# ---- design 1 ----
design_1/cell_classes.png
Fill, decap, tap and diode cells in gray.
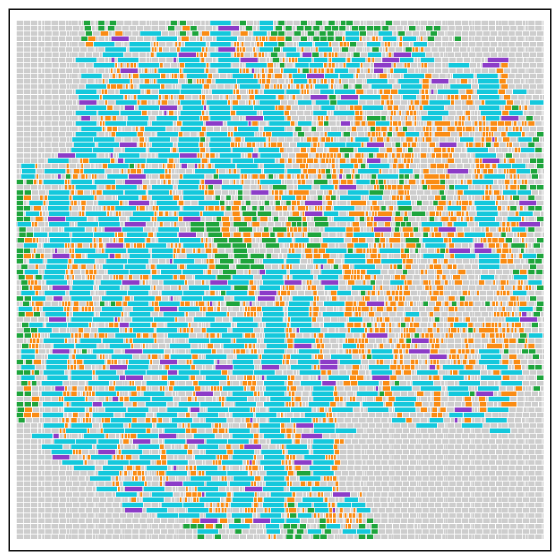

===== config.mk =====
export PLATFORM = sky130hd
export DESIGN_NAME = dm_cache_flat
export DESIGN_NICKNAME = d
export VERILOG_FILES = /design/src/rtl/cache_pkg.sv /design/src/rtl/dm_cache_if.sv /design/src/rtl/cache_line_array.sv /design/src/rtl/dm_cache.sv /design/src/flat_wrapper.sv
export SDC_FILE = /design/constraint.sdc
export NUM_CORES = 1
export LEC_CHECK = 0
export CORE_MARGIN = 3
export CORE_UTILIZATION = 45
export CTS_CLUSTER_SIZE = 24
export DETAILED_ROUTE_END_ITERATION = 10
export PLACE_DENSITY = 0.66
export SLEW_MARGIN = 20
export SYNTH_ARGS = -nofsm -noshare
export SYNTH_HDL_FRONTEND = slang
export SYNTH_SLANG_ARGS = --single-unit

===== constraint.sdc =====
create_clock -name clk -period 4.86 [get_ports clk]
set_input_delay 0.486 -clock clk [delete_from_list [all_inputs] [get_ports clk]]
set_output_delay 0.486 -clock clk [all_outputs]
set_load 0.1 [all_outputs]

===== src/rtl/cache_pkg.sv =====
// Shared definitions for the direct-mapped cache: FSM states, geometry
// derivations and word-address field extraction helpers.
package cache_pkg;

  localparam int DEF_INDEX_WIDTH  = 2;
  localparam int DEF_OFFSET_WIDTH = 2;

  typedef enum logic [2:0] {
    S_IDLE   = 3'd0,
    S_ACKED  = 3'd1,
    S_WB     = 3'd2,
    S_WB_GAP = 3'd3,
    S_RF     = 3'd4,
    S_RF_GAP = 3'd5
  } state_t;

  function automatic int tag_width(input int iw, input int ow);
    return 32 - iw - ow;
  endfunction

  function automatic int words_per_line(input int ow);
    return 1 << ow;
  endfunction

  // Field helpers return full-width values; callers keep the low bits.
  function automatic logic [31:0] addr_offset(input logic [31:0] addr, input int ow);
    return addr & ((32'd1 << ow) - 32'd1);
  endfunction

  function automatic logic [31:0] addr_index(input logic [31:0] addr, input int iw, input int ow);
    return (addr >> ow) & ((32'd1 << iw) - 32'd1);
  endfunction

  function automatic logic [31:0] addr_tag(input logic [31:0] addr, input int iw, input int ow);
    return addr >> (iw + ow);
  endfunction

endpackage


===== src/rtl/dm_cache_if.sv =====
// Word-wide cs/we/stall/ack request bus. The same shape serves the CPU port
// (cache is the slave) and the memory port (cache is the master).
interface dm_cache_if;
  logic        cs;
  logic        we;
  logic [31:0] addr;
  logic [31:0] din;
  logic [31:0] dout;
  logic        stall;
  logic        ack;

  modport master (output cs, we, addr, din, input dout, stall, ack);
  modport slave  (input cs, we, addr, din, output dout, stall, ack);
endinterface


===== src/rtl/cache_line_array.sv =====
// Line storage: valid/dirty bits (cleared on reset), tags and data words
// (not cleared). One combinational read port, one synchronous write port.
module cache_line_array #(
  parameter int INDEX_WIDTH  = 2,
  parameter int OFFSET_WIDTH = 2,
  parameter int TAG_WIDTH    = 28
) (
  input  logic                    clk,
  input  logic                    rst,
  input  logic [INDEX_WIDTH-1:0]  rd_index,
  input  logic [OFFSET_WIDTH-1:0] rd_offset,
  output logic                    rd_valid,
  output logic                    rd_dirty,
  output logic [TAG_WIDTH-1:0]    rd_tag,
  output logic [31:0]             rd_word,
  input  logic                    word_we,
  input  logic                    meta_we,
  input  logic [INDEX_WIDTH-1:0]  wr_index,
  input  logic [OFFSET_WIDTH-1:0] wr_offset,
  input  logic [31:0]             wr_data,
  input  logic [TAG_WIDTH-1:0]    wr_tag,
  input  logic                    wr_valid,
  input  logic                    wr_dirty
);
  localparam int LINES = 1 << INDEX_WIDTH;
  localparam int WORDS = 1 << OFFSET_WIDTH;

  logic [LINES-1:0]     valid_bits;
  logic [LINES-1:0]     dirty_bits;
  logic [TAG_WIDTH-1:0] tag_mem  [LINES];
  logic [31:0]          data_mem [LINES][WORDS];

  assign rd_valid = valid_bits[rd_index];
  assign rd_dirty = dirty_bits[rd_index];
  assign rd_tag   = tag_mem[rd_index];
  assign rd_word  = data_mem[rd_index][rd_offset];

  // Line state bits: cleared by reset, updated with the metadata write.
  always_ff @(posedge clk) begin
    if (rst) begin
      valid_bits <= '0;
      dirty_bits <= '0;
    end else if (meta_we) begin
      valid_bits[wr_index] <= wr_valid;
      dirty_bits[wr_index] <= wr_dirty;
    end
  end

  // Tag and data words: plain storage, contents survive reset.
  always_ff @(posedge clk) begin
    if (meta_we) tag_mem[wr_index] <= wr_tag;
    if (word_we) data_mem[wr_index][wr_offset] <= wr_data;
  end
endmodule


===== src/rtl/dm_cache.sv =====
// Direct-mapped write-back/write-allocate cache controller. Hits complete in
// one cycle; misses write back a dirty victim word by word, then refill the
// line, then re-run the lookup (which now hits).
module dm_cache
  import cache_pkg::*;
#(
  parameter int INDEX_WIDTH  = DEF_INDEX_WIDTH,
  parameter int OFFSET_WIDTH = DEF_OFFSET_WIDTH
) (
  input logic        clk,
  input logic        rst,
  dm_cache_if.slave  cpu,
  dm_cache_if.master mem
);
  localparam int TAG_WIDTH      = tag_width(INDEX_WIDTH, OFFSET_WIDTH);
  localparam int WORDS_PER_LINE = words_per_line(OFFSET_WIDTH);

  state_t                  state;
  logic [OFFSET_WIDTH-1:0] cnt;
  logic [OFFSET_WIDTH-1:0] cnt_next;
  logic                    last_word;
  logic [INDEX_WIDTH-1:0]  req_index;
  logic [TAG_WIDTH-1:0]    req_tag;

  logic [31:0]             cpu_off_full, cpu_idx_full, cpu_tag_full;
  logic [OFFSET_WIDTH-1:0] cpu_offset;
  logic [INDEX_WIDTH-1:0]  cpu_index;
  logic [TAG_WIDTH-1:0]    cpu_tag;
  logic                    unused_bits;

  logic [INDEX_WIDTH-1:0]  rd_index;
  logic [OFFSET_WIDTH-1:0] rd_offset;
  logic                    rd_valid, rd_dirty, hit;
  logic [TAG_WIDTH-1:0]    rd_tag;
  logic [31:0]             rd_word;

  logic                    word_we, meta_we, wr_valid, wr_dirty;
  logic [INDEX_WIDTH-1:0]  wr_index;
  logic [OFFSET_WIDTH-1:0] wr_offset;
  logic [31:0]             wr_data;
  logic [TAG_WIDTH-1:0]    wr_tag;

  assign cpu_off_full = addr_offset(cpu.addr, OFFSET_WIDTH);
  assign cpu_idx_full = addr_index(cpu.addr, INDEX_WIDTH, OFFSET_WIDTH);
  assign cpu_tag_full = addr_tag(cpu.addr, INDEX_WIDTH, OFFSET_WIDTH);
  assign cpu_offset   = cpu_off_full[OFFSET_WIDTH-1:0];
  assign cpu_index    = cpu_idx_full[INDEX_WIDTH-1:0];
  assign cpu_tag      = cpu_tag_full[TAG_WIDTH-1:0];
  // mem.stall carries no information the ack handshake lacks.
  assign unused_bits  = ^{mem.stall, cpu_off_full[31:OFFSET_WIDTH],
                          cpu_idx_full[31:INDEX_WIDTH], cpu_tag_full[31:TAG_WIDTH]};

  assign cnt_next  = cnt + OFFSET_WIDTH'(1);
  assign last_word = (cnt == OFFSET_WIDTH'(WORDS_PER_LINE - 1));
  assign hit       = rd_valid && (rd_tag == cpu_tag);
  assign cpu.stall = cpu.cs & ~cpu.ack;

  cache_line_array #(
    .INDEX_WIDTH (INDEX_WIDTH),
    .OFFSET_WIDTH(OFFSET_WIDTH),
    .TAG_WIDTH   (TAG_WIDTH)
  ) u_lines (
    .clk(clk), .rst(rst),
    .rd_index(rd_index), .rd_offset(rd_offset),
    .rd_valid(rd_valid), .rd_dirty(rd_dirty), .rd_tag(rd_tag), .rd_word(rd_word),
    .word_we(word_we), .meta_we(meta_we), .wr_index(wr_index), .wr_offset(wr_offset),
    .wr_data(wr_data), .wr_tag(wr_tag), .wr_valid(wr_valid), .wr_dirty(wr_dirty)
  );

  // Read port steering: CPU lookup in IDLE, victim word otherwise
  // (WB_GAP prefetches the next word so it launches with the request).
  always_comb begin
    rd_index  = req_index;
    rd_offset = cnt;
    case (state)
      S_IDLE: begin
        rd_index  = cpu_index;
        rd_offset = cpu_offset;
      end
      S_WB_GAP: rd_offset = cnt_next;
      default:  rd_offset = cnt;
    endcase
  end

  // Write port: store-hit merge, dirty clear after writeback, refill words.
  always_comb begin
    word_we   = 1'b0;
    meta_we   = 1'b0;
    wr_index  = req_index;
    wr_offset = cnt;
    wr_data   = mem.dout;
    wr_tag    = req_tag;
    wr_valid  = 1'b1;
    wr_dirty  = 1'b0;
    case (state)
      S_IDLE: begin
        if (cpu.cs && hit && cpu.we) begin
          word_we   = 1'b1;
          meta_we   = 1'b1;
          wr_index  = cpu_index;
          wr_offset = cpu_offset;
          wr_data   = cpu.din;
          wr_tag    = cpu_tag;
          wr_dirty  = 1'b1;
        end else begin
          word_we = 1'b0;
        end
      end
      S_WB: begin
        if (mem.cs && mem.ack && last_word) begin
          meta_we = 1'b1;
          wr_tag  = rd_tag;
        end else begin
          meta_we = 1'b0;
        end
      end
      S_RF: begin
        if (mem.cs && mem.ack) begin
          word_we = 1'b1;
          meta_we = last_word;
        end else begin
          word_we = 1'b0;
        end
      end
      default: word_we = 1'b0;
    endcase
  end

  // Control FSM with registered CPU and memory outputs.
  always_ff @(posedge clk) begin
    if (rst) begin
      state     <= S_IDLE;
      cnt       <= '0;
      req_index <= '0;
      req_tag   <= '0;
      cpu.ack   <= 1'b0;
      cpu.dout  <= 32'd0;
      mem.cs    <= 1'b0;
      mem.we    <= 1'b0;
      mem.addr  <= 32'd0;
      mem.din   <= 32'd0;
    end else begin
      cpu.ack  <= 1'b0;
      cpu.dout <= 32'd0;
      case (state)
        S_IDLE: begin
          if (cpu.cs) begin
            if (hit) begin
              cpu.ack  <= 1'b1;
              cpu.dout <= cpu.we ? 32'd0 : rd_word;
              state    <= S_ACKED;
            end else begin
              req_index <= cpu_index;
              req_tag   <= cpu_tag;
              cnt       <= '0;
              state     <= (rd_valid && rd_dirty) ? S_WB : S_RF;
            end
          end
        end
        S_ACKED: state <= S_IDLE;
        S_WB: begin
          if (!mem.cs) begin
            mem.cs   <= 1'b1;
            mem.we   <= 1'b1;
            mem.addr <= {rd_tag, req_index, cnt};
            mem.din  <= rd_word;
          end else if (mem.ack) begin
            mem.cs <= 1'b0;
            if (last_word) begin
              cnt   <= '0;
              state <= S_RF;
            end else begin
              state <= S_WB_GAP;
            end
          end
        end
        S_WB_GAP: begin
          cnt      <= cnt_next;
          mem.cs   <= 1'b1;
          mem.we   <= 1'b1;
          mem.addr <= {rd_tag, req_index, cnt_next};
          mem.din  <= rd_word;
          state    <= S_WB;
        end
        S_RF: begin
          if (!mem.cs) begin
            mem.cs   <= 1'b1;
            mem.we   <= 1'b0;
            mem.addr <= {req_tag, req_index, cnt};
            mem.din  <= 32'd0;
          end else if (mem.ack) begin
            mem.cs <= 1'b0;
            if (last_word) begin
              cnt   <= '0;
              state <= S_IDLE;
            end else begin
              state <= S_RF_GAP;
            end
          end
        end
        S_RF_GAP: begin
          cnt      <= cnt_next;
          mem.cs   <= 1'b1;
          mem.we   <= 1'b0;
          mem.addr <= {req_tag, req_index, cnt_next};
          mem.din  <= 32'd0;
          state    <= S_RF;
        end
        default: state <= S_IDLE;
      endcase
    end
  end
endmodule


===== src/flat_wrapper.sv =====
// flat-port wrapper written by rule: the top's interface ports become plain ports
module dm_cache_flat import cache_pkg::*;
#(
  parameter int INDEX_WIDTH  = DEF_INDEX_WIDTH,
  parameter int OFFSET_WIDTH = DEF_OFFSET_WIDTH
)
  (clk, rst, cpu_cs, cpu_we, cpu_addr, cpu_din, cpu_dout, cpu_stall, cpu_ack, mem_cs, mem_we, mem_addr, mem_din, mem_dout, mem_stall, mem_ack);
  dm_cache_if cpu_i ();
  dm_cache_if mem_i ();
  input logic clk;
  input logic rst;
  input wire logic [$bits(cpu_i.cs)-1:0] cpu_cs;
  input wire logic [$bits(cpu_i.we)-1:0] cpu_we;
  input wire logic [$bits(cpu_i.addr)-1:0] cpu_addr;
  input wire logic [$bits(cpu_i.din)-1:0] cpu_din;
  output wire logic [$bits(cpu_i.dout)-1:0] cpu_dout;
  output wire logic [$bits(cpu_i.stall)-1:0] cpu_stall;
  output wire logic [$bits(cpu_i.ack)-1:0] cpu_ack;
  output wire logic [$bits(mem_i.cs)-1:0] mem_cs;
  output wire logic [$bits(mem_i.we)-1:0] mem_we;
  output wire logic [$bits(mem_i.addr)-1:0] mem_addr;
  output wire logic [$bits(mem_i.din)-1:0] mem_din;
  input wire logic [$bits(mem_i.dout)-1:0] mem_dout;
  input wire logic [$bits(mem_i.stall)-1:0] mem_stall;
  input wire logic [$bits(mem_i.ack)-1:0] mem_ack;
  assign cpu_i.cs = cpu_cs;
  assign cpu_i.we = cpu_we;
  assign cpu_i.addr = cpu_addr;
  assign cpu_i.din = cpu_din;
  assign cpu_dout = cpu_i.dout;
  assign cpu_stall = cpu_i.stall;
  assign cpu_ack = cpu_i.ack;
  assign mem_cs = mem_i.cs;
  assign mem_we = mem_i.we;
  assign mem_addr = mem_i.addr;
  assign mem_din = mem_i.din;
  assign mem_i.dout = mem_dout;
  assign mem_i.stall = mem_stall;
  assign mem_i.ack = mem_ack;
  dm_cache #(.INDEX_WIDTH(INDEX_WIDTH), .OFFSET_WIDTH(OFFSET_WIDTH)) u_core (.clk(clk), .rst(rst), .cpu(cpu_i), .mem(mem_i));
endmodule

# ---- design 2 ----
**src/rtl/store_buf_pkg.sv**
```systemverilog
// Shared types and constants for the store commit buffer.
// The optional load-forwarding port set is enabled with the STORE_FWD_EN macro.
package store_buf_pkg;

    localparam logic [2:0] WIDTH_SB = 3'b000;
    localparam logic [2:0] WIDTH_SH = 3'b001;
    localparam logic [2:0] WIDTH_SW = 3'b010;

    // Entries hold tags up to this width; narrower ROB tags are zero-extended.
    localparam int ENTRY_TAG_W = 16;

    localparam int ERR_TAG   = 0;
    localparam int ERR_ALIGN = 1;

    typedef struct packed {
        logic [ENTRY_TAG_W-1:0] tag;
        logic [31:0]            addr;
        logic [31:0]            data;
        logic [3:0]             be;
    } entry_t;

    typedef enum logic {
        IDLE = 1'b0,
        REQ  = 1'b1
    } drain_state_t;

endpackage

```
**src/rtl/store_be_gen.sv**
```systemverilog
// Byte-enable and lane-data formatter for a single store.
// Misaligned or invalid-width stores produce be=0000 and raise misaligned.
module store_be_gen
    import store_buf_pkg::*;
(
    input  logic [2:0]  width,
    input  logic [1:0]  addr_lo,
    input  logic [31:0] data,
    output logic [3:0]  be,
    output logic [31:0] lane_data,
    output logic        misaligned
);

    always_comb begin
        be         = 4'b0000;
        lane_data  = data;
        misaligned = 1'b0;
        case (width)
            WIDTH_SB: begin
                be        = 4'b0001 << addr_lo;
                lane_data = {4{data[7:0]}};
            end
            WIDTH_SH: begin
                if (addr_lo[0]) begin
                    misaligned = 1'b1;
                end else begin
                    be        = addr_lo[1] ? 4'b1100 : 4'b0011;
                    lane_data = {2{data[15:0]}};
                end
            end
            WIDTH_SW: begin
                if (addr_lo != 2'b00) misaligned = 1'b1;
                else                  be = 4'b1111;
            end
            default: misaligned = 1'b1;
        endcase
    end

endmodule

```
**src/rtl/store_commit_buffer.sv**
```systemverilog
// In-order store buffer: holds executed stores until ROB commit, then drains them to memory.
// Define STORE_FWD_EN to add the combinational load-forwarding ports.
module store_commit_buffer
    import store_buf_pkg::*;
#(
    parameter int DEPTH = 4,
    parameter int TAG_W = 6
) (
    input  logic                     clk,
    input  logic                     reset,
    input  logic                     exe_valid,
    input  logic [TAG_W-1:0]         exe_tag,
    input  logic [31:0]              exe_addr,
    input  logic [31:0]              exe_data,
    input  logic [2:0]               exe_width,
    output logic                     exe_ready,
    input  logic                     commit_valid,
    input  logic [TAG_W-1:0]         commit_tag,
    input  logic                     flush,
    output logic                     mem_req,
    output logic [31:0]              mem_addr,
    output logic [31:0]              mem_wdata,
    output logic [3:0]               mem_be,
    input  logic                     mem_ack,
    output logic [$clog2(DEPTH):0]   count,
`ifdef STORE_FWD_EN
    input  logic [31:0]              ld_addr,
    output logic                     fwd_hit,
    output logic [31:0]              fwd_data,
    output logic                     fwd_conflict,
`endif
    output logic [1:0]               err
);

    // Pointers carry one extra wrap bit so full and empty are distinguishable.
    localparam int PTR_W = $clog2(DEPTH) + 1;
    localparam int IDX_W = PTR_W - 1;
    localparam logic [PTR_W-1:0] FULL = PTR_W'(DEPTH);
    localparam logic [PTR_W-1:0] ONE  = PTR_W'(1);

    logic [PTR_W-1:0] head, cptr, tail, occ, cptr_inc;
    entry_t           buf_q [DEPTH];
    drain_state_t     state, state_next;

    logic [3:0]             gen_be;
    logic [31:0]            gen_data;
    logic                   gen_mis;
    logic                   push, has_spec, do_commit, tag_bad, load, pop;
    logic [ENTRY_TAG_W-1:0] commit_tag_ext;

    store_be_gen u_be_gen (
        .width      (exe_width),
        .addr_lo    (exe_addr[1:0]),
        .data       (exe_data),
        .be         (gen_be),
        .lane_data  (gen_data),
        .misaligned (gen_mis)
    );

    assign occ            = tail - head;
    assign count          = occ;
    assign exe_ready      = (occ != FULL);
    assign push           = exe_valid && exe_ready && !flush;
    assign has_spec       = (cptr != tail);
    assign do_commit      = commit_valid && has_spec;
    assign commit_tag_ext = ENTRY_TAG_W'(commit_tag);
    assign tag_bad        = commit_valid &&
                            (!has_spec || (buf_q[cptr[IDX_W-1:0]].tag != commit_tag_ext));
    assign cptr_inc       = cptr + {{(PTR_W-1){1'b0}}, do_commit};

    always_ff @(posedge clk) begin
        if (reset) state <= IDLE;
        else       state <= state_next;
    end

    // Unwritable (be=0000) entries retire straight from IDLE without a request.
    always_comb begin
        state_next = state;
        load       = 1'b0;
        pop        = 1'b0;
        case (state)
            IDLE: begin
                if (head != cptr) begin
                    if (buf_q[head[IDX_W-1:0]].be == 4'b0000) begin
                        pop = 1'b1;
                    end else begin
                        load       = 1'b1;
                        state_next = REQ;
                    end
                end
            end
            REQ: begin
                if (mem_ack) begin
                    pop        = 1'b1;
                    state_next = IDLE;
                end
            end
            default: state_next = IDLE;
        endcase
    end

    always_ff @(posedge clk) begin
        if (reset) begin
            head      <= '0;
            cptr      <= '0;
            tail      <= '0;
            mem_req   <= 1'b0;
            mem_addr  <= '0;
            mem_wdata <= '0;
            mem_be    <= '0;
            err       <= 2'b00;
        end else begin
            if (pop) head <= head + ONE;
            cptr <= cptr_inc;
            if (flush)     tail <= cptr_inc;
            else if (push) tail <= tail + ONE;
            if (load) begin
                mem_req   <= 1'b1;
                mem_addr  <= buf_q[head[IDX_W-1:0]].addr;
                mem_wdata <= buf_q[head[IDX_W-1:0]].data;
                mem_be    <= buf_q[head[IDX_W-1:0]].be;
            end else if (state == REQ && mem_ack) begin
                mem_req <= 1'b0;
            end
            if (tag_bad)        err[ERR_TAG]   <= 1'b1;
            if (push && gen_mis) err[ERR_ALIGN] <= 1'b1;
        end
    end

    always_ff @(posedge clk) begin
        if (push) begin
            buf_q[tail[IDX_W-1:0]] <= '{tag:  ENTRY_TAG_W'(exe_tag),
                                        addr: {exe_addr[31:2], 2'b00},
                                        data: gen_data,
                                        be:   gen_be};
        end
    end

`ifdef STORE_FWD_EN
    logic [IDX_W-1:0] fwd_idx;
    logic [1:0]       unused_ld_lo;

    assign unused_ld_lo = ld_addr[1:0];

    // Walk oldest to youngest so the last match seen is the youngest one.
    always_comb begin
        fwd_hit      = 1'b0;
        fwd_data     = '0;
        fwd_conflict = 1'b0;
        fwd_idx      = '0;
        for (int i = 0; i < DEPTH; i++) begin
            fwd_idx = head[IDX_W-1:0] + IDX_W'(i);
            if (PTR_W'(i) < occ &&
                buf_q[fwd_idx].addr[31:2] == ld_addr[31:2] &&
                buf_q[fwd_idx].be != 4'b0000) begin
                if (buf_q[fwd_idx].be == 4'b1111) begin
                    fwd_hit  = 1'b1;
                    fwd_data = buf_q[fwd_idx].data;
                end else begin
                    fwd_hit      = 1'b0;
                    fwd_data     = '0;
                    fwd_conflict = 1'b1;
                end
            end
        end
        if (fwd_conflict) begin
            fwd_hit  = 1'b0;
            fwd_data = '0;
        end
    end
`endif

endmodule

```
**config.mk**
```make
export PLATFORM = sky130hd
export DESIGN_NAME = store_commit_buffer
export DESIGN_NICKNAME = d
export VERILOG_FILES = /design/src/rtl/store_buf_pkg.sv /design/src/rtl/store_be_gen.sv /design/src/rtl/store_commit_buffer.sv
export SDC_FILE = /design/constraint.sdc
export NUM_CORES = 1
export LEC_CHECK = 0
export ABC_AREA = 1
export CORE_ASPECT_RATIO = 1.4
export CORE_UTILIZATION = 50
export CTS_BUF_LIST = sky130_fd_sc_hd__clkbuf_16
export DETAILED_ROUTE_END_ITERATION = 12
export DONT_BUFFER_PORTS = 1
export PLACE_DENSITY = 0.64
export SYNTH_ARGS = -nofsm -noshare
export SYNTH_HDL_FRONTEND = slang
export SYNTH_SLANG_ARGS = --single-unit
```
**constraint.sdc**
```tcl
create_clock -name clk -period 5.8 [get_ports clk]
set_input_delay 1.16 -clock clk [delete_from_list [all_inputs] [get_ports clk]]
set_output_delay 1.16 -clock clk [all_outputs]
set_load 0.005 [all_outputs]
```
design_1/metal_stack.png
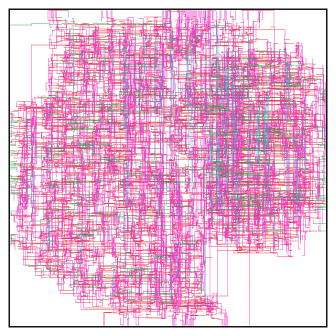
met4: drawn in cyan, wire length 4,280 um. met2: drawn in magenta, wire length 47.1 mm. met1: drawn in red, wire length 39.7 mm. met3: drawn in green, wire length 7,010 um.

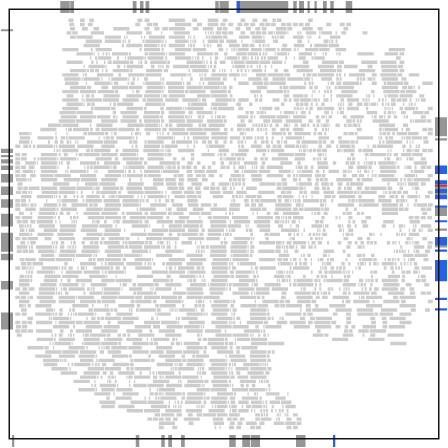
design_1/pins.png
Pins as bars across the die edge, other pins in gray.
cpu_addr: drawn in blue, pins 32, direction input, edge 29 right, 2 top, 1 bottom. cpu_cs: drawn in red, pins 1, direction input, edge right.
Die Height: 277 um
Port Buf Inserts: 200
chip width: 277 um

Notes on design_1/cell_classes.png above:
flops: drawn in cyan, cells 766, share of their area 55%. clock drivers and dummy loads: drawn in purple, cells 148, share of their area 7.2%. all other logic: drawn in orange, cells 1,808, share of their area 28%. other buffers and delay cells: drawn in green, cells 353, share of their area 9.5%.
Final Core Density: 55.6%
Rows: 98
fin area: 40,100 um^2
core area: 72,200 um^2

==> results.cfg, design 1 <==
; implementation run metrics
[run_status]
outcome = finished clean

[yosys]
async_flop_share_pct = 0
synth_nets = 2898
yosys_cells = 2795
synth-seq-cells = 766
avgSynthCellArea_um2 = 11.9

[critical_path]
critical_path.startpoint = u_core.state[2]$_SDFFE_PP0P_
r2r_start = u_core.state[2]$_SDFFE_PP0P_
cp-endpoint = u_core.u_lines.tag_mem[3][9]$_DFFE_PP_
crit_fanout = 28
worstSetupStartpointType = flop

[clocking]
clock_latency_ns = 0.65

[placement]
hpwl_mm = 61.3
dp.cells = 3876

[floorplan]
die-area_um2 = 76900
n_tap_cell = 950

[drt]
drc = 0

[flow_run]
warnings = 30

[sta]
tightest_slew_ns = 1.13
design 1: through the flow:
stage | setup TNS [ns] | hold WS, ns
CTS | 0 | 0.305
global placement | 0 | 0.439
detailed placement | 0 | 0.447
global route | 0 | 0.329
floorplan | -142.13 | 0.447
finish | 0 | 0.324
design 1: state kept, by name (all words and copies together) (netlist names):
signal                     cells
u_core.cnt                     2
u_core.cpu.ack                 1
u_core.cpu.dout               32
u_core.mem.addr               32
u_core.mem.cs                  1
u_core.mem.din                32
u_core.mem.we                  1
u_core.req_index               2
u_core.req_tag                28
u_core.state                   3
u_core.u_lines.data_mem      512
u_core.u_lines.dirty_bits      4
u_core.u_lines.tag_mem       112
u_core.u_lines.valid_bits      4
design 1: kinds of logic after synthesis:
logic type      count (synthesis)  share of synthesized area [%]
compound gates                553                           11.6
xor+xnor                       13                          0.344
fa+ha+maj                       1                         0.0378
buf+inv                       262                           3.17
flops                         766                           65.2
mux                           177                           5.89
simple gates                 1023                           13.8
design 1: routing by layer:
| metal | vias up | routed length (um) |
|---|---|---|
| li1 | 10900 | - |
| met1 | 12100 | 39700 |
| met2 | 1165 | 47100 |
| met3 | 248 | 7010 |
| met4 | 0 | 4280 |
| met5 | - | 0 |
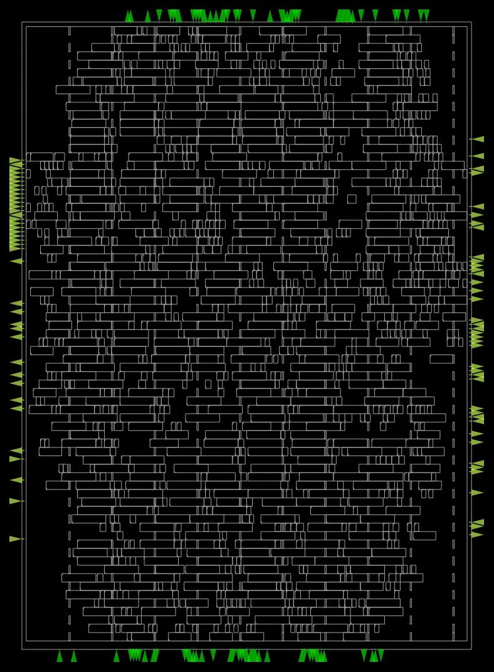
design_2/final_placement.png
tap cells: 375
core area: 28,300 um^2
Rows: 73
Final Core Density: 55.9%
Fill cells: 2,417

==> results.cfg, design 2 <==
; implementation run metrics
[run_status]
outcome = finished clean

[pwr]
power_clock_mw = 2.36
p_sw_mw = 2.22

[yosys]
ys_sh_aoi_pct = 11.5
ys_warn_count = 0
synth.largest_area_cell = edfxtp_1
adder_share_pct = 0.834
synth.most_common_cell = edfxtp_1
yosys-stat-area_um2 = 14400

[drt]
vias = 9081
wl_mm = 31.7

[global_route]
grtUsageTotal_pct = 21.9

[clocking]
cts_made_buffers = 36

[critical_path]
crit_cells = 9
crit_path_end_kind = flop
critPathKind = flop to flop
[design 2: worst reg2reg max path, stage by stage, from the launching register on]
cell     delay, ns
dfxtp_1       0.43
inv_1         0.13
ha_1          0.21
fa_1          0.37
xnor2_1       0.19
xnor2_1       0.12
nand3_1       0.16
nand3_1       0.35
nor2_4        0.67
buf_4         0.56
[design 2: path summary, 6_finish.rpt]
check / startpoint / to
setup reg to reg: tail[0]$_SDFFE_PP0P_ / buf_q[2][6]$_DFFE_PP_
hold reg to reg: err[0]$_SDFFE_PP0P_ / err[0]$_SDFFE_PP0P_
setup / recovery: tail[0]$_SDFFE_PP0P_ / buf_q[2][6]$_DFFE_PP_
hold / removal: err[0]$_SDFFE_PP0P_ / err[0]$_SDFFE_PP0P_
[design 2: layer usage]
| layer | share of wire, % | track usage [%] | vias to the layer above |
|---|---|---|---|
| met3 | 6.7 | 4.61 | 62 |
| met2 | 49 | 36.9 | 293 |
| li1 | - | - | 4320 |
| met5 | 0 | 0 | - |
| met1 | 41 | 27.4 | 4406 |
| met4 | 3.3 | 9.10 | 0 |

# ---- design 3 ----
File: config.mk
export PLATFORM = sky130hd
export DESIGN_NAME = gray_counter
export DESIGN_NICKNAME = d
export VERILOG_FILES = /design/src/rtl/gray_counter.sv
export SDC_FILE = /design/constraint.sdc
export NUM_CORES = 1
export LEC_CHECK = 0
export CAP_MARGIN = 20
export CORE_MARGIN = 3
export CORE_UTILIZATION = 51
export DETAILED_ROUTE_END_ITERATION = 12
export GPL_TIMING_DRIVEN = 0
export PLACE_DENSITY = 0.84
export SLEW_MARGIN = 5
export SYNTH_ARGS = -nofsm -noshare
export SYNTH_HDL_FRONTEND = slang
export SYNTH_SLANG_ARGS = --single-unit
File: constraint.sdc
create_clock -name clk -period 3.15 [get_ports clk]
set_input_delay 0.4725 -clock clk [delete_from_list [all_inputs] [get_ports clk]]
set_output_delay 0.4725 -clock clk [all_outputs]
set_load 0.01 [all_outputs]
File: src/rtl/gray_counter.sv
// Up/down binary counter with a registered Gray-code copy, terminal-count and wrap pulse.
// Define GRAY_COUNTER_CHECK_EN to add the sticky `err` self-check output.
module gray_counter #(
  parameter int unsigned          WIDTH     = 8,
  parameter bit                   SATURATE  = 1'b0,
  parameter logic [WIDTH-1:0]     RESET_VAL = '0
) (
  input  logic             clk,
  input  logic             rst,
  input  logic             en,
  input  logic             up_dn,
  input  logic             load,
  input  logic [WIDTH-1:0] load_val,
  output logic [WIDTH-1:0] bin_q,
  output logic [WIDTH-1:0] gray_q,
  output logic             tc,
  output logic             wrapped
`ifdef GRAY_COUNTER_CHECK_EN
  ,
  output logic             err
`endif
);

  localparam logic [WIDTH-1:0] RESET_GRAY = RESET_VAL ^ (RESET_VAL >> 1);

  logic [WIDTH-1:0] bin_d;
  logic [WIDTH-1:0] gray_d;
  logic             wrapped_d;
  logic             wrapped_q;
  logic             at_max;
  logic             at_zero;

  assign at_max  = &bin_q;
  assign at_zero = ~|bin_q;

  assign tc      = en & ~load & ((up_dn & at_max) | (~up_dn & at_zero));
  assign wrapped = wrapped_q;

  always_comb begin
    bin_d     = bin_q;
    wrapped_d = 1'b0;
    if (load) begin
      bin_d = load_val;
    end else if (en) begin
      if (up_dn) begin
        if (!at_max) begin
          bin_d = bin_q + WIDTH'(1);
        end else if (!SATURATE) begin
          bin_d     = '0;
          wrapped_d = 1'b1;
        end
      end else begin
        if (!at_zero) begin
          bin_d = bin_q - WIDTH'(1);
        end else if (!SATURATE) begin
          bin_d     = '1;
          wrapped_d = 1'b1;
        end
      end
    end
    // Encode the next value so both codes update on the same edge.
    gray_d = bin_d ^ (bin_d >> 1);
  end

  always_ff @(posedge clk) begin
    if (rst) begin
      bin_q     <= RESET_VAL;
      gray_q    <= RESET_GRAY;
      wrapped_q <= 1'b0;
    end else begin
      bin_q     <= bin_d;
      gray_q    <= gray_d;
      wrapped_q <= wrapped_d;
    end
  end

`ifdef GRAY_COUNTER_CHECK_EN
  // skip_q marks cycles whose gray step came from rst/load and may jump arbitrarily.
  logic [WIDTH-1:0] gray_prev_q;
  logic [WIDTH-1:0] gray_diff;
  logic             skip_q;
  logic             multi_bit;
  logic             enc_bad;
  logic             err_d;
  logic             err_q;

  assign gray_diff = gray_q ^ gray_prev_q;
  assign multi_bit = |(gray_diff & (gray_diff - WIDTH'(1)));
  assign enc_bad   = gray_q != (bin_q ^ (bin_q >> 1));
  assign err       = err_q;

  always_comb begin
    err_d = err_q | (~skip_q & multi_bit) | enc_bad;
  end

  always_ff @(posedge clk) begin
    if (rst) begin
      err_q       <= 1'b0;
      skip_q      <= 1'b1;
      gray_prev_q <= RESET_GRAY;
    end else begin
      err_q       <= err_d;
      skip_q      <= load;
      gray_prev_q <= gray_q;
    end
  end
`endif

endmodule

# ---- design 4 ----
### config.mk
export PLATFORM = sky130hd
export DESIGN_NAME = frame_stream_gen
export DESIGN_NICKNAME = d
export VERILOG_FILES = /design/src/rtl/frame_stream_gen.sv
export SDC_FILE = /design/constraint.sdc
export NUM_CORES = 1
export LEC_CHECK = 0
export ABC_CLOCK_PERIOD_IN_PS = 3100
export CORE_UTILIZATION = 54
export DETAILED_ROUTE_END_ITERATION = 10
export GPL_ROUTABILITY_DRIVEN = 0
export GPL_TIMING_DRIVEN = 0
export PLACE_DENSITY = 0.78
export RECOVER_POWER = 50
export SLEW_MARGIN = 5
export SYNTH_ARGS = -nofsm -noshare
export SYNTH_HDL_FRONTEND = slang
export SYNTH_SLANG_ARGS = --single-unit
### constraint.sdc
create_clock -name clk -period 3.1 [get_ports clk]
set_input_delay 0.62 -clock clk [delete_from_list [all_inputs] [get_ports clk]]
set_output_delay 0.62 -clock clk [all_outputs]
set_load 0.05 [all_outputs]
### src/rtl/frame_stream_gen.sv
// Test-pattern pixel stream source: frames of h_pixel x v_pixel pixels with line/frame blanking,
// valid/ready backpressure and hstart/fstart/hend/fend framing flags.
module frame_stream_gen #(
  parameter int DATA_W = 16,
  parameter int HBLANK = 8,
  parameter int VBLANK = 64
) (
  input  logic              clk,
  input  logic              reset,
  input  logic              enable,
  input  logic [15:0]       h_pixel,
  input  logic [15:0]       v_pixel,
  input  logic [1:0]        pattern_sel,
  input  logic              out_ready,
  output logic              out_valid,
  output logic [DATA_W-1:0] out_data,
  output logic              hstart,
  output logic              fstart,
  output logic              hend,
  output logic              fend,
  output logic              busy,
  output logic [1:0]        state_dbg
);

  // Handshake: a pixel moves on a rising clk edge where out_valid && out_ready; while
  // out_ready is low the presented pixel, its flags and the x/y position hold unchanged.

  typedef enum logic [1:0] {
    IDLE   = 2'd0,
    ACTIVE = 2'd1,
    HBLK   = 2'd2,
    VBLK   = 2'd3
  } state_t;

  localparam logic [15:0] HB_LOAD = 16'(HBLANK - 1);
  localparam logic [15:0] VB_LOAD = 16'(VBLANK - 1);

  state_t            state;
  logic [15:0]       x;
  logic [15:0]       y;
  logic [15:0]       hl;
  logic [15:0]       vl;
  logic [15:0]       frame_cnt;
  logic [15:0]       bcnt;
  logic [1:0]        pat;
  logic              start_ok;
  logic              last_x;
  logic              last_y;
  logic [DATA_W-1:0] pix;

  assign start_ok = enable && (h_pixel != 16'd0) && (v_pixel != 16'd0);
  assign last_x   = (x == hl - 16'd1);
  assign last_y   = (y == vl - 16'd1);

  always_comb begin
    pix = '0;
    case (pat)
      2'd0: pix = DATA_W'(x);
      2'd1: pix = DATA_W'(y);
      2'd2: pix = (x[3] ^ y[3]) ? '1 : '0;
      2'd3: pix = DATA_W'(16'(x + frame_cnt));
    endcase
  end

  // Outputs are decodes of registered state only, so reset clears them asynchronously.
  assign out_valid = (state == ACTIVE);
  assign busy      = (state != IDLE);
  assign hstart    = out_valid && (x == 16'd0);
  assign fstart    = hstart && (y == 16'd0);
  assign hend      = out_valid && last_x;
  assign fend      = hend && last_y;
  assign out_data  = out_valid ? pix : '0;
  assign state_dbg = state;

  always_ff @(posedge clk or negedge reset) begin
    if (!reset) begin
      state     <= IDLE;
      x         <= '0;
      y         <= '0;
      hl        <= '0;
      vl        <= '0;
      pat       <= '0;
      frame_cnt <= '0;
      bcnt      <= '0;
    end else begin
      case (state)
        IDLE: begin
          if (start_ok) begin
            hl    <= h_pixel;
            vl    <= v_pixel;
            pat   <= pattern_sel;
            x     <= '0;
            y     <= '0;
            state <= ACTIVE;
          end
        end
        ACTIVE: begin
          if (out_ready) begin
            if (!last_x) begin
              x <= x + 16'd1;
            end else if (!last_y) begin
              x <= '0;
              y <= y + 16'd1;
              if (HBLANK != 0) begin
                bcnt  <= HB_LOAD;
                state <= HBLK;
              end
            end else begin
              frame_cnt <= frame_cnt + 16'd1;
              if (VBLANK != 0) begin
                bcnt  <= VB_LOAD;
                state <= VBLK;
              end else if (start_ok) begin
                // Zero vertical blanking: the frame boundary is this very edge.
                hl  <= h_pixel;
                vl  <= v_pixel;
                pat <= pattern_sel;
                x   <= '0;
                y   <= '0;
              end else begin
                state <= IDLE;
              end
            end
          end
        end
        HBLK: begin
          if (bcnt == 16'd0) state <= ACTIVE;
          else               bcnt  <= bcnt - 16'd1;
        end
        VBLK: begin
          if (bcnt != 16'd0) begin
            bcnt <= bcnt - 16'd1;
          end else if (start_ok) begin
            hl    <= h_pixel;
            vl    <= v_pixel;
            pat   <= pattern_sel;
            x     <= '0;
            y     <= '0;
            state <= ACTIVE;
          end else begin
            state <= IDLE;
          end
        end
      endcase
    end
  end

endmodule
# ---- design 5 ----
[src/rtl/bus_mux_encoded.sv]
// Registered priority-encoded bus mux with multi-driver detection and counting.
// Latency: 1 cycle from sampled src_out/src_data to bus_out/sel_idx.
// Backpressure: none; bus captures only on enabled edges and otherwise holds.
// Optional build macro: BUS_MUX_CONFLICT_CNT_EN (conflict counter flops).
module bus_mux_encoded #(
  parameter int WIDTH = 32,
  parameter int N_SRC = 32,
  parameter int SEL_W = $clog2(N_SRC),
  parameter int CNT_W = 8
) (
  input  logic                   clock,
  input  logic                   clear_n,
  input  logic [N_SRC*WIDTH-1:0] src_data,
  input  logic [N_SRC-1:0]       src_out,
  input  logic                   enable,
  input  logic                   conflict_clr,
  output logic [WIDTH-1:0]       bus_out,
  output logic                   bus_valid,
  output logic [SEL_W-1:0]       sel_idx,
  output logic                   conflict,
  output logic                   conflict_sticky,
  output logic [CNT_W-1:0]       conflict_cnt
);

  logic [SEL_W-1:0] win_idx;
  logic [WIDTH-1:0] win_data;
  logic             any_strobe;
  logic             multi_strobe;
  logic             seen;
  logic             conf_evt;

  logic [WIDTH-1:0] bus_d, bus_q;
  logic             valid_d, valid_q;
  logic [SEL_W-1:0] sel_d, sel_q;
  logic             conf_d, conf_q;
  logic             sticky_d, sticky_q;

  // Priority encode: scan high to low so the lowest set strobe is written last and wins.
  always_comb begin
    win_idx  = '0;
    win_data = '0;
    for (int i = N_SRC - 1; i >= 0; i--) begin
      if (src_out[i]) begin
        win_idx  = SEL_W'(i);
        win_data = src_data[i*WIDTH +: WIDTH];
      end
    end
  end

  // Detect zero / one / more-than-one strobes without a full popcount.
  always_comb begin
    seen         = 1'b0;
    multi_strobe = 1'b0;
    for (int i = 0; i < N_SRC; i++) begin
      if (src_out[i]) begin
        if (seen) multi_strobe = 1'b1;
        seen = 1'b1;
      end
    end
    any_strobe = seen;
  end

  assign conf_evt = enable & multi_strobe;

  // Next-state for the bus capture and conflict flags; data and index hold when idle.
  always_comb begin
    bus_d    = bus_q;
    sel_d    = sel_q;
    valid_d  = valid_q;
    conf_d   = conf_evt;
    sticky_d = sticky_q;
    if (enable) begin
      valid_d = any_strobe;
      if (any_strobe) begin
        bus_d = win_data;
        sel_d = win_idx;
      end
    end
    // A fresh conflict takes priority over a clear in the same cycle.
    if (conf_evt) begin
      sticky_d = 1'b1;
    end else if (conflict_clr) begin
      sticky_d = 1'b0;
    end
  end

  // Bus and flag registers with synchronous clear.
  always_ff @(posedge clock) begin
    if (!clear_n) begin
      bus_q    <= '0;
      sel_q    <= '0;
      valid_q  <= 1'b0;
      conf_q   <= 1'b0;
      sticky_q <= 1'b0;
    end else begin
      bus_q    <= bus_d;
      sel_q    <= sel_d;
      valid_q  <= valid_d;
      conf_q   <= conf_d;
      sticky_q <= sticky_d;
    end
  end

`ifdef BUS_MUX_CONFLICT_CNT_EN
  localparam logic [CNT_W-1:0] CNT_MAX = {CNT_W{1'b1}};

  logic [CNT_W-1:0] cnt_d, cnt_q;

  // Saturating conflict counter; a conflict alongside a clear restarts the count at one.
  always_comb begin
    cnt_d = cnt_q;
    if (conf_evt) begin
      if (conflict_clr) begin
        cnt_d = CNT_W'(1);
      end else if (cnt_q != CNT_MAX) begin
        cnt_d = cnt_q + CNT_W'(1);
      end
    end else if (conflict_clr) begin
      cnt_d = '0;
    end
  end

  // Counter register with synchronous clear.
  always_ff @(posedge clock) begin
    if (!clear_n) begin
      cnt_q <= '0;
    end else begin
      cnt_q <= cnt_d;
    end
  end

  assign conflict_cnt = cnt_q;
`else
  assign conflict_cnt = '0;
`endif

  assign bus_out         = bus_q;
  assign bus_valid       = valid_q;
  assign sel_idx         = sel_q;
  assign conflict        = conf_q;
  assign conflict_sticky = sticky_q;

endmodule

[config.mk]
export PLATFORM = sky130hd
export DESIGN_NAME = bus_mux_encoded
export DESIGN_NICKNAME = d
export VERILOG_FILES = /design/src/rtl/bus_mux_encoded.sv
export SDC_FILE = /design/constraint.sdc
export NUM_CORES = 1
export LEC_CHECK = 0
export CAP_MARGIN = 20
export CORE_AREA = 2 2 434 436
export CTS_BUF_LIST = sky130_fd_sc_hd__clkbuf_16
export DETAILED_ROUTE_END_ITERATION = 7
export DIE_AREA = 0 0 436 438
export GPL_ROUTABILITY_DRIVEN = 0
export PLACE_DENSITY = 0.3
export SETUP_SLACK_MARGIN = 0.4
export SYNTH_ARGS = -nofsm -noshare
export SYNTH_HDL_FRONTEND = slang
export SYNTH_SLANG_ARGS = --single-unit
[constraint.sdc]
create_clock -name clock -period 2.4 [get_ports clock]
set_input_delay 0.36 -clock clock [delete_from_list [all_inputs] [get_ports clock]]
set_output_delay 0.36 -clock clock [all_outputs]
set_load 0.005 [all_outputs]
design_5/metal_stack.png
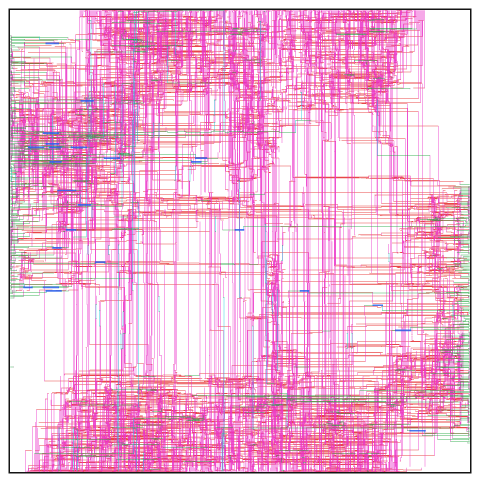
met4: drawn in cyan, wire length 3,180 um. met1: drawn in red, wire length 79.1 mm. met5: drawn in blue, wire length 265 um. met2: drawn in magenta, wire length 112 mm. met3: drawn in green, wire length 10,500 um.
gr usage total: 20.4%
Vias: 23,500

==> results.cfg, design 5 <==
; implementation run metrics
[run_status]
outcome = finished clean

[yosys]
synth.most_common_cell = o21ai_0
synth_top_area_share_pct = 10.9
ys_warn_count = 0
ys_types = 73
yosys-stat-area_um2 = 12000

[floorplan]
num_io_pins = 1108
rows = 159
die_w_um = 436

[worst_hold_path]
hold_start = clear_n
min_to = sel_idx[4]$_SDFFE_PN0P_
whs_path_depth = 3

[placement]
hpwl_mm = 182

[sta]
slew_viol_final = 0
rsz0062_at_grt = true
fmax_ghz = 0.423
tightest_slew_ns = 0.672
setup_viol = 0
setup_tns_ns = 0

[drt]
wl_mm = 205
wl_per_cell_um = 34.4

[global_route]
grt_use_met1_pct = 23.2

[flow_run]
max_cap_viol_count = 0
warnings = 29

[finish]
drive_above_1_share_pct = 30.9
area_delta_synth_final_pct = 189

[pwr]
power_density_nw_per_um2 = 223

[clocking]
cts_resized = 493
design 5: report_power, final:
| group | leakage, nW | internal [mW] | total [mW] | switching, mW |
|---|---|---|---|---|
| clock network | 0.0737 | 0.389 | 0.825 | 0.436 |
| logic | 12.2 | 3.29 | 6.16 | 2.87 |
| registers | 0.331 | 0.710 | 0.754 | 0.0432 |
design 5: critical path: cells and delay by family:
| family | cells | cell delay [ns] |
|---|---|---|
| compound gates | 5 | 1.44 |
| simple gates | 1 | 0.18 |
| buf+inv | 5 | 0.59 |
design 5: cells by family (layout without fill, tap and decap cells):
group	Yosys count	count (layout)	synth area share, %
buf+inv	317	1945	11.1
simple gates	571	572	26.4
compound gates	882	882	55.6
other cells	1	38	0.0312
fa+ha+maj	1	1	0.0834
flops	40	40	6.67
design 5: area by class of cell:
type	instances	area [um^2]
fill	21200	152000
timing repair buffer	1841	18200
multi-input combinational	1463	12100
tap	2495	3120
sequential	40	801
inverter	96	369
clock buffer	5	125
antenna	30	75.1
clock inverter	3	18.8
design 5: registers in the layout (all words and copies together), names as in the netlist:
| register | flops |
|---|---|
| bus_out | 32 |
| conflict_sticky | 1 |
| conflict | 1 |
| bus_valid | 1 |
| sel_idx | 5 |
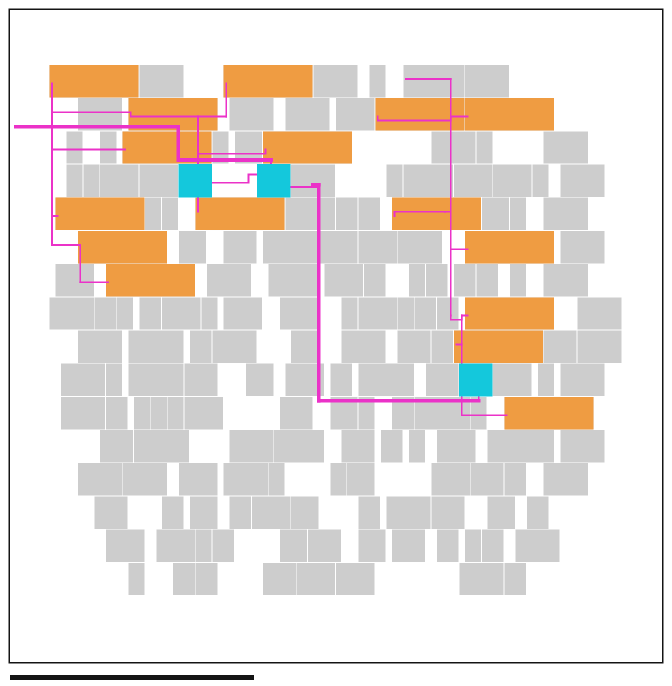
design_3/clock_map.png
Scale bar: 20 um.
clock wires: drawn in magenta, length 182 um. cells driving clock nets: drawn in cyan, count 3. flip-flops: drawn in orange, count 16.
There are 4 routed clock nets.

==> results.cfg, design 3 <==
; implementation run metrics
[yosys]
ys_sh_aoi_pct = 24.0
topCombFamilyByArea = AND-OR/OR-AND gates
ys_warn_count = 0
yosys-stat-area_um2 = 1150
ff_type = dfxtp_1
ys_sh_simple_pct = 23.7

[placement]
io_buffers = 28
post-place-ws_ns = 0.531
gp_congestion = 0.935

[finish]
most-common-layout-cells = clkdlybuf4s50_1 (28), nor2_1 (22), dfxtp_1 (16), a21oi_1 (12)
final-nonclk-buf-share_pct = 24.7
clock_cell_area_share_pct = 2.42
comb-cell-share_pct = 47.5

[floorplan]
die-area_um2 = 2850
rows = 16

[critical_path]
worstPathCellList = buf_2, inv_1, ha_1, nor3b_2, and3_2, a31oi_1, nor2_1, clkdlybuf4s50_1
worst_path_dominant_cell_family = buffers and inverters
r2r_slack_ns = 0.87

[worst_hold_path]
hold_start = load
whs_path_depth = 4

[clocking]
clkTransAtPathRegs_ns = 0.09
clkSinkCount = 16

[pwr]
switching_share_pct = 31.8

[run_status]
outcome = finished clean

[sta]
period_needed_ns = 2.94
setup_viol = 0
period_used_pct = 93.3
==> design 3: routing by layer <==
layer | global-route usage [%] | share of wire, % | up-vias
met4 | 5.96 | 2.2 | 0
met1 | 28.2 | 41 | 514
li1 | - | - | 556
met3 | 6.20 | 7.3 | 6
met5 | 0 | 0 | -
met2 | 40.8 | 50 | 42
==> design 3: sequential cells by signal, summed over array words and instances (netlist names) <==
register / flops
bin_q: 8
gray_q: 7
wrapped: 1
==> design 3: worst max path at each step <==
stage | to | cells past startpoint
after floorplan | tc | 7
after global placement | tc | 6
after detailed placement | tc | 6
after CTS | tc | 8
after global routing | tc | 8
final | tc | 8
==> design 3: power by group through the flow <==
| stage | Sequential, mW | Combinational, mW | Clock [mW] |
|---|---|---|---|
| 2_1_floorplan | 0.249 | 0.134 | 0 |
| 3_3_place_gp | 0.239 | 0.224 | 0 |
| 4_1_cts | 0.235 | 0.230 | 0.137 |
| 5_1_grt | 0.237 | 0.252 | 0.143 |
| 6_report | 0.235 | 0.230 | 0.134 |
| 3_5_place_dp | 0.239 | 0.228 | 0 |
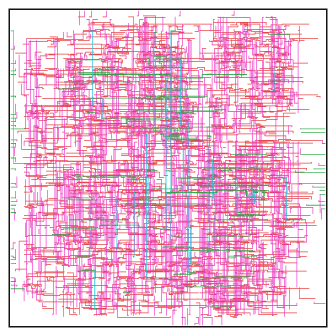
design_4/metal_stack.png
met1: drawn in red, wire length 9,340 um. met2: drawn in magenta, wire length 10,700 um. met4: drawn in cyan, wire length 839 um. met3: drawn in green, wire length 1,490 um.
final wirelength: 22.4 mm
gr usage total: 31.5%

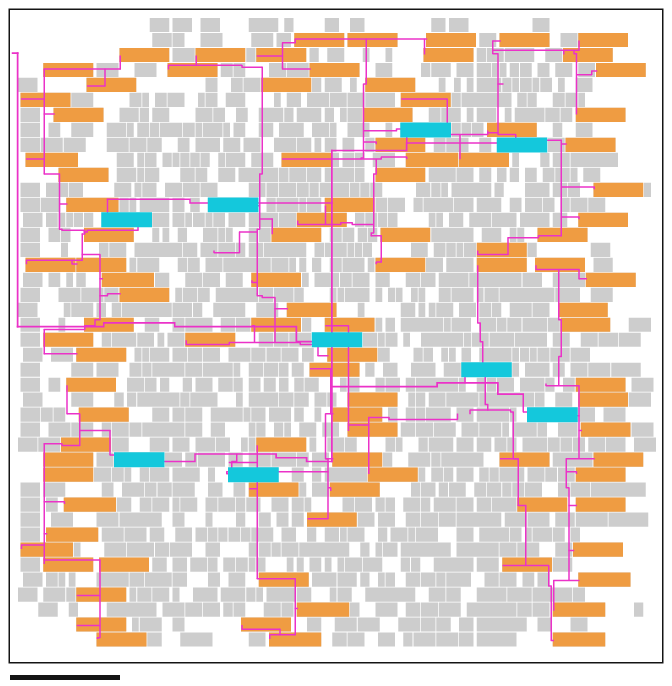
design_4/clock_map.png
Scale bar: 20 um.
flip-flops: drawn in orange, count 100. clock wires: drawn in magenta, length 1,360 um. cells driving clock nets: drawn in cyan, count 9.
Position of the flops: spread over the die.

==> results.cfg, design 4 <==
; implementation run metrics
[run_status]
outcome = complete, but fails checks
violations = setup timing

[yosys]
synth-seq-cells = 100
yosys-stat-area_um2 = 7310
ff_type = dfrtp_1
ys_sh_aoi_pct = 20.0
ys_sh_simple_pct = 24.2
syn_inst = 839

[finish]
seqCellArea_um2 = 2520
comb_cells = 659
comb-cell-share_pct = 53.3

[critical_path]
r2r_slack_ns = -0.36
worstSetupStartpointType = flop
crit_fanout = 3

[placement]
placed_area_um2 = 8520
post-place-ws_ns = -1.14

[sta]
setup_tns_ns = -15.18
postLayoutSetupSlackWorst_ns = -0.657
period_needed_ns = 3.76
setup_viol = 65

[drt]
drc = 0
wl_met3_mm = 1.49

[flow_run]
max_cap_viol_count = 0
warnings = 31

[floorplan]
die-area_um2 = 14000
num_io_pins = 62
design 4: state kept, by name, summed over array words and instances (netlist names):
| register | count |
|---|---|
| bcnt | 16 |
| frame_cnt | 16 |
| hl | 16 |
| vl | 16 |
| x | 16 |
| y | 16 |
| pat | 2 |
| state_dbg | 2 |
design 4: worst max-delay path, stage by stage (launching register included):
cell and delay (ns):
dfrtp_2 0.44, ha_4 0.18, fa_2 0.37, a211oi_4 0.26
o21bai_2 0.12, a31oi_4 0.21, o21ai_2 0.11, o41ai_2 0.30
o21ai_1 0.15, xor2_1 0.16, nand2_1 0.11, a31oi_4 0.19
buf_6 0.18
design 4: repair_timing:
action                     4_1_cts  5_1_grt
pin swaps                       49       51
setup endpoints to repair      120      102
buffers inserted                37       24
cloned                           4        2
resized                        236      120
design 4: Yosys cell counts, drive strengths merged (23+ instances only):
library cell / n / area share, %
xor2: 25 / 3.0
dfrtp: 100 / 34
xnor2: 41 / 4.9
mux2: 27 / 4.2
nand3: 37 / 2.5
a21oi: 34 / 2.3
nand2: 51 / 2.7
inv: 26 / 1.3
clkbuf: 41 / 2.1
nor2: 36 / 1.8
ha: 23 / 3.9
and3: 25 / 2.1
nor4: 28 / 2.8
o21ai: 82 / 5.8

# ---- design 6 ----
design_6/clock_map.png
Scale bar: 20 um.
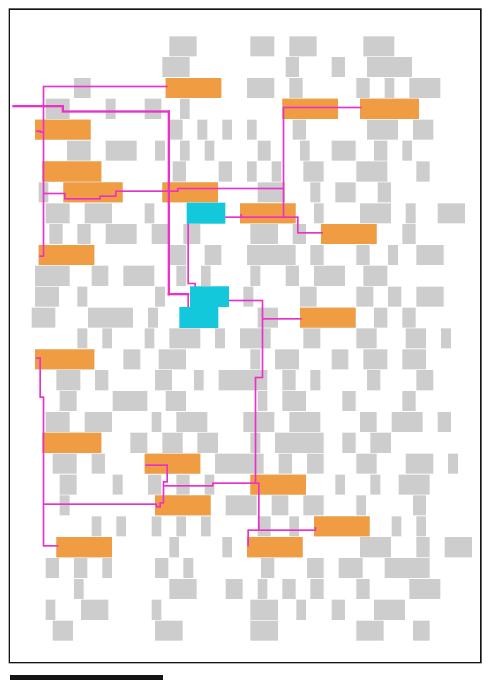

**src/rtl/tc_irq_ctrl.sv**
```systemverilog
// tc_irq_ctrl: six-source timer interrupt controller with IMSK/IFLG registers and a request/acknowledge handshake.
// Define TC_IRQ_ROUND_ROBIN_EN for round-robin arbitration; the default build uses fixed lowest-index priority.
module tc_irq_ctrl #(
  parameter logic [7:0] A_IMSK = 8'h6F,
  parameter logic [7:0] A_IFLG = 8'h16
) (
  input  logic       clk,
  input  logic       rst,
  input  logic [5:0] src_set,
  input  logic [7:0] addr,
  input  logic [7:0] wdata,
  input  logic       write,
  input  logic       read,
  output logic [7:0] rdata,
  output logic       interrupt_request,
  output logic [2:0] vector,
  input  logic       interrupt_executed
);

  typedef enum logic [1:0] {IDLE, REQ, GAP} state_e;

  state_e     state_q, state_d;
  logic [7:0] imsk_q, imsk_d;
  logic [5:0] iflg_q, iflg_d;
  logic       irq_q, irq_d;
  logic [2:0] vec_q, vec_d;
  logic [5:0] pending;
  logic [2:0] winner;

  assign pending = imsk_q[7] ? (iflg_q & imsk_q[5:0]) : 6'h00;

`ifdef TC_IRQ_ROUND_ROBIN_EN
  logic [2:0] ptr_q, ptr_d;
  logic       ack;

  function automatic logic [2:0] wrap6(input logic [3:0] v);
    return (v >= 4'd6) ? 3'(v - 4'd6) : v[2:0];
  endfunction

  assign ack = (state_q == REQ) && interrupt_executed;

  // Walk from farthest to nearest so the first pending index after the pointer is kept.
  always_comb begin
    winner = 3'd0;
    for (int k = 6; k >= 1; k--) begin
      if (pending[wrap6({1'b0, ptr_q} + 4'(k))]) winner = wrap6({1'b0, ptr_q} + 4'(k));
    end
  end

  assign ptr_d = ack ? vec_q : ptr_q;

  always_ff @(posedge clk) begin
    if (rst) ptr_q <= 3'd5;
    else     ptr_q <= ptr_d;
  end
`else
  always_comb begin
    winner = 3'd0;
    for (int i = 5; i >= 0; i--) begin
      if (pending[i]) winner = 3'(i);
    end
  end
`endif

  // NOTE: every output of this block gets a default first, so no path can infer a latch.
  always_comb begin
    state_d = state_q;
    irq_d   = irq_q;
    vec_d   = vec_q;
    imsk_d  = imsk_q;
    iflg_d  = iflg_q;

    if (write && addr == A_IMSK) imsk_d = wdata & 8'hBF;
    if (write && addr == A_IFLG) iflg_d = iflg_d & ~wdata[5:0];

    case (state_q)
      IDLE: begin
        if (pending != 6'h00) begin
          vec_d   = winner;
          irq_d   = 1'b1;
          state_d = REQ;
        end
      end
      REQ: begin
        if (interrupt_executed) begin
          iflg_d[vec_q] = 1'b0;
          irq_d         = 1'b0;
          state_d       = GAP;
        end
      end
      GAP:     state_d = IDLE;
      default: state_d = IDLE;
    endcase

    // New events are merged last so they override any clear in the same cycle.
    iflg_d = iflg_d | src_set;
  end

  // NOTE: state registers use non-blocking assignments so every flop samples pre-edge values.
  always_ff @(posedge clk) begin
    // NOTE: reset is synchronous; src_set and writes in the reset cycle are dropped.
    if (rst) begin
      state_q <= IDLE;
      imsk_q  <= 8'h00;
      iflg_q  <= 6'h00;
      irq_q   <= 1'b0;
      vec_q   <= 3'd0;
    end else begin
      state_q <= state_d;
      imsk_q  <= imsk_d;
      iflg_q  <= iflg_d;
      irq_q   <= irq_d;
      vec_q   <= vec_d;
    end
  end

  always_comb begin
    rdata = 8'h00;
    if (read) begin
      if (addr == A_IMSK)      rdata = imsk_q;
      else if (addr == A_IFLG) rdata = {2'b00, iflg_q};
    end
  end

  assign interrupt_request = irq_q;
  assign vector            = vec_q;

endmodule
```
**config.mk**
```make
export PLATFORM = sky130hd
export DESIGN_NAME = tc_irq_ctrl
export DESIGN_NICKNAME = d
export VERILOG_FILES = /design/src/rtl/tc_irq_ctrl.sv
export SDC_FILE = /design/constraint.sdc
export NUM_CORES = 1
export LEC_CHECK = 0
export ABC_AREA = 1
export CAP_MARGIN = 20
export CELL_PAD_IN_SITES_DETAIL_PLACEMENT = 2
export CELL_PAD_IN_SITES_GLOBAL_PLACEMENT = 2
export CORE_ASPECT_RATIO = 1.4
export CORE_UTILIZATION = 24
export DETAILED_ROUTE_END_ITERATION = 8
export GPL_TIMING_DRIVEN = 0
export HOLD_SLACK_MARGIN = 0.08
export MAX_ROUTING_LAYER = met4
export PLACE_DENSITY_LB_ADDON = 0.1
export SLEW_MARGIN = 5
export SYNTH_ARGS = -nofsm -noshare
export SYNTH_HDL_FRONTEND = slang
export SYNTH_SLANG_ARGS = --single-unit
```
**constraint.sdc**
```tcl
create_clock -name clk -period 1.15 [get_ports clk]
set_input_delay 0.1725 -clock clk [delete_from_list [all_inputs] [get_ports clk]]
set_output_delay 0.1725 -clock clk [all_outputs]
set_load 0.01 [all_outputs]
```
# ---- design 7 ----
[src/rtl/uart_rx_param.sv]
// uart_rx_param: parametrised UART receiver with NCO baud tick and one-deep valid/ready output.
// Optional UART_RX_MAJORITY_EN: 3-sample majority filter on the received bit.
module uart_rx_param #(
  parameter int DATA_BITS = 8,
  parameter int PARITY    = 0,
  parameter int STOP_BITS = 1,
  parameter int NCO_W     = 16
) (
  input  logic                 clk,
  input  logic                 rst_n,
  input  logic                 rxd,
  input  logic [NCO_W-1:0]     baud_inc,
  output logic [DATA_BITS-1:0] data,
  output logic                 valid,
  input  logic                 ready,
  output logic                 parity_err,
  output logic                 frame_err,
  output logic                 overrun,
  output logic                 busy
);
  typedef enum logic [2:0] {IDLE, START, DATA, PAR, STOP, BRK} state_t;
  localparam logic [3:0] LAST_D = 4'(DATA_BITS - 1);
  localparam logic [3:0] LAST_S = 4'(STOP_BITS - 1);

  state_t state_q, state_d;
  logic [NCO_W:0] acc_q, acc_d;
  logic [1:0] sync_q, sync_d;
  logic [3:0] os_q, os_d, bit_q, bit_d;
  logic [DATA_BITS-1:0] sh_q, sh_d, data_q, data_d;
  logic x_q, x_d, pbad_q, pbad_d, fbad_q, fbad_d;
  logic valid_q, valid_d, perr_q, perr_d, ferr_q, ferr_d, ovr_q, ovr_d, busy_q, busy_d;
  logic tick, rb, pub, load;

`ifdef UART_RX_MAJORITY_EN
  logic [2:0] win_q, win_d;
  assign win_d = tick ? {win_q[1:0], sync_q[1]} : win_q;
  assign rb = (win_q[0] & win_q[1]) | (win_q[0] & win_q[2]) | (win_q[1] & win_q[2]);
`else
  logic win_q, win_d;
  assign win_d = tick ? sync_q[1] : win_q;
  assign rb = win_q;
`endif

  assign tick = acc_q[NCO_W];

  always_comb begin
    acc_d = {1'b0, acc_q[NCO_W-1:0]} + {1'b0, baud_inc};
    sync_d = {sync_q[0], rxd};
    state_d = state_q;
    os_d = os_q;
    bit_d = bit_q;
    sh_d = sh_q;
    x_d = x_q;
    pbad_d = pbad_q;
    fbad_d = fbad_q;
    pub = 1'b0;
    if (tick) begin
      os_d = os_q + 4'd1;
      case (state_q)
        IDLE: if (!rb) begin
          state_d = START;
          os_d = '0;
        end
        START: if (os_q == 4'd7) begin
          state_d = rb ? IDLE : DATA;
          os_d = '0;
          bit_d = '0;
          x_d = 1'b0;
          pbad_d = 1'b0;
          fbad_d = 1'b0;
        end
        DATA: if (os_q == 4'd15) begin
          sh_d = {rb, sh_q[DATA_BITS-1:1]};
          x_d = x_q ^ rb;
          bit_d = bit_q + 4'd1;
          if (bit_q == LAST_D) begin
            bit_d = '0;
            state_d = (PARITY != 0) ? PAR : STOP;
          end
        end
        PAR: if (os_q == 4'd15) begin
          pbad_d = (PARITY == 1) ? ~(x_q ^ rb) : (x_q ^ rb);
          state_d = STOP;
        end
        STOP: if (os_q == 4'd15) begin
          fbad_d = fbad_q | ~rb;
          bit_d = bit_q + 4'd1;
          if (bit_q == LAST_S) begin
            bit_d = '0;
            pub = 1'b1;
            state_d = (fbad_q | ~rb) ? BRK : IDLE;
          end
        end
        BRK: if (rb) state_d = IDLE;
        default: state_d = IDLE;
      endcase
    end
    load = pub & (~valid_q | ready);
    data_d = load ? sh_q : data_q;
    perr_d = load ? pbad_q : perr_q;
    ferr_d = load ? fbad_d : ferr_q;
    valid_d = load | (valid_q & ~ready);
    ovr_d = pub & ~load;
    busy_d = state_d != IDLE;
  end

  always_ff @(posedge clk or negedge rst_n) begin
    if (!rst_n) begin
      state_q <= IDLE;
      acc_q <= '0;
      sync_q <= '1;
      win_q <= '1;
      os_q <= '0;
      bit_q <= '0;
      sh_q <= '0;
      x_q <= 1'b0;
      pbad_q <= 1'b0;
      fbad_q <= 1'b0;
      data_q <= '0;
      valid_q <= 1'b0;
      perr_q <= 1'b0;
      ferr_q <= 1'b0;
      ovr_q <= 1'b0;
      busy_q <= 1'b0;
    end else begin
      state_q <= state_d;
      acc_q <= acc_d;
      sync_q <= sync_d;
      win_q <= win_d;
      os_q <= os_d;
      bit_q <= bit_d;
      sh_q <= sh_d;
      x_q <= x_d;
      pbad_q <= pbad_d;
      fbad_q <= fbad_d;
      data_q <= data_d;
      valid_q <= valid_d;
      perr_q <= perr_d;
      ferr_q <= ferr_d;
      ovr_q <= ovr_d;
      busy_q <= busy_d;
    end
  end

  assign data = data_q;
  assign valid = valid_q;
  assign parity_err = perr_q;
  assign frame_err = ferr_q;
  assign overrun = ovr_q;
  assign busy = busy_q;
endmodule

[config.mk]
export PLATFORM = sky130hd
export DESIGN_NAME = uart_rx_param
export DESIGN_NICKNAME = d
export VERILOG_FILES = /design/src/rtl/uart_rx_param.sv
export SDC_FILE = /design/constraint.sdc
export NUM_CORES = 1
export LEC_CHECK = 0
export CAP_MARGIN = 10
export CORE_ASPECT_RATIO = 0.7
export CORE_MARGIN = 3
export CORE_UTILIZATION = 55
export DETAILED_ROUTE_END_ITERATION = 10
export PLACE_DENSITY = 0.78
export SLEW_MARGIN = 5
export SYNTH_ARGS = -nofsm -noshare
export SYNTH_HDL_FRONTEND = slang
export SYNTH_SLANG_ARGS = --single-unit
[constraint.sdc]
create_clock -name clk -period 6.1 [get_ports clk]
set_input_delay 1.525 -clock clk [delete_from_list [all_inputs] [get_ports clk]]
set_output_delay 1.525 -clock clk [all_outputs]
set_load 0.01 [all_outputs]
# ---- design 8 ----
### src/rtl/shift_seq_pkg.sv
// Shared definitions for the shift-register sequencer and the universal
// shift register it drives: FSM state encoding and register command codes.
package shift_seq_pkg;

    typedef enum logic [1:0] {
        IDLE  = 2'd0,
        LOAD  = 2'd1,
        SHIFT = 2'd2,
        DONE  = 2'd3
    } seq_state_t;

    // Universal shift register commands
    localparam logic [1:0] SR_HOLD = 2'b00;
    localparam logic [1:0] SR_SHL  = 2'b01;
    localparam logic [1:0] SR_SHR  = 2'b10;
    localparam logic [1:0] SR_LOAD = 2'b11;

endpackage

### src/rtl/shift_seq_ctrl.sv
// Sequencer for an N-bit universal shift register.
// Takes a word on the start handshake, parallel-loads it into the register,
// issues N shift commands (word leaves on ser_out while ser_in is shifted in),
// then offers the received word (read straight from sr_q) on the done handshake.
//
// Ports:
//   clk, reset            clock, asynchronous active-high reset
//   start_valid/ready     start handshake; dir and load_data sampled here
//   dir                   0 = shift left (MSB out first), 1 = shift right
//   load_data             word to transmit
//   ser_in / ser_out      serial receive / transmit bit
//   sr_ctrl, sr_d, sr_q   shift register command, data, current contents
//   done_valid/ready      received-word handshake, done_data = word
//   busy                  any state other than IDLE
//   abort                 synchronous cancel back to IDLE
module shift_seq_ctrl
    import shift_seq_pkg::*;
#(
    parameter int N     = 8,
    parameter int CNT_W = $clog2(N)
) (
    input  logic             clk,
    input  logic             reset,
    input  logic             start_valid,
    output logic             start_ready,
    input  logic             dir,
    input  logic [N-1:0]     load_data,
    input  logic             ser_in,
    output logic             ser_out,
    output logic [1:0]       sr_ctrl,
    output logic [N-1:0]     sr_d,
    input  logic [N-1:0]     sr_q,
    output logic             done_valid,
    input  logic             done_ready,
    output logic [N-1:0]     done_data,
    output logic             busy,
    input  logic             abort
);

    localparam logic [CNT_W-1:0] CNT_LAST = CNT_W'(N - 1);

    seq_state_t       state, state_nxt;
    logic [CNT_W-1:0] cnt;
    logic             dir_q;
    logic [N-1:0]     data_q;

    // State register; abort wins over every transition condition
    always_ff @(posedge clk or posedge reset) begin
        if (reset)
            state <= IDLE;
        else if (abort)
            state <= IDLE;
        else
            state <= state_nxt;
    end

    // Next-state logic
    always_comb begin
        state_nxt = state;
        case (state)
            IDLE:  if (start_valid)     state_nxt = LOAD;
            LOAD:                       state_nxt = SHIFT;
            SHIFT: if (cnt == CNT_LAST) state_nxt = DONE;
            DONE:  if (done_ready)      state_nxt = IDLE;
            default:                    state_nxt = IDLE;
        endcase
    end

    // Shift counter and start-time latches
    always_ff @(posedge clk or posedge reset) begin
        if (reset) begin
            cnt    <= '0;
            dir_q  <= 1'b0;
            data_q <= '0;
        end else if (abort) begin
            cnt    <= '0;
        end else begin
            if (state == SHIFT)
                cnt <= (cnt == CNT_LAST) ? '0 : cnt + CNT_W'(1);
            if (state == IDLE && start_valid) begin
                dir_q  <= dir;
                data_q <= load_data;
            end
        end
    end

    // Outputs: Moore decode, except ser_out / done_data which expose sr_q
    always_comb begin
        start_ready = 1'b0;
        busy        = 1'b1;
        sr_ctrl     = SR_HOLD;
        sr_d        = '0;
        ser_out     = 1'b0;
        done_valid  = 1'b0;
        done_data   = '0;
        case (state)
            IDLE: begin
                start_ready = 1'b1;
                busy        = 1'b0;
            end
            LOAD: begin
                sr_ctrl = SR_LOAD;
                sr_d    = data_q;
            end
            SHIFT: begin
                sr_ctrl = dir_q ? SR_SHR : SR_SHL;
                // Register takes its serial input from either end of sr_d
                sr_d    = {N{ser_in}};
                ser_out = dir_q ? sr_q[0] : sr_q[N-1];
            end
            DONE: begin
                done_valid = 1'b1;
                done_data  = sr_q;
            end
            default: ;
        endcase
    end

endmodule

### config.mk
export PLATFORM = sky130hd
export DESIGN_NAME = shift_seq_ctrl
export DESIGN_NICKNAME = d
export VERILOG_FILES = /design/src/rtl/shift_seq_pkg.sv /design/src/rtl/shift_seq_ctrl.sv
export SDC_FILE = /design/constraint.sdc
export NUM_CORES = 1
export LEC_CHECK = 0
export CAP_MARGIN = 20
export CORE_MARGIN = 2
export CORE_UTILIZATION = 42
export DETAILED_ROUTE_END_ITERATION = 8
export GPL_TIMING_DRIVEN = 0
export MAX_ROUTING_LAYER = met4
export PLACE_DENSITY = 0.84
export SLEW_MARGIN = 20
export SYNTH_ARGS = -nofsm -noshare
export SYNTH_HDL_FRONTEND = slang
export SYNTH_SLANG_ARGS = --single-unit
### constraint.sdc
create_clock -name clk -period 4.1 [get_ports clk]
set_input_delay 0.41 -clock clk [delete_from_list [all_inputs] [get_ports clk]]
set_output_delay 0.41 -clock clk [all_outputs]
set_load 0.01 [all_outputs]
# ---- design 9 ----
$ cat src/rtl/lcd_pixel_packer.sv
// lcd_pixel_packer: packs 2-bit grey pixels from an LCD scan stream into bytes
// (4 pixels per byte, first pixel in [7:6]) and buffers them in an 8-entry FIFO
// tagged with start-of-line / start-of-frame flags.
// Optional feature macro: LCD_PACKER_DROP_CNT_EN enables the saturating drop counter.
module lcd_pixel_packer (
  input  logic        clk,
  input  logic        rst,
  input  logic        hsync,
  input  logic        vsync,
  input  logic        pvalid,
  input  logic [1:0]  pixel,
  output logic [7:0]  byte_data,
  output logic        byte_valid,
  input  logic        byte_ready,
  output logic        byte_sol,
  output logic        byte_sof,
  output logic        overflow,
  output logic [15:0] drop_cnt
);

  localparam int unsigned Depth = 8;

  typedef enum logic [1:0] {
    StIdle,
    StWaitLine,
    StActive
  } state_e;

  state_e      state_q, state_d;
  logic [7:0]  acc_q, acc_d;
  logic [1:0]  cnt_q, cnt_d;
  logic        sol_pend_q, sol_pend_d;
  logic        sof_pend_q, sof_pend_d;
  // Staged byte {sof, sol, data}; written into the FIFO one cycle after completion.
  logic        push_q, push_d;
  logic [9:0]  push_byte_q, push_byte_d;
  logic [7:0]  packed_byte;

  logic [9:0]  mem_q [Depth];
  logic [2:0]  wr_ptr_q, rd_ptr_q;
  logic [3:0]  count_q;
  logic        fifo_empty, fifo_full, pop, wr_en, drop;
  logic [9:0]  head;
  logic        overflow_q;

  // Sync handling, pixel packing and byte staging; syncs act before the pixel.
  always_comb begin
    state_d     = state_q;
    acc_d       = acc_q;
    cnt_d       = cnt_q;
    sol_pend_d  = sol_pend_q;
    sof_pend_d  = sof_pend_q;
    push_d      = 1'b0;
    push_byte_d = push_byte_q;
    packed_byte = 8'h00;

    if (vsync) begin
      // A partial byte is dropped on a new frame.
      state_d    = StWaitLine;
      acc_d      = 8'h00;
      cnt_d      = 2'd0;
      sol_pend_d = 1'b1;
      sof_pend_d = 1'b1;
    end else if (hsync && (state_q == StActive)) begin
      // Flush a partial byte; unfilled positions are already zero.
      if (cnt_q != 2'd0) begin
        push_d      = 1'b1;
        push_byte_d = {sof_pend_q, sol_pend_q, acc_q};
        sof_pend_d  = 1'b0;
      end
      acc_d      = 8'h00;
      cnt_d      = 2'd0;
      sol_pend_d = 1'b1;
      state_d    = StWaitLine;
    end

    if (pvalid && (state_d != StIdle)) begin
      state_d     = StActive;
      packed_byte = acc_d | ({6'd0, pixel} << {2'd3 - cnt_d, 1'b0});
      if (cnt_d == 2'd3) begin
        push_d      = 1'b1;
        push_byte_d = {sof_pend_d, sol_pend_d, packed_byte};
        sof_pend_d  = 1'b0;
        sol_pend_d  = 1'b0;
        acc_d       = 8'h00;
        cnt_d       = 2'd0;
      end else begin
        acc_d = packed_byte;
        cnt_d = cnt_d + 2'd1;
      end
    end
  end

  // Packer state register.
  always_ff @(posedge clk or posedge rst) begin
    if (rst) begin
      state_q     <= StIdle;
      acc_q       <= 8'h00;
      cnt_q       <= 2'd0;
      sol_pend_q  <= 1'b0;
      sof_pend_q  <= 1'b0;
      push_q      <= 1'b0;
      push_byte_q <= 10'h000;
    end else begin
      state_q     <= state_d;
      acc_q       <= acc_d;
      cnt_q       <= cnt_d;
      sol_pend_q  <= sol_pend_d;
      sof_pend_q  <= sof_pend_d;
      push_q      <= push_d;
      push_byte_q <= push_byte_d;
    end
  end

  // FIFO control; a pop frees the slot for a push in the same cycle when full.
  always_comb begin
    fifo_empty = (count_q == 4'd0);
    fifo_full  = (count_q == 4'(Depth));
    pop        = !fifo_empty && byte_ready;
    wr_en      = push_q && (!fifo_full || pop);
    drop       = push_q && fifo_full && !pop;
    head       = mem_q[rd_ptr_q];
    byte_valid = !fifo_empty;
    byte_data  = fifo_empty ? 8'h00 : head[7:0];
    byte_sol   = fifo_empty ? 1'b0 : head[8];
    byte_sof   = fifo_empty ? 1'b0 : head[9];
    overflow   = overflow_q;
  end

  // FIFO storage; contents are qualified by the occupancy count, so no reset.
  always_ff @(posedge clk) begin
    if (wr_en) begin
      mem_q[wr_ptr_q] <= push_byte_q;
    end
  end

  // FIFO pointers and occupancy.
  always_ff @(posedge clk or posedge rst) begin
    if (rst) begin
      wr_ptr_q <= 3'd0;
      rd_ptr_q <= 3'd0;
      count_q  <= 4'd0;
    end else begin
      if (wr_en) begin
        wr_ptr_q <= wr_ptr_q + 3'd1;
      end
      if (pop) begin
        rd_ptr_q <= rd_ptr_q + 3'd1;
      end
      if (wr_en && !pop) begin
        count_q <= count_q + 4'd1;
      end else if (!wr_en && pop) begin
        count_q <= count_q - 4'd1;
      end
    end
  end

  // Sticky overflow; a drop in the same cycle as vsync wins.
  always_ff @(posedge clk or posedge rst) begin
    if (rst) begin
      overflow_q <= 1'b0;
    end else if (drop) begin
      overflow_q <= 1'b1;
    end else if (vsync) begin
      overflow_q <= 1'b0;
    end
  end

`ifdef LCD_PACKER_DROP_CNT_EN
  logic [15:0] drop_cnt_q;

  // Saturating drop counter, cleared only by reset.
  always_ff @(posedge clk or posedge rst) begin
    if (rst) begin
      drop_cnt_q <= 16'h0000;
    end else if (drop && (drop_cnt_q != 16'hFFFF)) begin
      drop_cnt_q <= drop_cnt_q + 16'h0001;
    end
  end

  assign drop_cnt = drop_cnt_q;
`else
  assign drop_cnt = 16'h0000;
`endif

endmodule

$ cat config.mk
export PLATFORM = sky130hd
export DESIGN_NAME = lcd_pixel_packer
export DESIGN_NICKNAME = d
export VERILOG_FILES = /design/src/rtl/lcd_pixel_packer.sv
export SDC_FILE = /design/constraint.sdc
export NUM_CORES = 1
export LEC_CHECK = 0
export ABC_AREA = 1
export CAP_MARGIN = 20
export CORE_MARGIN = 2
export CORE_UTILIZATION = 42
export CTS_CLUSTER_SIZE = 20
export DETAILED_ROUTE_END_ITERATION = 16
export PLACE_DENSITY_LB_ADDON = 0.2
export SKIP_CTS_REPAIR_TIMING = 1
export SLEW_MARGIN = 10
export SYNTH_ARGS = -nofsm -noshare
export SYNTH_HDL_FRONTEND = slang
export SYNTH_SLANG_ARGS = --single-unit
export TNS_END_PERCENT = 1
$ cat constraint.sdc
create_clock -name clk -period 5.8 [get_ports clk]
set_clock_uncertainty 0.1 [all_clocks]
set_input_delay 1.16 -clock clk [delete_from_list [all_inputs] [get_ports clk]]
set_output_delay 1.16 -clock clk [all_outputs]
set_load 0.01 [all_outputs]

==> layout pictures side by side <==
Placement view.
(a)
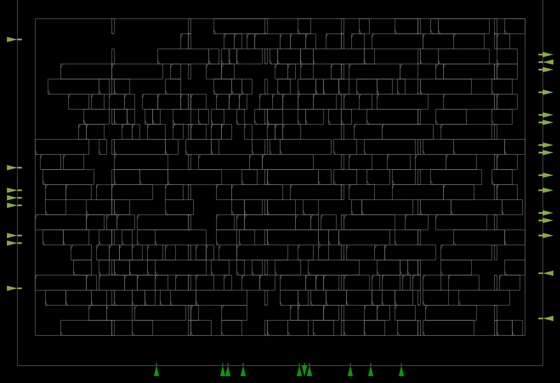
(b)
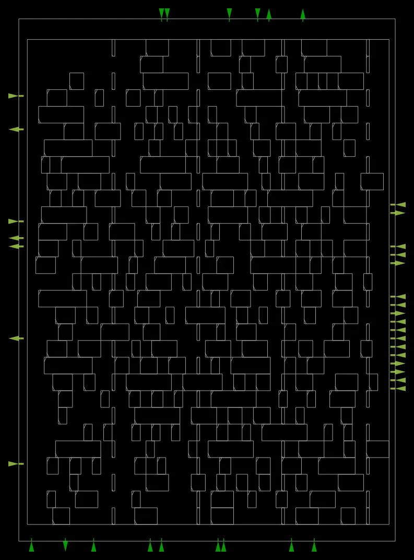
(c)
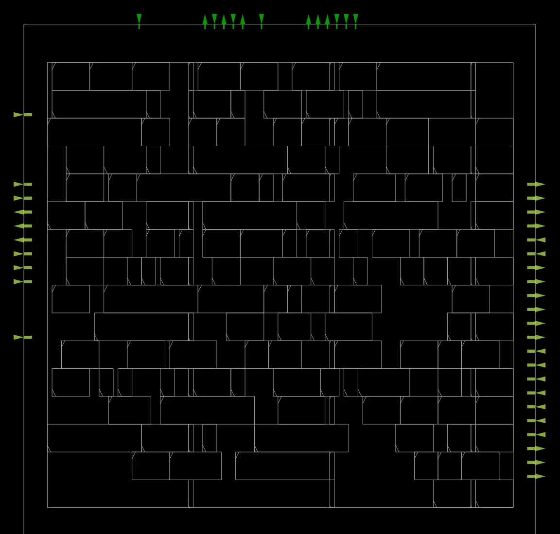
(d)
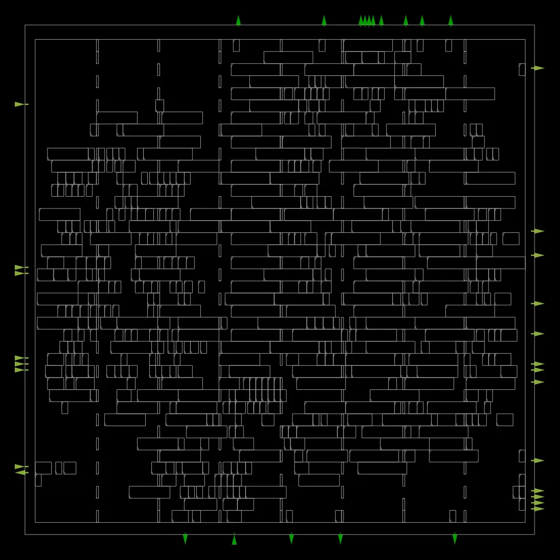
(c) is design 8.
(d) is design 9.
(a) is design 7.
(b) is design 6.
The one with the fewest sequential cells is (c).
The one with the most cells is (d).

design_9/cell_classes.png
Fill, decap, tap and diode cells in gray.
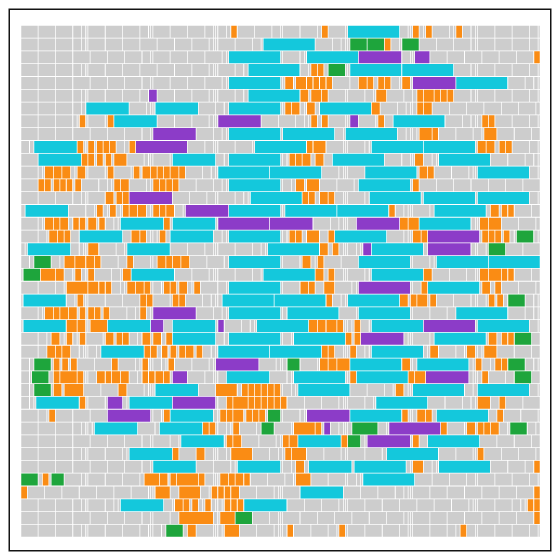
all other logic: drawn in orange, cells 368, share of their area 29%. flops: drawn in cyan, cells 116, share of their area 56%. other buffers and delay cells: drawn in green, cells 25, share of their area 4.1%. clock drivers and dummy loads: drawn in purple, cells 32, share of their area 11%.

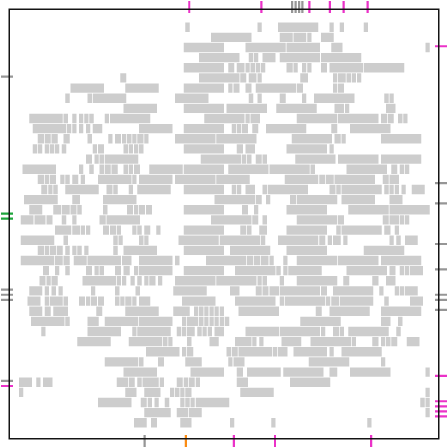
design_9/pins.png
Pins as bars across the die edge, other pins in gray.
pixel: drawn in green, pins 2, direction input, edge left. drop_cnt: drawn in magenta, pins 16, direction output, edge 6 right, 6 top, 3 bottom, 1 left. byte_ready: drawn in orange, pins 1, direction input, edge bottom.

==> results.cfg, design 9 <==
; implementation run metrics
[yosys]
edf_count = 80
syn_inst = 503
avgSynthCellArea_um2 = 10.2
ys_sh_simple_pct = 16.0
synth.largest_area_cell = edfxtp_1
adder_share_pct = 1.85
synth.most_common_cell = nor2_1
ff_type = edfxtp_1

[finish]
drive_above_1_share_pct = 7.58
comb_area_um2 = 1550
final_nets = 543
seq_area_share_pct = 54.2
inv_count = 43

[critical_path]
critPathKind = flop to output pin
worstPathCellList = inv_1, o21ai_0, o22ai_1, nor2_1, nor2_1, clkdlybuf4s50_1
crit_path_end_kind = output pin
worstSetupStartpointType = flop

[floorplan]
num_io_pins = 36
die_w_um = 115

[worst_hold_path]
hold_start = count_q[2]$_DFFE_PP0P_
min_to = count_q[2]$_DFFE_PP0P_

[drt]
drc = 0

[global_route]
grt_pass1_wl_mm = 17.0
grt_pass1_vias = 3418

[sta]
rsz0062_at_grt = false
postLayoutSetupSlackWorst_ns = 1.70

[run_status]
outcome = finished clean

[clocking]
cts_made_buffers = 17
==> design 9: where the power goes <==
group / switching, mW / total, mW / internal, mW
Sequential: 0.152 / 1.17 / 1.02
Clock: 0.359 / 1.16 / 0.800
Combinational: 0.444 / 0.797 / 0.353
Total: 0.955 / 3.13 / 2.17
==> design 9: per-stage QoR <==
step	power, mW	util, %	hold slack (ns)	std cells	cell area (um^2)
after floorplan	1.67	-	0.381	518	5210
after global placement	1.97	45.1	0.406	654	5410
after detailed placement	1.98	45.1	0.403	654	5410
after CTS	3.14	50.6	0.416	686	6080
after global routing	3.31	50.8	0.465	688	6100
final	3.13	50.8	0.412	688	6100
==> design 9: state kept, by name, summed over array words and instances, names as in the netlist <==
signal	count
acc_q	8
cnt_q	2
count_q	4
mem_q	80
overflow	1
push_byte_q	10
push_q	1
rd_ptr_q	3
sof_pend_q	1
sol_pend_q	1
state_q	2
wr_ptr_q	3
==> design 9: layer usage <==
layer,share of wire (%),track usage (%),vias to the layer above
met2,49,28.0,64
met4,1.6,7.55,0
met1,45,21.5,1624
met5,0,0,-
li1,-,-,1727
met3,4.1,4.38,15
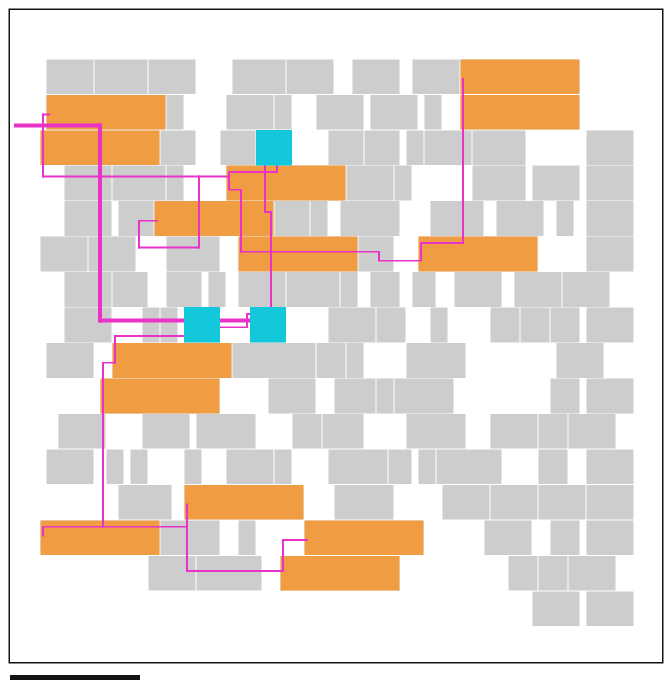
design_8/clock_map.png
Scale bar: 10 um.
cells driving clock nets: drawn in cyan, count 3. clock wires: drawn in magenta, length 183 um. flip-flops: drawn in orange, count 14.
There are 4 routed clock nets.
Late-Pin Clk Latency: 0.28 ns
Clock power frac: 13.0%
Fin Clk Skew: 0.00783 ns
clk pwr: 98.8 uW

==> results.cfg, design 8 <==
; implementation run metrics
[sta]
slew_headroom_pct = 64.5
tightest_slew_ns = 0.532

[pwr]
p_leak_nw = 0.584
pwr-share-comb_pct = 56.0
internal_power_uw = 487

[yosys]
ys_seq_share_pct = 39.4
avgSynthCellArea_um2 = 10.5
muxShareOfSynthArea_pct = 15.9
synth_nets = 115
async_flop_share_pct = 100

[finish]
seqCellArea_um2 = 350
fin_util_pct = 70.6
lay_top_count = clkdlybuf4s50_1
drive_above_1_share_pct = 13.5

[clocking]
clkTransAtPathRegs_ns = 0.09
cts_tree = yes

[critical_path]
critical_path.startpoint = state[1]$_DFFE_PP0P_
worstPathArrival_ns = 2.20
worstSetupStartpointType = flop
slowest_delay_ns = 0.58

[drt]
wl_met1_um = 850
vias = 779
via_per_inst = 4.87

[worst_hold_path]
hp-class = primary input to async pin

[run_status]
outcome = finished clean

[placement]
placed_area_um2 = 1360

[global_route]
grt_busiest_layer = met2
-- design 8: synth_stat cells (2+ instances only) --
cell type	number
a21boi_0	8
and2_1	8
clkbuf_1	2
dfrtp_1	14
ha_1	7
inv_1	4
mux2_2	9
mux2i_1	4
nand2_1	10
nor2_1	4
nor2b_1	5
-- design 8: cell families after synthesis --
group                    after synthesis
multiplexers                          13
AND/OR/NAND/NOR                       29
buffers and inverters                  8
adder cells (fa/ha/maj)                7
flip-flops                            14
AND-OR/OR-AND                         14
-- design 8: power groups by stage --
stage | Sequential, mW | Combinational, mW | Clock, mW
after floorplan | 0.226 | 0.259 | 0
after global placement | 0.234 | 0.415 | 0
after detailed placement | 0.238 | 0.428 | 0
after CTS | 0.235 | 0.430 | 0.102
after global routing | 0.242 | 0.466 | 0.108
final | 0.235 | 0.424 | 0.0988
-- design 8: layout make-up --
class | instances | area share (%)
Clock buffer | 4 | 2.59
Buffer | 3 | 0.894
Inverter | 5 | 1.34
Timing Repair Buffer | 44 | 31.5
Tap cell | 27 | 2.42
Sequential cell | 14 | 25.0
Multi-Input combinational cell | 63 | 36.2
-- design 8: registers in the layout, summed over array words and instances, names as in the netlist --
name / cells
data_q: 8
cnt: 3
dir_q: 1
state: 2
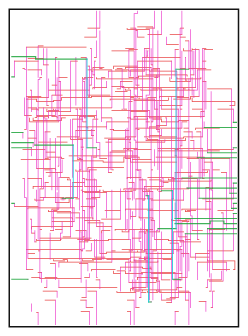
design_6/metal_stack.png
met1: drawn in red, wire length 1,770 um. met2: drawn in magenta, wire length 2,750 um. met4: drawn in cyan, wire length 133 um. met3: drawn in green, wire length 199 um.
Vias: 1,367
Avg WL per Cell: 16.7 um

Notes on design_6/clock_map.png above:
flip-flops: drawn in orange, count 19. cells driving clock nets: drawn in cyan, count 3. clock wires: drawn in magenta, length 297 um.
There are 4 routed clock nets.
Clock power frac: 34.6%
Late-Pin Clk Latency: 0.25 ns
Fin Clk Skew: 0.00290 ns

==> results.cfg, design 6 <==
; implementation run metrics
[sta]
setup_viol = 9
period_used_pct = 125
postLayoutSetupSlackWorst_ns = -0.288

[critical_path]
cp-endpoint = rdata[0]
path_buffers = 6
worstPathArrival_ns = 1.27
worstSetupStartpointType = primary input
ff2ff_path_depth = 9

[worst_hold_path]
hp-class = primary input to flop
whs_path_depth = 2

[run_status]
outcome = complete, but fails checks
violations = setup timing

[yosys]
muxShareOfSynthArea_pct = 0
ys_types = 29
ys_sh_simple_pct = 41.1
ys_sh_xor_pct = 0
adder_share_pct = 0
syn_inst = 173

[global_route]
grt_pass1_vias = 1570

[finish]
largestClassByArea = multi-input combinational cells
design_area_um2 = 1910
final_nets = 256

[drt]
wl_met3_um = 199
-- design 6: layer usage --
metal / GRT usage [%] / up-vias
li1: - / 665
met1: 20.4 / 660
met3: 2.74 / 10
met2: 38.4 / 32
met4: 7.64 / 0
met5: - / -
-- design 6: Yosys cell counts, drive strengths merged --
| cell | count | area [um^2] |
|---|---|---|
| nand2 | 52 | 230 |
| a21oi | 23 | 123 |
| inv | 23 | 86.3 |
| dfxtp | 19 | 380 |
| nand3 | 18 | 125 |
| nor2 | 14 | 77.6 |
| nor3 | 6 | 46.3 |
| o21ai | 5 | 25.0 |
| buf | 4 | 28.8 |
| a21boi | 2 | 15.0 |
| a31oi | 2 | 12.5 |
| a211oi | 1 | 7.51 |
| clkbuf | 1 | 3.75 |
| clkinv | 1 | 8.76 |
| conb | 1 | 3.75 |
| nand4 | 1 | 6.26 |
-- design 6: state kept, by name (all words and copies together), names as in the netlist --
| register | count |
|---|---|
| state_q | 2 |
| iflg_q | 6 |
| interrupt_request | 1 |
| imsk_q | 7 |
| vector | 3 |
-- design 6: what timing repair did --
action,in CTS,in global routing
pin swaps,13,20
resized,100,30
cloned,2,0
endpoints found under the setup margin,28,25
setup buffers,13,2
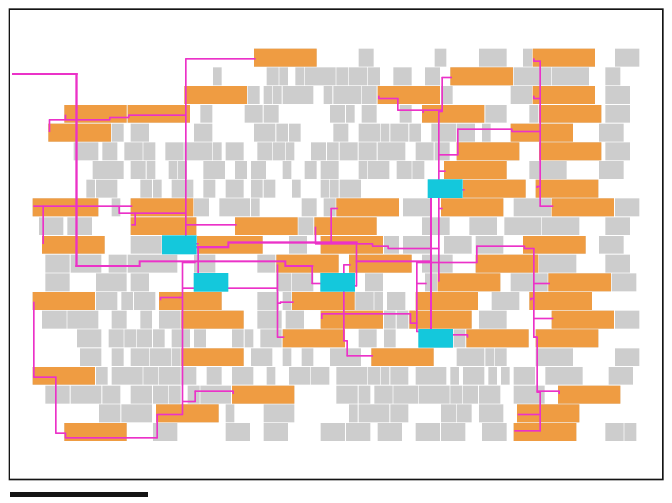
design_7/clock_map.png
Scale bar: 20 um.
clock wires: drawn in magenta, length 604 um. cells driving clock nets: drawn in cyan, count 5. flip-flops: drawn in orange, count 55.
Position of the flops: spread over the die.
Fin Clk Skew: 0.00715 ns
clk pwr: 206 uW
Clock power frac: 15.4%

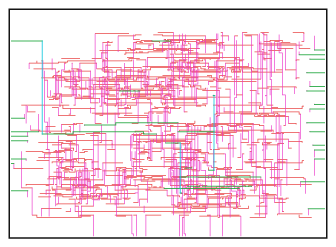
design_7/metal_stack.png
met1: drawn in red, wire length 2,940 um. met3: drawn in green, wire length 269 um. met4: drawn in cyan, wire length 65.3 um. met2: drawn in magenta, wire length 2,430 um.

==> results.cfg, design 7 <==
; implementation run metrics
[flow_run]
max_cap_viol_count = 0

[floorplan]
rows = 21
n_tap_cell = 69
num_io_pins = 33

[yosys]
ys_types = 60
syn_inst = 278

[finish]
comb_area_um2 = 1570
signal_buffers = 33
final_nets = 350
inv_count = 10
comb-cell-share_pct = 45.0

[critical_path]
worstPathArrival_ns = 3.82
crit_cells = 9

[run_status]
outcome = finished clean

[pwr]
pwr-share-seq_pct = 40.2
power_density_nw_per_um2 = 384
## design 7: cell usage in the layout (no fill, tap or decap), drive strengths merged, types with 4 or more instances in the layout
cell | synthesis | layout
dfrtp | 52 | 52
clkdlybuf4s50 | 0 | 31
ha | 19 | 19
mux2 | 19 | 19
nand2 | 18 | 18
a21oi | 15 | 15
o21ai | 14 | 14
inv | 10 | 12
nor2 | 11 | 11
nor2b | 10 | 10
nand3 | 9 | 9
xnor2 | 9 | 9
o31ai | 7 | 7
a21o | 5 | 5
nand2b | 5 | 5
nor3 | 5 | 5
clkbuf | 1 | 5
o21a | 4 | 4
nor3b | 4 | 4
nand3b | 4 | 4
## design 7: flip-flops by register name, summed over array words and instances, names as in the netlist
signal,count
sync_q,2
fbad_q,1
state_q,3
frame_err,1
data,8
sh_q,8
valid,1
overrun,1
bit_q,4
rb,1
os_q,4
acc_q,17
busy,1
parity_err,1
x_q,1
pbad_q,1
## design 7: per-stage QoR
step	std cells	worst slack (ns)
after global placement	372	2.15
after detailed placement	372	2.14
after global routing	380	2.35
final	380	2.46
after floorplan	278	2.71
after CTS	380	2.46

# ---- design 10 ----
design_10/final_placement.png
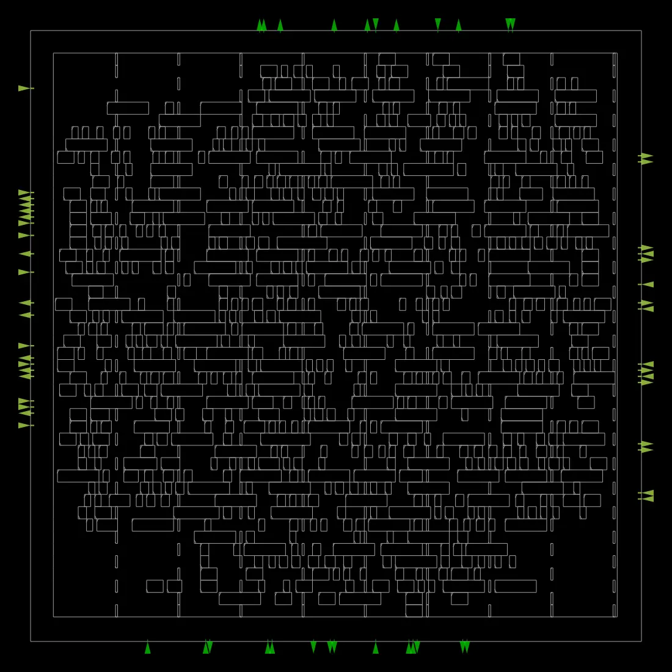

### src/rtl/fetch_pkg.sv
// Shared types and default sizing for the instruction-fetch front end.
package fetch_pkg;

  localparam int FETCH_PC_W     = 8;
  localparam int FETCH_INSTR_W  = 16;
  localparam int FETCH_PC_INC   = 4;
  localparam int FETCH_DEPTH    = 4;
  localparam int FETCH_RESET_PC = 0;

  // Queue entry layout at the default widths. The parametrised RTL builds
  // an identically shaped local struct so that {pc, instr} ordering stays
  // the same at any width.
  typedef struct packed {
    logic [FETCH_PC_W-1:0]    pc;
    logic [FETCH_INSTR_W-1:0] instr;
  } fetch_entry_t;

  // Occupancy counter width for a power-of-two queue: needs to hold DEPTH itself.
  function automatic int fetch_cnt_w(input int depth);
    return $clog2(depth) + 1;
  endfunction

endpackage

### src/rtl/fetch_if.sv
// Fetch front-end bus: instruction memory port, redirect input and decode handshake.
interface fetch_if
  import fetch_pkg::*;
#(
  parameter int PC_W    = FETCH_PC_W,
  parameter int INSTR_W = FETCH_INSTR_W
);

  logic               imem_req;
  logic [PC_W-1:0]    imem_addr;
  logic [INSTR_W-1:0] imem_rdata;
  logic               redirect_en;
  logic [PC_W-1:0]    redirect_pc;
  logic               instr_valid;
  logic               instr_ready;
  logic [INSTR_W-1:0] instr_data;
  logic [PC_W-1:0]    instr_pc;

  // Fetch unit side.
  modport master (
    output imem_req,
    output imem_addr,
    input  imem_rdata,
    input  redirect_en,
    input  redirect_pc,
    output instr_valid,
    input  instr_ready,
    output instr_data,
    output instr_pc
  );

  // Memory / decode / control side.
  modport slave (
    input  imem_req,
    input  imem_addr,
    output imem_rdata,
    output redirect_en,
    output redirect_pc,
    input  instr_valid,
    output instr_ready,
    input  instr_data,
    input  instr_pc
  );

endinterface

### src/rtl/fetch_queue.sv
// Circular fetch buffer: DEPTH entries, naturally wrapping pointers, flush to empty.
module fetch_queue
  import fetch_pkg::*;
#(
  parameter int DEPTH = FETCH_DEPTH,
  parameter int WIDTH = FETCH_PC_W + FETCH_INSTR_W
) (
  input  logic                     clk,
  input  logic                     rst,
  input  logic                     i_push,
  input  logic [WIDTH-1:0]         i_push_data,
  input  logic                     i_pop,
  input  logic                     i_flush,
  output logic [WIDTH-1:0]         o_head,
  output logic [$clog2(DEPTH):0]   o_count
);

  localparam int PTR_W = $clog2(DEPTH);
  localparam int CNT_W = fetch_cnt_w(DEPTH);

  logic [WIDTH-1:0] r_mem [DEPTH];
  logic [PTR_W-1:0] r_wptr;
  logic [PTR_W-1:0] r_rptr;
  logic [CNT_W-1:0] r_count;

  // Pointer and occupancy update; flush empties the queue in one cycle.
  always_ff @(posedge clk or posedge rst) begin
    if (rst) begin
      r_wptr  <= '0;
      r_rptr  <= '0;
      r_count <= '0;
    end else if (i_flush) begin
      r_wptr  <= '0;
      r_rptr  <= '0;
      r_count <= '0;
    end else begin
      if (i_push) r_wptr <= r_wptr + PTR_W'(1);
      if (i_pop)  r_rptr <= r_rptr + PTR_W'(1);
      case ({i_push, i_pop})
        2'b10:   r_count <= r_count + CNT_W'(1);
        2'b01:   r_count <= r_count - CNT_W'(1);
        default: r_count <= r_count;
      endcase
    end
  end

  // Entry storage; cleared on reset so an empty queue presents zeros at the head.
  always_ff @(posedge clk or posedge rst) begin
    if (rst) begin
      for (int i = 0; i < DEPTH; i++) r_mem[i] <= '0;
    end else if (i_push && !i_flush) begin
      r_mem[r_wptr] <= i_push_data;
    end
  end

  assign o_head  = r_mem[r_rptr];
  assign o_count = r_count;

endmodule

### src/rtl/fetch_unit.sv
// Instruction-fetch front end: PC, one-deep in-flight tracking, credit-based issue,
// redirect masking, and a buffer queue towards decode.
module fetch_unit
  import fetch_pkg::*;
#(
  parameter int PC_W     = FETCH_PC_W,
  parameter int INSTR_W  = FETCH_INSTR_W,
  parameter int PC_INC   = FETCH_PC_INC,
  parameter int DEPTH    = FETCH_DEPTH,
  parameter int RESET_PC = FETCH_RESET_PC
) (
  input logic     clk,
  input logic     reset,
  fetch_if.master bus
);

  localparam int CNT_W = fetch_cnt_w(DEPTH);

  typedef struct packed {
    logic [PC_W-1:0]    pc;
    logic [INSTR_W-1:0] instr;
  } entry_t;

  logic [PC_W-1:0]  r_pc;
  logic             r_inflight;
  logic [PC_W-1:0]  r_inflight_pc;

  logic             w_redirect;
  logic             w_valid;
  logic             w_pop;
  logic             w_push;
  logic             w_issue;
  logic [PC_W-1:0]  w_addr;
  logic [CNT_W-1:0] w_count;
  logic [CNT_W:0]   w_occ;
  entry_t           w_head;
  entry_t           w_push_entry;

  // Redirect qualification: a redirect hides the head, blocks the pop and drops the returning word.
  always_comb begin
    w_redirect   = bus.redirect_en & ~reset;
    w_valid      = (w_count != '0) & ~w_redirect;
    w_pop        = w_valid & bus.instr_ready;
    w_push       = r_inflight & ~w_redirect;
    w_push_entry = '{pc: r_inflight_pc, instr: bus.imem_rdata};
  end

  // Issue only when the buffered plus in-flight words, after this cycle's pop, leave room for one more.
  always_comb begin
    w_occ   = {1'b0, w_count} + (CNT_W+1)'(r_inflight) - (CNT_W+1)'(w_pop);
    w_issue = ~reset & (w_redirect | (w_occ < (CNT_W+1)'(DEPTH)));
    w_addr  = w_redirect ? bus.redirect_pc : r_pc;
  end

  // Sequential PC advance and in-flight bookkeeping; PC wraps modulo 2^PC_W.
  always_ff @(posedge clk or posedge reset) begin
    if (reset) begin
      r_pc          <= PC_W'(RESET_PC);
      r_inflight    <= 1'b0;
      r_inflight_pc <= PC_W'(RESET_PC);
    end else begin
      r_inflight <= w_issue;
      if (w_issue) begin
        r_pc          <= w_addr + PC_W'(PC_INC);
        r_inflight_pc <= w_addr;
      end
    end
  end

  fetch_queue #(
    .DEPTH (DEPTH),
    .WIDTH (PC_W + INSTR_W)
  ) u_queue (
    .clk         (clk),
    .rst         (reset),
    .i_push      (w_push),
    .i_push_data (w_push_entry),
    .i_pop       (w_pop),
    .i_flush     (w_redirect),
    .o_head      (w_head),
    .o_count     (w_count)
  );

  assign bus.imem_req    = w_issue;
  assign bus.imem_addr   = w_addr;
  assign bus.instr_valid = w_valid;
  assign bus.instr_data  = w_head.instr;
  assign bus.instr_pc    = w_head.pc;

endmodule

### src/flat_wrapper.sv
// flat-port wrapper written by rule: the top's interface ports become plain ports
module fetch_unit_flat import fetch_pkg::*;
#(
  parameter int PC_W     = FETCH_PC_W,
  parameter int INSTR_W  = FETCH_INSTR_W,
  parameter int PC_INC   = FETCH_PC_INC,
  parameter int DEPTH    = FETCH_DEPTH,
  parameter int RESET_PC = FETCH_RESET_PC
)
  (clk, reset, bus_imem_req, bus_imem_addr, bus_imem_rdata, bus_redirect_en, bus_redirect_pc, bus_instr_valid, bus_instr_ready, bus_instr_data, bus_instr_pc);
  fetch_if #(.PC_W(PC_W), .INSTR_W(INSTR_W)) bus_i ();
  input logic clk;
  input logic reset;
  output wire logic [$bits(bus_i.imem_req)-1:0] bus_imem_req;
  output wire logic [$bits(bus_i.imem_addr)-1:0] bus_imem_addr;
  input wire logic [$bits(bus_i.imem_rdata)-1:0] bus_imem_rdata;
  input wire logic [$bits(bus_i.redirect_en)-1:0] bus_redirect_en;
  input wire logic [$bits(bus_i.redirect_pc)-1:0] bus_redirect_pc;
  output wire logic [$bits(bus_i.instr_valid)-1:0] bus_instr_valid;
  input wire logic [$bits(bus_i.instr_ready)-1:0] bus_instr_ready;
  output wire logic [$bits(bus_i.instr_data)-1:0] bus_instr_data;
  output wire logic [$bits(bus_i.instr_pc)-1:0] bus_instr_pc;
  assign bus_imem_req = bus_i.imem_req;
  assign bus_imem_addr = bus_i.imem_addr;
  assign bus_i.imem_rdata = bus_imem_rdata;
  assign bus_i.redirect_en = bus_redirect_en;
  assign bus_i.redirect_pc = bus_redirect_pc;
  assign bus_instr_valid = bus_i.instr_valid;
  assign bus_i.instr_ready = bus_instr_ready;
  assign bus_instr_data = bus_i.instr_data;
  assign bus_instr_pc = bus_i.instr_pc;
  fetch_unit #(.PC_W(PC_W), .INSTR_W(INSTR_W), .PC_INC(PC_INC), .DEPTH(DEPTH), .RESET_PC(RESET_PC)) u_core (.clk(clk), .reset(reset), .bus(bus_i));
endmodule
### config.mk
export PLATFORM = sky130hd
export DESIGN_NAME = fetch_unit_flat
export DESIGN_NICKNAME = d
export VERILOG_FILES = /design/src/rtl/fetch_pkg.sv /design/src/rtl/fetch_if.sv /design/src/rtl/fetch_queue.sv /design/src/rtl/fetch_unit.sv /design/src/flat_wrapper.sv
export SDC_FILE = /design/constraint.sdc
export NUM_CORES = 1
export LEC_CHECK = 0
export ABC_AREA = 1
export CELL_PAD_IN_SITES_DETAIL_PLACEMENT = 1
export CELL_PAD_IN_SITES_GLOBAL_PLACEMENT = 2
export CORE_MARGIN = 5
export CORE_UTILIZATION = 34
export CTS_CLUSTER_DIAMETER = 30
export DETAILED_ROUTE_END_ITERATION = 8
export GPL_TIMING_DRIVEN = 0
export HOLD_SLACK_MARGIN = 0.06
export PLACE_DENSITY_LB_ADDON = 0.3
export SYNTH_ARGS = -nofsm -noshare
export SYNTH_HDL_FRONTEND = slang
export SYNTH_SLANG_ARGS = --single-unit
### constraint.sdc
create_clock -name clk -period 4.1 [get_ports clk]
set_input_delay 0.41 -clock clk [delete_from_list [all_inputs] [get_ports clk]]
set_output_delay 0.41 -clock clk [all_outputs]
set_load 0.01 [all_outputs]
# ---- design 11 ----
[src/rtl/button_reader.sv]
// ---------------------------------------------------------------------------
// ButtonReader (top: button_reader)
//
// Debounced push-button reader. The raw board button is brought into the
// clock domain through a two-flop synchroniser and normalised so that 1 means
// pressed. A four-state machine then accepts a level change only after it has
// been seen for DEBOUNCE_CYCLES consecutive sampled cycles.
//
// Ports:
//   CLOCK_IN      in   sole clock, rising edge
//   RESET         in   synchronous, active-high reset
//   BUTTON_IN     in   raw asynchronous button pin
//   BUTTON_STATE  out  debounced level, 1 = pressed
//   PRESS_PULSE   out  one-cycle pulse on an accepted press
//   RELEASE_PULSE out  one-cycle pulse on an accepted release
//   LONG_PRESS    out  one-cycle pulse, at most once per press
//   PRESS_COUNT   out  accepted presses, wrapping modulo 2^COUNT_WIDTH
//
// All outputs come straight from registers.
// ---------------------------------------------------------------------------
module button_reader #(
   parameter int unsigned DEBOUNCE_CYCLES   = 500000,
   parameter int unsigned LONG_PRESS_CYCLES = 50000000,
   parameter int unsigned COUNT_WIDTH       = 8,
   parameter bit          ACTIVE_LOW        = 1'b1
) (
   input  logic                   CLOCK_IN,
   input  logic                   RESET,
   input  logic                   BUTTON_IN,
   output logic                   BUTTON_STATE,
   output logic                   PRESS_PULSE,
   output logic                   RELEASE_PULSE,
   output logic                   LONG_PRESS,
   output logic [COUNT_WIDTH-1:0] PRESS_COUNT
);

   localparam int unsigned DCNT_W = $clog2(DEBOUNCE_CYCLES + 1);
   localparam int unsigned HOLD_W = $clog2(LONG_PRESS_CYCLES + 1);

   localparam logic [DCNT_W-1:0] DCNT_ZERO = '0;
   localparam logic [DCNT_W-1:0] DCNT_ONE  = DCNT_W'(1);
   localparam logic [DCNT_W-1:0] DCNT_LAST = DCNT_W'(DEBOUNCE_CYCLES - 1);
   localparam logic [HOLD_W-1:0] HOLD_MAX  = HOLD_W'(LONG_PRESS_CYCLES);
   localparam logic [HOLD_W-1:0] HOLD_PRE  = HOLD_W'(LONG_PRESS_CYCLES - 1);

   typedef enum logic [1:0] {
      RELEASED,
      PRESS_WAIT,
      PRESSED,
      RELEASE_WAIT
   } stateT;

   stateT                  state_q, state_d;
   logic [DCNT_W-1:0]      dcnt_q, dcnt_d;
   logic [HOLD_W-1:0]      hold_q, hold_d;
   logic                   syncMeta_q, syncOut_q;
   logic                   buttonState_q, buttonState_d;
   logic                   pressPulse_q, pressPulse_d;
   logic                   releasePulse_q, releasePulse_d;
   logic                   longPress_q, longPress_d;
   logic [COUNT_WIDTH-1:0] pressCount_q, pressCount_d;

   logic pinPressed;
   logic sample;

   // Polarity is normalised ahead of the synchroniser (a constant XOR is a
   // plain inverter or wire) so that the reset value 0 of both flops means
   // "released" for either button polarity.
   assign pinPressed = BUTTON_IN ^ ACTIVE_LOW;
   assign sample     = syncOut_q;

   // Two-flop synchroniser for the asynchronous pin.
   always_ff @(posedge CLOCK_IN) begin
      if (RESET) begin
         syncMeta_q <= 1'b0;
         syncOut_q  <= 1'b0;
      end else begin
         syncMeta_q <= pinPressed;
         syncOut_q  <= syncMeta_q;
      end
   end

   // State, counters and registered outputs.
   always_ff @(posedge CLOCK_IN) begin
      if (RESET) begin
         state_q        <= RELEASED;
         dcnt_q         <= DCNT_ZERO;
         hold_q         <= '0;
         buttonState_q  <= 1'b0;
         pressPulse_q   <= 1'b0;
         releasePulse_q <= 1'b0;
         longPress_q    <= 1'b0;
         pressCount_q   <= '0;
      end else begin
         state_q        <= state_d;
         dcnt_q         <= dcnt_d;
         hold_q         <= hold_d;
         buttonState_q  <= buttonState_d;
         pressPulse_q   <= pressPulse_d;
         releasePulse_q <= releasePulse_d;
         longPress_q    <= longPress_d;
         pressCount_q   <= pressCount_d;
      end
   end

   // Next-state logic. The hold counter keeps running through RELEASE_WAIT so
   // a short release glitch does not disturb long-press timing; an accepted
   // release on the same edge as the long-press threshold suppresses the
   // long-press pulse.
   always_comb begin
      state_d        = state_q;
      dcnt_d         = dcnt_q;
      hold_d         = hold_q;
      buttonState_d  = buttonState_q;
      pressPulse_d   = 1'b0;
      releasePulse_d = 1'b0;
      longPress_d    = 1'b0;
      pressCount_d   = pressCount_q;

      if ((state_q == PRESSED || state_q == RELEASE_WAIT) && hold_q != HOLD_MAX) begin
         hold_d      = hold_q + HOLD_W'(1);
         longPress_d = (hold_q == HOLD_PRE);
      end

      case (state_q)
         RELEASED: begin
            if (sample) begin
               state_d = PRESS_WAIT;
               dcnt_d  = DCNT_ONE;
            end
         end
         PRESS_WAIT: begin
            if (!sample) begin
               state_d = RELEASED;
               dcnt_d  = DCNT_ZERO;
            end else if (dcnt_q == DCNT_LAST) begin
               state_d       = PRESSED;
               dcnt_d        = DCNT_ZERO;
               pressPulse_d  = 1'b1;
               buttonState_d = 1'b1;
               pressCount_d  = pressCount_q + COUNT_WIDTH'(1);
               hold_d        = '0;
            end else begin
               dcnt_d = dcnt_q + DCNT_ONE;
            end
         end
         PRESSED: begin
            if (!sample) begin
               state_d = RELEASE_WAIT;
               dcnt_d  = DCNT_ONE;
            end
         end
         RELEASE_WAIT: begin
            if (sample) begin
               state_d = PRESSED;
               dcnt_d  = DCNT_ZERO;
            end else if (dcnt_q == DCNT_LAST) begin
               state_d        = RELEASED;
               dcnt_d         = DCNT_ZERO;
               releasePulse_d = 1'b1;
               buttonState_d  = 1'b0;
               longPress_d    = 1'b0;
            end else begin
               dcnt_d = dcnt_q + DCNT_ONE;
            end
         end
         default: begin
            state_d = RELEASED;
            dcnt_d  = DCNT_ZERO;
         end
      endcase
   end

   assign BUTTON_STATE  = buttonState_q;
   assign PRESS_PULSE   = pressPulse_q;
   assign RELEASE_PULSE = releasePulse_q;
   assign LONG_PRESS    = longPress_q;
   assign PRESS_COUNT   = pressCount_q;

endmodule
[config.mk]
export PLATFORM = sky130hd
export DESIGN_NAME = button_reader
export DESIGN_NICKNAME = d
export VERILOG_FILES = /design/src/rtl/button_reader.sv
export SDC_FILE = /design/constraint.sdc
export NUM_CORES = 1
export LEC_CHECK = 0
export ABC_AREA = 1
export CORE_MARGIN = 4
export CORE_UTILIZATION = 43
export DETAILED_ROUTE_END_ITERATION = 7
export PLACE_DENSITY = 0.56
export SYNTH_ARGS = -nofsm -noshare
export SYNTH_HDL_FRONTEND = slang
export SYNTH_SLANG_ARGS = --single-unit
[constraint.sdc]
create_clock -name CLOCK_IN -period 4.42 [get_ports CLOCK_IN]
set_input_delay 0.884 -clock CLOCK_IN [delete_from_list [all_inputs] [get_ports CLOCK_IN]]
set_output_delay 0.884 -clock CLOCK_IN [all_outputs]
set_load 0.005 [all_outputs]
design_11/pins.png
Pins as bars across the die edge, other pins in gray.
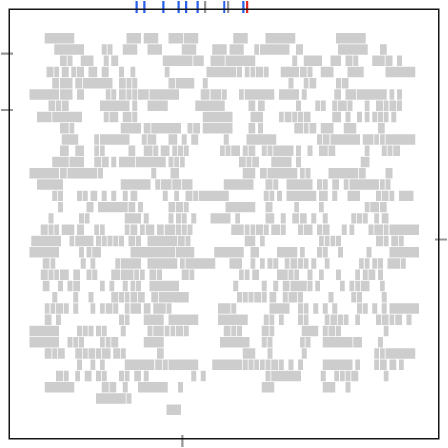
PRESS_COUNT: drawn in blue, pins 8, direction output, edge top. PRESS_PULSE: drawn in red, pins 1, direction output, edge top.
All pins by edge: 11 top, 2 left, 1 bottom, 1 right.
chip width: 103 um
Die Height: 103 um

==> results.cfg, design 11 <==
; implementation run metrics
[pwr]
p_clk_share_pct = 46.9

[sta]
tightest_slew_ns = 0.817
finClkSkew_ns = 0.0114
postLayoutSetupSlackWorst_ns = 2.20
rsz0062_at_grt = false

[critical_path]
crit_fanout = 6
crit_cells = 1
r2r_slack_ns = 2.26
critical_path.startpoint = PRESS_COUNT[2]$_SDFFE_PP0P_
ff2ff_path_depth = 6

[drt]
vias = 3832

[placement]
post-place-ws_ns = 1.82

[run_status]
outcome = finished clean

[clocking]
cts_made_buffers = 9

[yosys]
syn_area_um2 = 3910
top_cells_by_count = nand2_1 (203), nor2_1 (80), nand3_1 (62)

[worst_hold_path]
hold_start = syncMeta_q$_SDFF_PP0_

[finish]
area_delta_synth_final_pct = 9.60
n_antenna_cell = 0
-- design 11: per-layer routing --
layer  GRT usage [%]  vias up  routed length (um)
li1                -     2017                   -
met1            25.3     1726                4520
met2            33.2       70                4760
met3            3.35       19                 375
met4            10.6        0                 272
met5               0        -                   0
-- design 11: per-stage QoR --
| step | hold slack, ns | util, % |
|---|---|---|
| final | 0.415 | 48.7 |
| after global routing | 0.437 | 48.7 |
| after CTS | 0.422 | 48.7 |
| after detailed placement | 0.407 | 46.4 |
| after global placement | 0.401 | 46.4 |
| after floorplan | 0.388 | - |
-- design 11: sequential cells by signal, indices dropped and copies added (netlist names), named ones only --
signal and flops:
BUTTON_STATE 1, LONG_PRESS 1, PRESS_COUNT 8, syncMeta_q 1, sample 1, state_q 1, RELEASE_PULSE 1, PRESS_PULSE 1
hold_q 26, dcnt_q 19
-- design 11: final cells by class --
class	count	share of cell area [%]
multi-input cells	481	54.6
flip-flops and latches	61	28.5
inverters	65	5.69
clock buffers	11	3.53
repair buffers	15	3.44
well taps	108	3.15
clock inverters	4	1.11
-- design 11: cells by family after synthesis --
kind of cell,after synthesis
xor+xnor,13
flops,61
buf+inv,81
simple gates,397
compound gates,67
fa+ha+maj,4
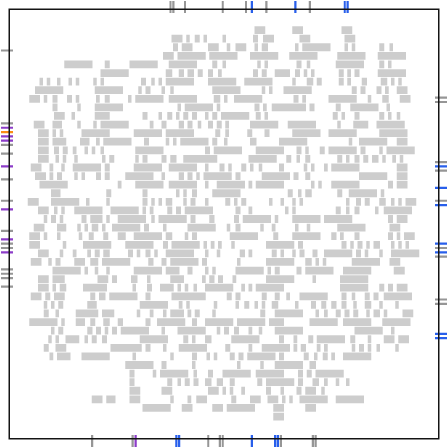
design_10/pins.png
Pins as bars across the die edge, other pins in gray.
bus_imem_req: drawn in orange, pins 1, direction output, edge left. bus_imem_addr: drawn in purple, pins 8, direction output, edge 7 left, 1 bottom. bus_imem_rdata: drawn in blue, pins 16, direction input, edge 7 right, 5 bottom, 4 top.
All pins by edge: 21 left, 16 right, 14 bottom, 11 top.

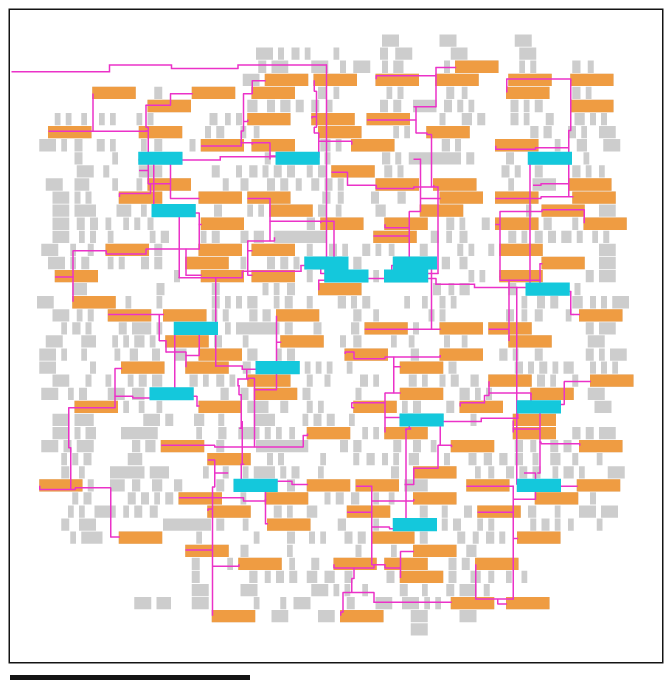
design_10/clock_map.png
Scale bar: 50 um.
cells driving clock nets: drawn in cyan, count 17. clock wires: drawn in magenta, length 1,700 um. flip-flops: drawn in orange, count 118.
There are 18 routed clock nets.
Clock power frac: 25.8%
Late-Pin Clk Latency: 0.41 ns
clk pwr: 1.54 mW

Notes on design_10/final_placement.png above:
Final Non-Filler Cells: 941
Rows: 46
core area: 15,700 um^2
Fill cells: 1,865

==> results.cfg, design 10 <==
; implementation run metrics
[run_status]
outcome = finished clean

[placement]
hpwl_mm = 11.4
gp_congestion = 0.784
post-place-ws_ns = 0.133

[sta]
setup_viol = 0

[drt]
drc = 0
top_layer = met4
vias = 4775

[pwr]
ir_worst_vdd_uv = 398
powerSeq_mw = 1.93
switching_share_pct = 37.9

[finish]
comb-cell-share_pct = 30.1
area_delta_synth_final_pct = 28.9
n_antenna_cell = 0
seq_area_share_pct = 42.7

[critical_path]
critical_path.startpoint = reset
worst_path_dominant_cell_family = buffers and inverters
r2r-end = u_core.r_inflight_pc[2]$_DFFE_PP0P_

[clocking]
cts_setup_buffers = 0
cts_made_buffers = 17

[global_route]
met2_usage_pct = 31.8
overflow = 0

[yosys]
syn_inst = 630
## design 10: state kept, by name, summed over array words and instances (netlist names)
name and cells:
u_core.r_inflight_pc 8, u_core.u_queue.r_mem 96, u_core.u_queue.r_rptr 2, u_core.r_inflight 1, u_core.r_pc 6, u_core.u_queue.o_count 3
u_core.u_queue.r_wptr 2
## design 10: logic make-up after synthesis
logic type	Yosys count	synth area share, %
AND/OR/NAND/NOR	235	18.0
flip-flops	118	55.1
AND-OR/OR-AND	184	17.7
XOR/XNOR	6	0.981
buffers and inverters	79	6.14
adder cells (fa/ha/maj)	8	2.01
## design 10: worst min path at each step
stage	depth (start not counted)	endpoint	slack, ns
floorplan	2	u_core.u_queue.r_mem[24]$_DFFE_PP0P_	0.45
global placement	2	u_core.u_queue.r_mem[33]$_DFFE_PP0P_	0.46
detailed placement	2	u_core.u_queue.r_mem[33]$_DFFE_PP0P_	0.47
CTS	2	u_core.r_inflight_pc[0]$_DFFE_PP0P_	0.33
global route	2	u_core.r_inflight_pc[0]$_DFFE_PP0P_	0.36
finish	2	u_core.r_inflight_pc[0]$_DFFE_PP0P_	0.35

# ---- design 12 ----
[config.mk]
export PLATFORM = sky130hd
export DESIGN_NAME = piso_serializer
export DESIGN_NICKNAME = d
export VERILOG_FILES = /design/src/rtl/piso_serializer.sv
export SDC_FILE = /design/constraint.sdc
export NUM_CORES = 1
export LEC_CHECK = 0
export CORE_MARGIN = 3
export CORE_UTILIZATION = 30
export CTS_CLUSTER_SIZE = 12
export DETAILED_ROUTE_END_ITERATION = 16
export PLACE_DENSITY = 0.63
export SYNTH_ARGS = -nofsm -noshare
export SYNTH_HDL_FRONTEND = slang
export SYNTH_SLANG_ARGS = --single-unit
[constraint.sdc]
create_clock -name clk -period 1.95 [get_ports clk]
set_input_delay 0.39 -clock clk [delete_from_list [all_inputs] [get_ports clk]]
set_output_delay 0.39 -clock clk [all_outputs]
set_load 0.02 [all_outputs]
[src/rtl/piso_serializer.sv]
// ============================================================================
// Module   : piso_serializer
// Purpose  : Parallel-in / serial-out serializer with a valid/ready load side.
//            Accepts a WIDTH-bit word in IDLE and shifts it out MSB first,
//            one bit per clock, then issues a single-cycle done pulse.
// Option   : PISO_SERIALIZER_PARITY_EN adds an even-parity bit after the data.
// Revision : 1.0 - initial release
// ============================================================================
`default_nettype none

module piso_serializer #(
  parameter int WIDTH = 8
) (
  input  logic             clk,
  input  logic             reset,
  input  logic             load_valid,
  output logic             load_ready,
  input  logic [WIDTH-1:0] d,
  output logic             sout,
  output logic             sout_valid,
  output logic             done
);

  localparam int CNT_W = $clog2(WIDTH + 1);

  localparam logic [1:0] S_IDLE   = 2'd0;
  localparam logic [1:0] S_SHIFT  = 2'd1;
`ifdef PISO_SERIALIZER_PARITY_EN
  localparam logic [1:0] S_PARITY = 2'd2;
`endif
  localparam logic [1:0] S_DONE   = 2'd3;

  logic [1:0]       state;
  logic [1:0]       state_nxt;
  logic [WIDTH-1:0] shreg;
  logic [CNT_W-1:0] cnt;
  logic             armed;
  logic             accept;
`ifdef PISO_SERIALIZER_PARITY_EN
  logic             parity;
`endif

  assign accept = load_valid && load_ready;

  // Next-state decode; the last data bit is the SHIFT cycle with cnt == 1
  always_comb begin
    state_nxt = state;
    case (state)
      S_IDLE: begin
        if (accept) state_nxt = S_SHIFT;
      end
      S_SHIFT: begin
        if (cnt == CNT_W'(1)) begin
`ifdef PISO_SERIALIZER_PARITY_EN
          state_nxt = S_PARITY;
`else
          state_nxt = S_DONE;
`endif
        end
      end
`ifdef PISO_SERIALIZER_PARITY_EN
      S_PARITY: state_nxt = S_DONE;
`endif
      S_DONE:   state_nxt = S_IDLE;
      default:  state_nxt = S_IDLE;
    endcase
  end

  // State register
  always_ff @(posedge clk or negedge reset) begin
    if (!reset) state <= S_IDLE;
    else        state <= state_nxt;
  end

  // Held low through reset so load_ready only rises on the first edge after release
  always_ff @(posedge clk or negedge reset) begin
    if (!reset) armed <= 1'b0;
    else        armed <= 1'b1;
  end

  // Shift register and bit counter: load on accept, shift/decrement while in SHIFT
  always_ff @(posedge clk or negedge reset) begin
    if (!reset) begin
      shreg <= '0;
      cnt   <= '0;
    end else if (accept) begin
      shreg <= d;
      cnt   <= CNT_W'(WIDTH);
    end else if (state == S_SHIFT) begin
      shreg <= {shreg[WIDTH-2:0], 1'b0};
      cnt   <= cnt - CNT_W'(1);
    end
  end

`ifdef PISO_SERIALIZER_PARITY_EN
  // Even parity of the captured word, frozen at accept time
  always_ff @(posedge clk or negedge reset) begin
    if (!reset)      parity <= 1'b0;
    else if (accept) parity <= ^d;
  end
`endif

  // Outputs decoded purely from registered state
  always_comb begin
    load_ready = armed && (state == S_IDLE);
    done       = (state == S_DONE);
    sout_valid = 1'b0;
    sout       = 1'b0;
    if (state == S_SHIFT) begin
      sout_valid = 1'b1;
      sout       = shreg[WIDTH-1];
    end
`ifdef PISO_SERIALIZER_PARITY_EN
    if (state == S_PARITY) begin
      sout_valid = 1'b1;
      sout       = parity;
    end
`endif
  end

endmodule

`default_nettype wire

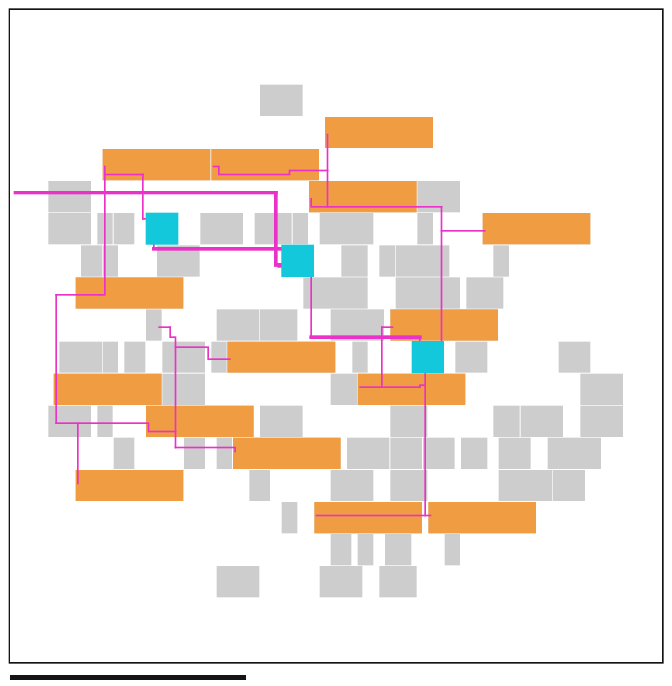
design_12/clock_map.png
Scale bar: 20 um.
cells driving clock nets: drawn in cyan, count 3. flip-flops: drawn in orange, count 15. clock wires: drawn in magenta, length 214 um.
There are 4 routed clock nets.
Fin Clk Skew: 0.00219 ns
Late-Pin Clk Latency: 0.28 ns
Clock power frac: 13.8%
clk pwr: 180 uW

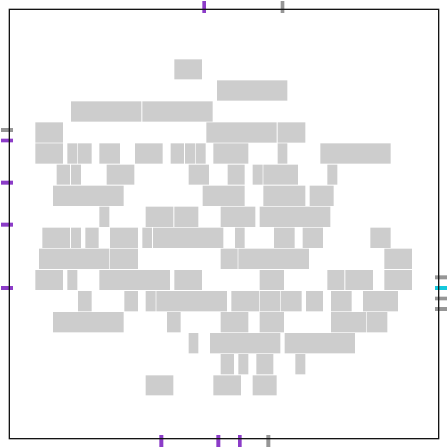
design_12/pins.png
Pins as bars across the die edge, other pins in gray.
done: drawn in cyan, pins 1, direction output, edge right. d: drawn in purple, pins 8, direction input, edge 4 left, 3 bottom, 1 top.
All pins by edge: 5 left, 4 bottom, 4 right, 2 top.

==> results.cfg <==
; implementation run metrics
[run_status]
outcome = finished clean

[critical_path]
critical_path.startpoint = state[1]$_DFFE_PN0P_
cp_slowest_cell = dfrtp_1
slowest_delay_ns = 0.41
crit_cells = 4

[clocking]
clkSinkCount = 15

[global_route]
grt_pass1_wl_mm = 2.26
met2_usage_pct = 14.2

[yosys]
yosys_cells = 65

[floorplan]
fp.dieH_um = 55.3

[placement]
dp.cells = 108

[drt]
wl_per_cell_um = 11.3
ant_nets = 0

[finish]
seqCellArea_um2 = 375
finalNonFillerCells = 112
## metrics by stage
step                hold WS [ns]  setup slack [ns]  area, um^2  util, %
floorplan                 0.0944             0.540         728        -
global placement           0.472             0.174         910     40.3
detailed placement         0.464             0.164         910     40.3
CTS                        0.415           0.00353         933     41.4
global route               0.412            0.0260         936     41.5
finish                     0.416             0.132         936     41.5
## registers in the layout (all words and copies together), names as in the netlist
name / count
state: 2
shreg: 8
armed: 1
cnt: 4
## cell usage after synthesis (all sizes together)
cell type,number
and2,2
and4bb,1
buf,3
conb,1
dfrtp,15
ha,2
inv,3
mux2,1
mux2i,8
nand2,9
nand2b,1
nand3b,1
nor2,4
nor3b,1
nor4,1
nor4b,1
o21ai,8
or2,1
xnor2,1
xor2,1
## kinds of logic after synthesis
kind of cell	count (synthesis)
other	1
adder cells (fa/ha/maj)	2
buffers and inverters	6
multiplexers	9
XOR/XNOR	2
AND/OR/NAND/NOR	22
AND-OR/OR-AND	8
flip-flops	15
## report_power, final
part,internal (mW),switching (mW),leakage (nW)
logic,0.310,0.291,0.241
registers,0.438,0.0908,0.188
clock network,0.0795,0.101,0.0150
total,0.827,0.482,0.444


==> screenshots <==
Pin map.
Pins as bars across the die edge, other pins in gray.
shot_01.png
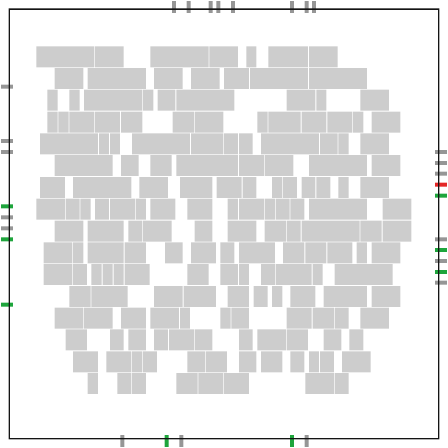
shot_02.png
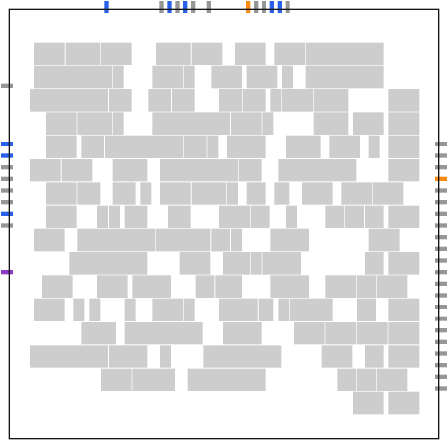
shot_03.png
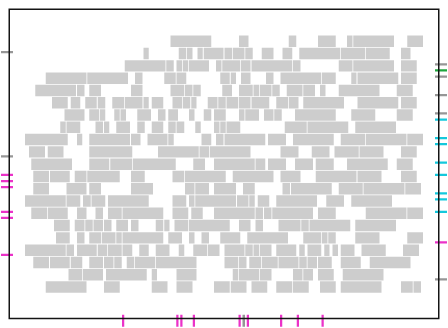
shot_04.png
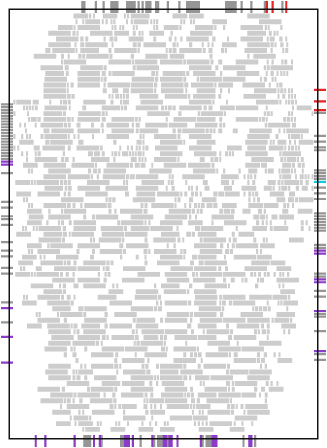
shot_05.png
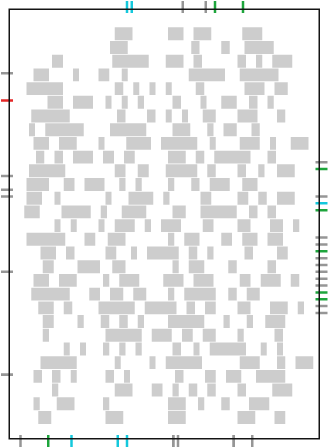
shot_06.png
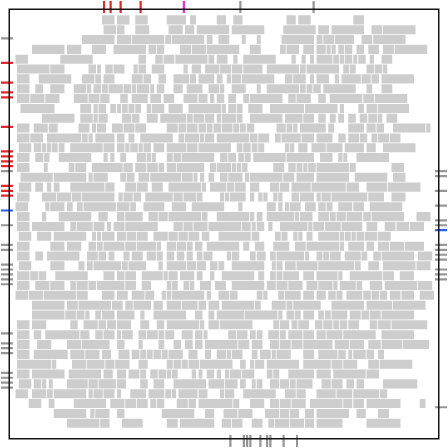
shot_05.png comes from design 6.
shot_06.png comes from design 4.
shot_01.png comes from design 3.
shot_02.png comes from design 8.
shot_03.png comes from design 7.
shot_04.png comes from design 2.
The one with the most pins is shot_04.png.

Key to shot_01.png:
tc: drawn in red, pins 1, direction output, edge right. load_val: drawn in green, pins 8, direction input, edge 3 left, 3 right, 2 bottom.
All pins by edge: 10 right, 8 left, 8 top, 5 bottom.


==> layout pictures side by side <==
Signal wires by layer.
image #1
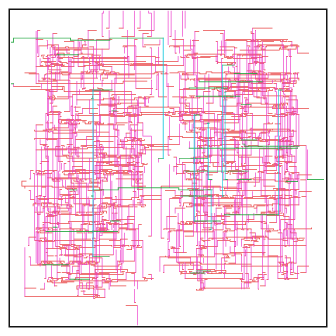
image #2
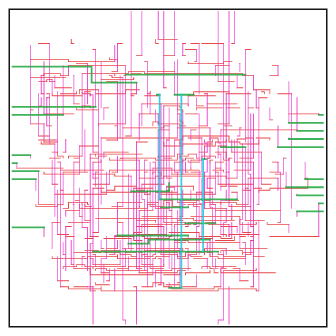
image #3
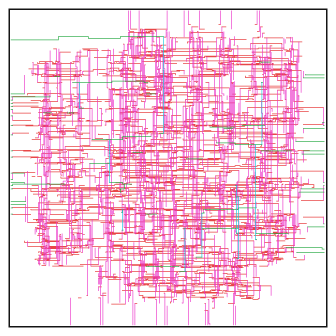
image #4
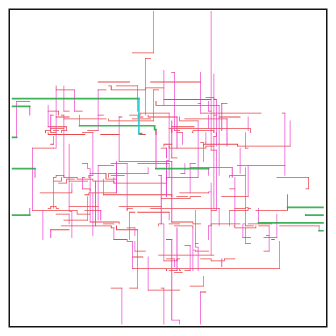
image #5
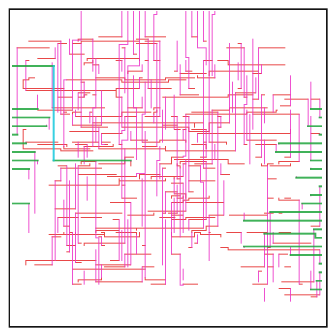
image #6
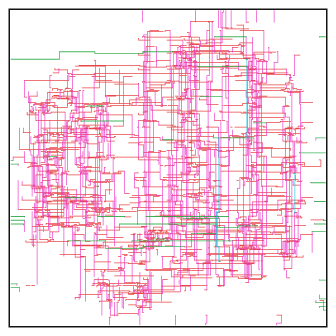
design 8: image #5
design 12: image #4
design 3: image #2
design 11: image #1
design 10: image #3
design 9: image #6
Of these, least wire: image #4

Key to image #5:
met3: drawn in green, wire length 130 um. met2: drawn in magenta, wire length 1,090 um. met4: drawn in cyan, wire length 15.0 um. met1: drawn in red, wire length 851 um.

Power and IR drop assume default switching activity.
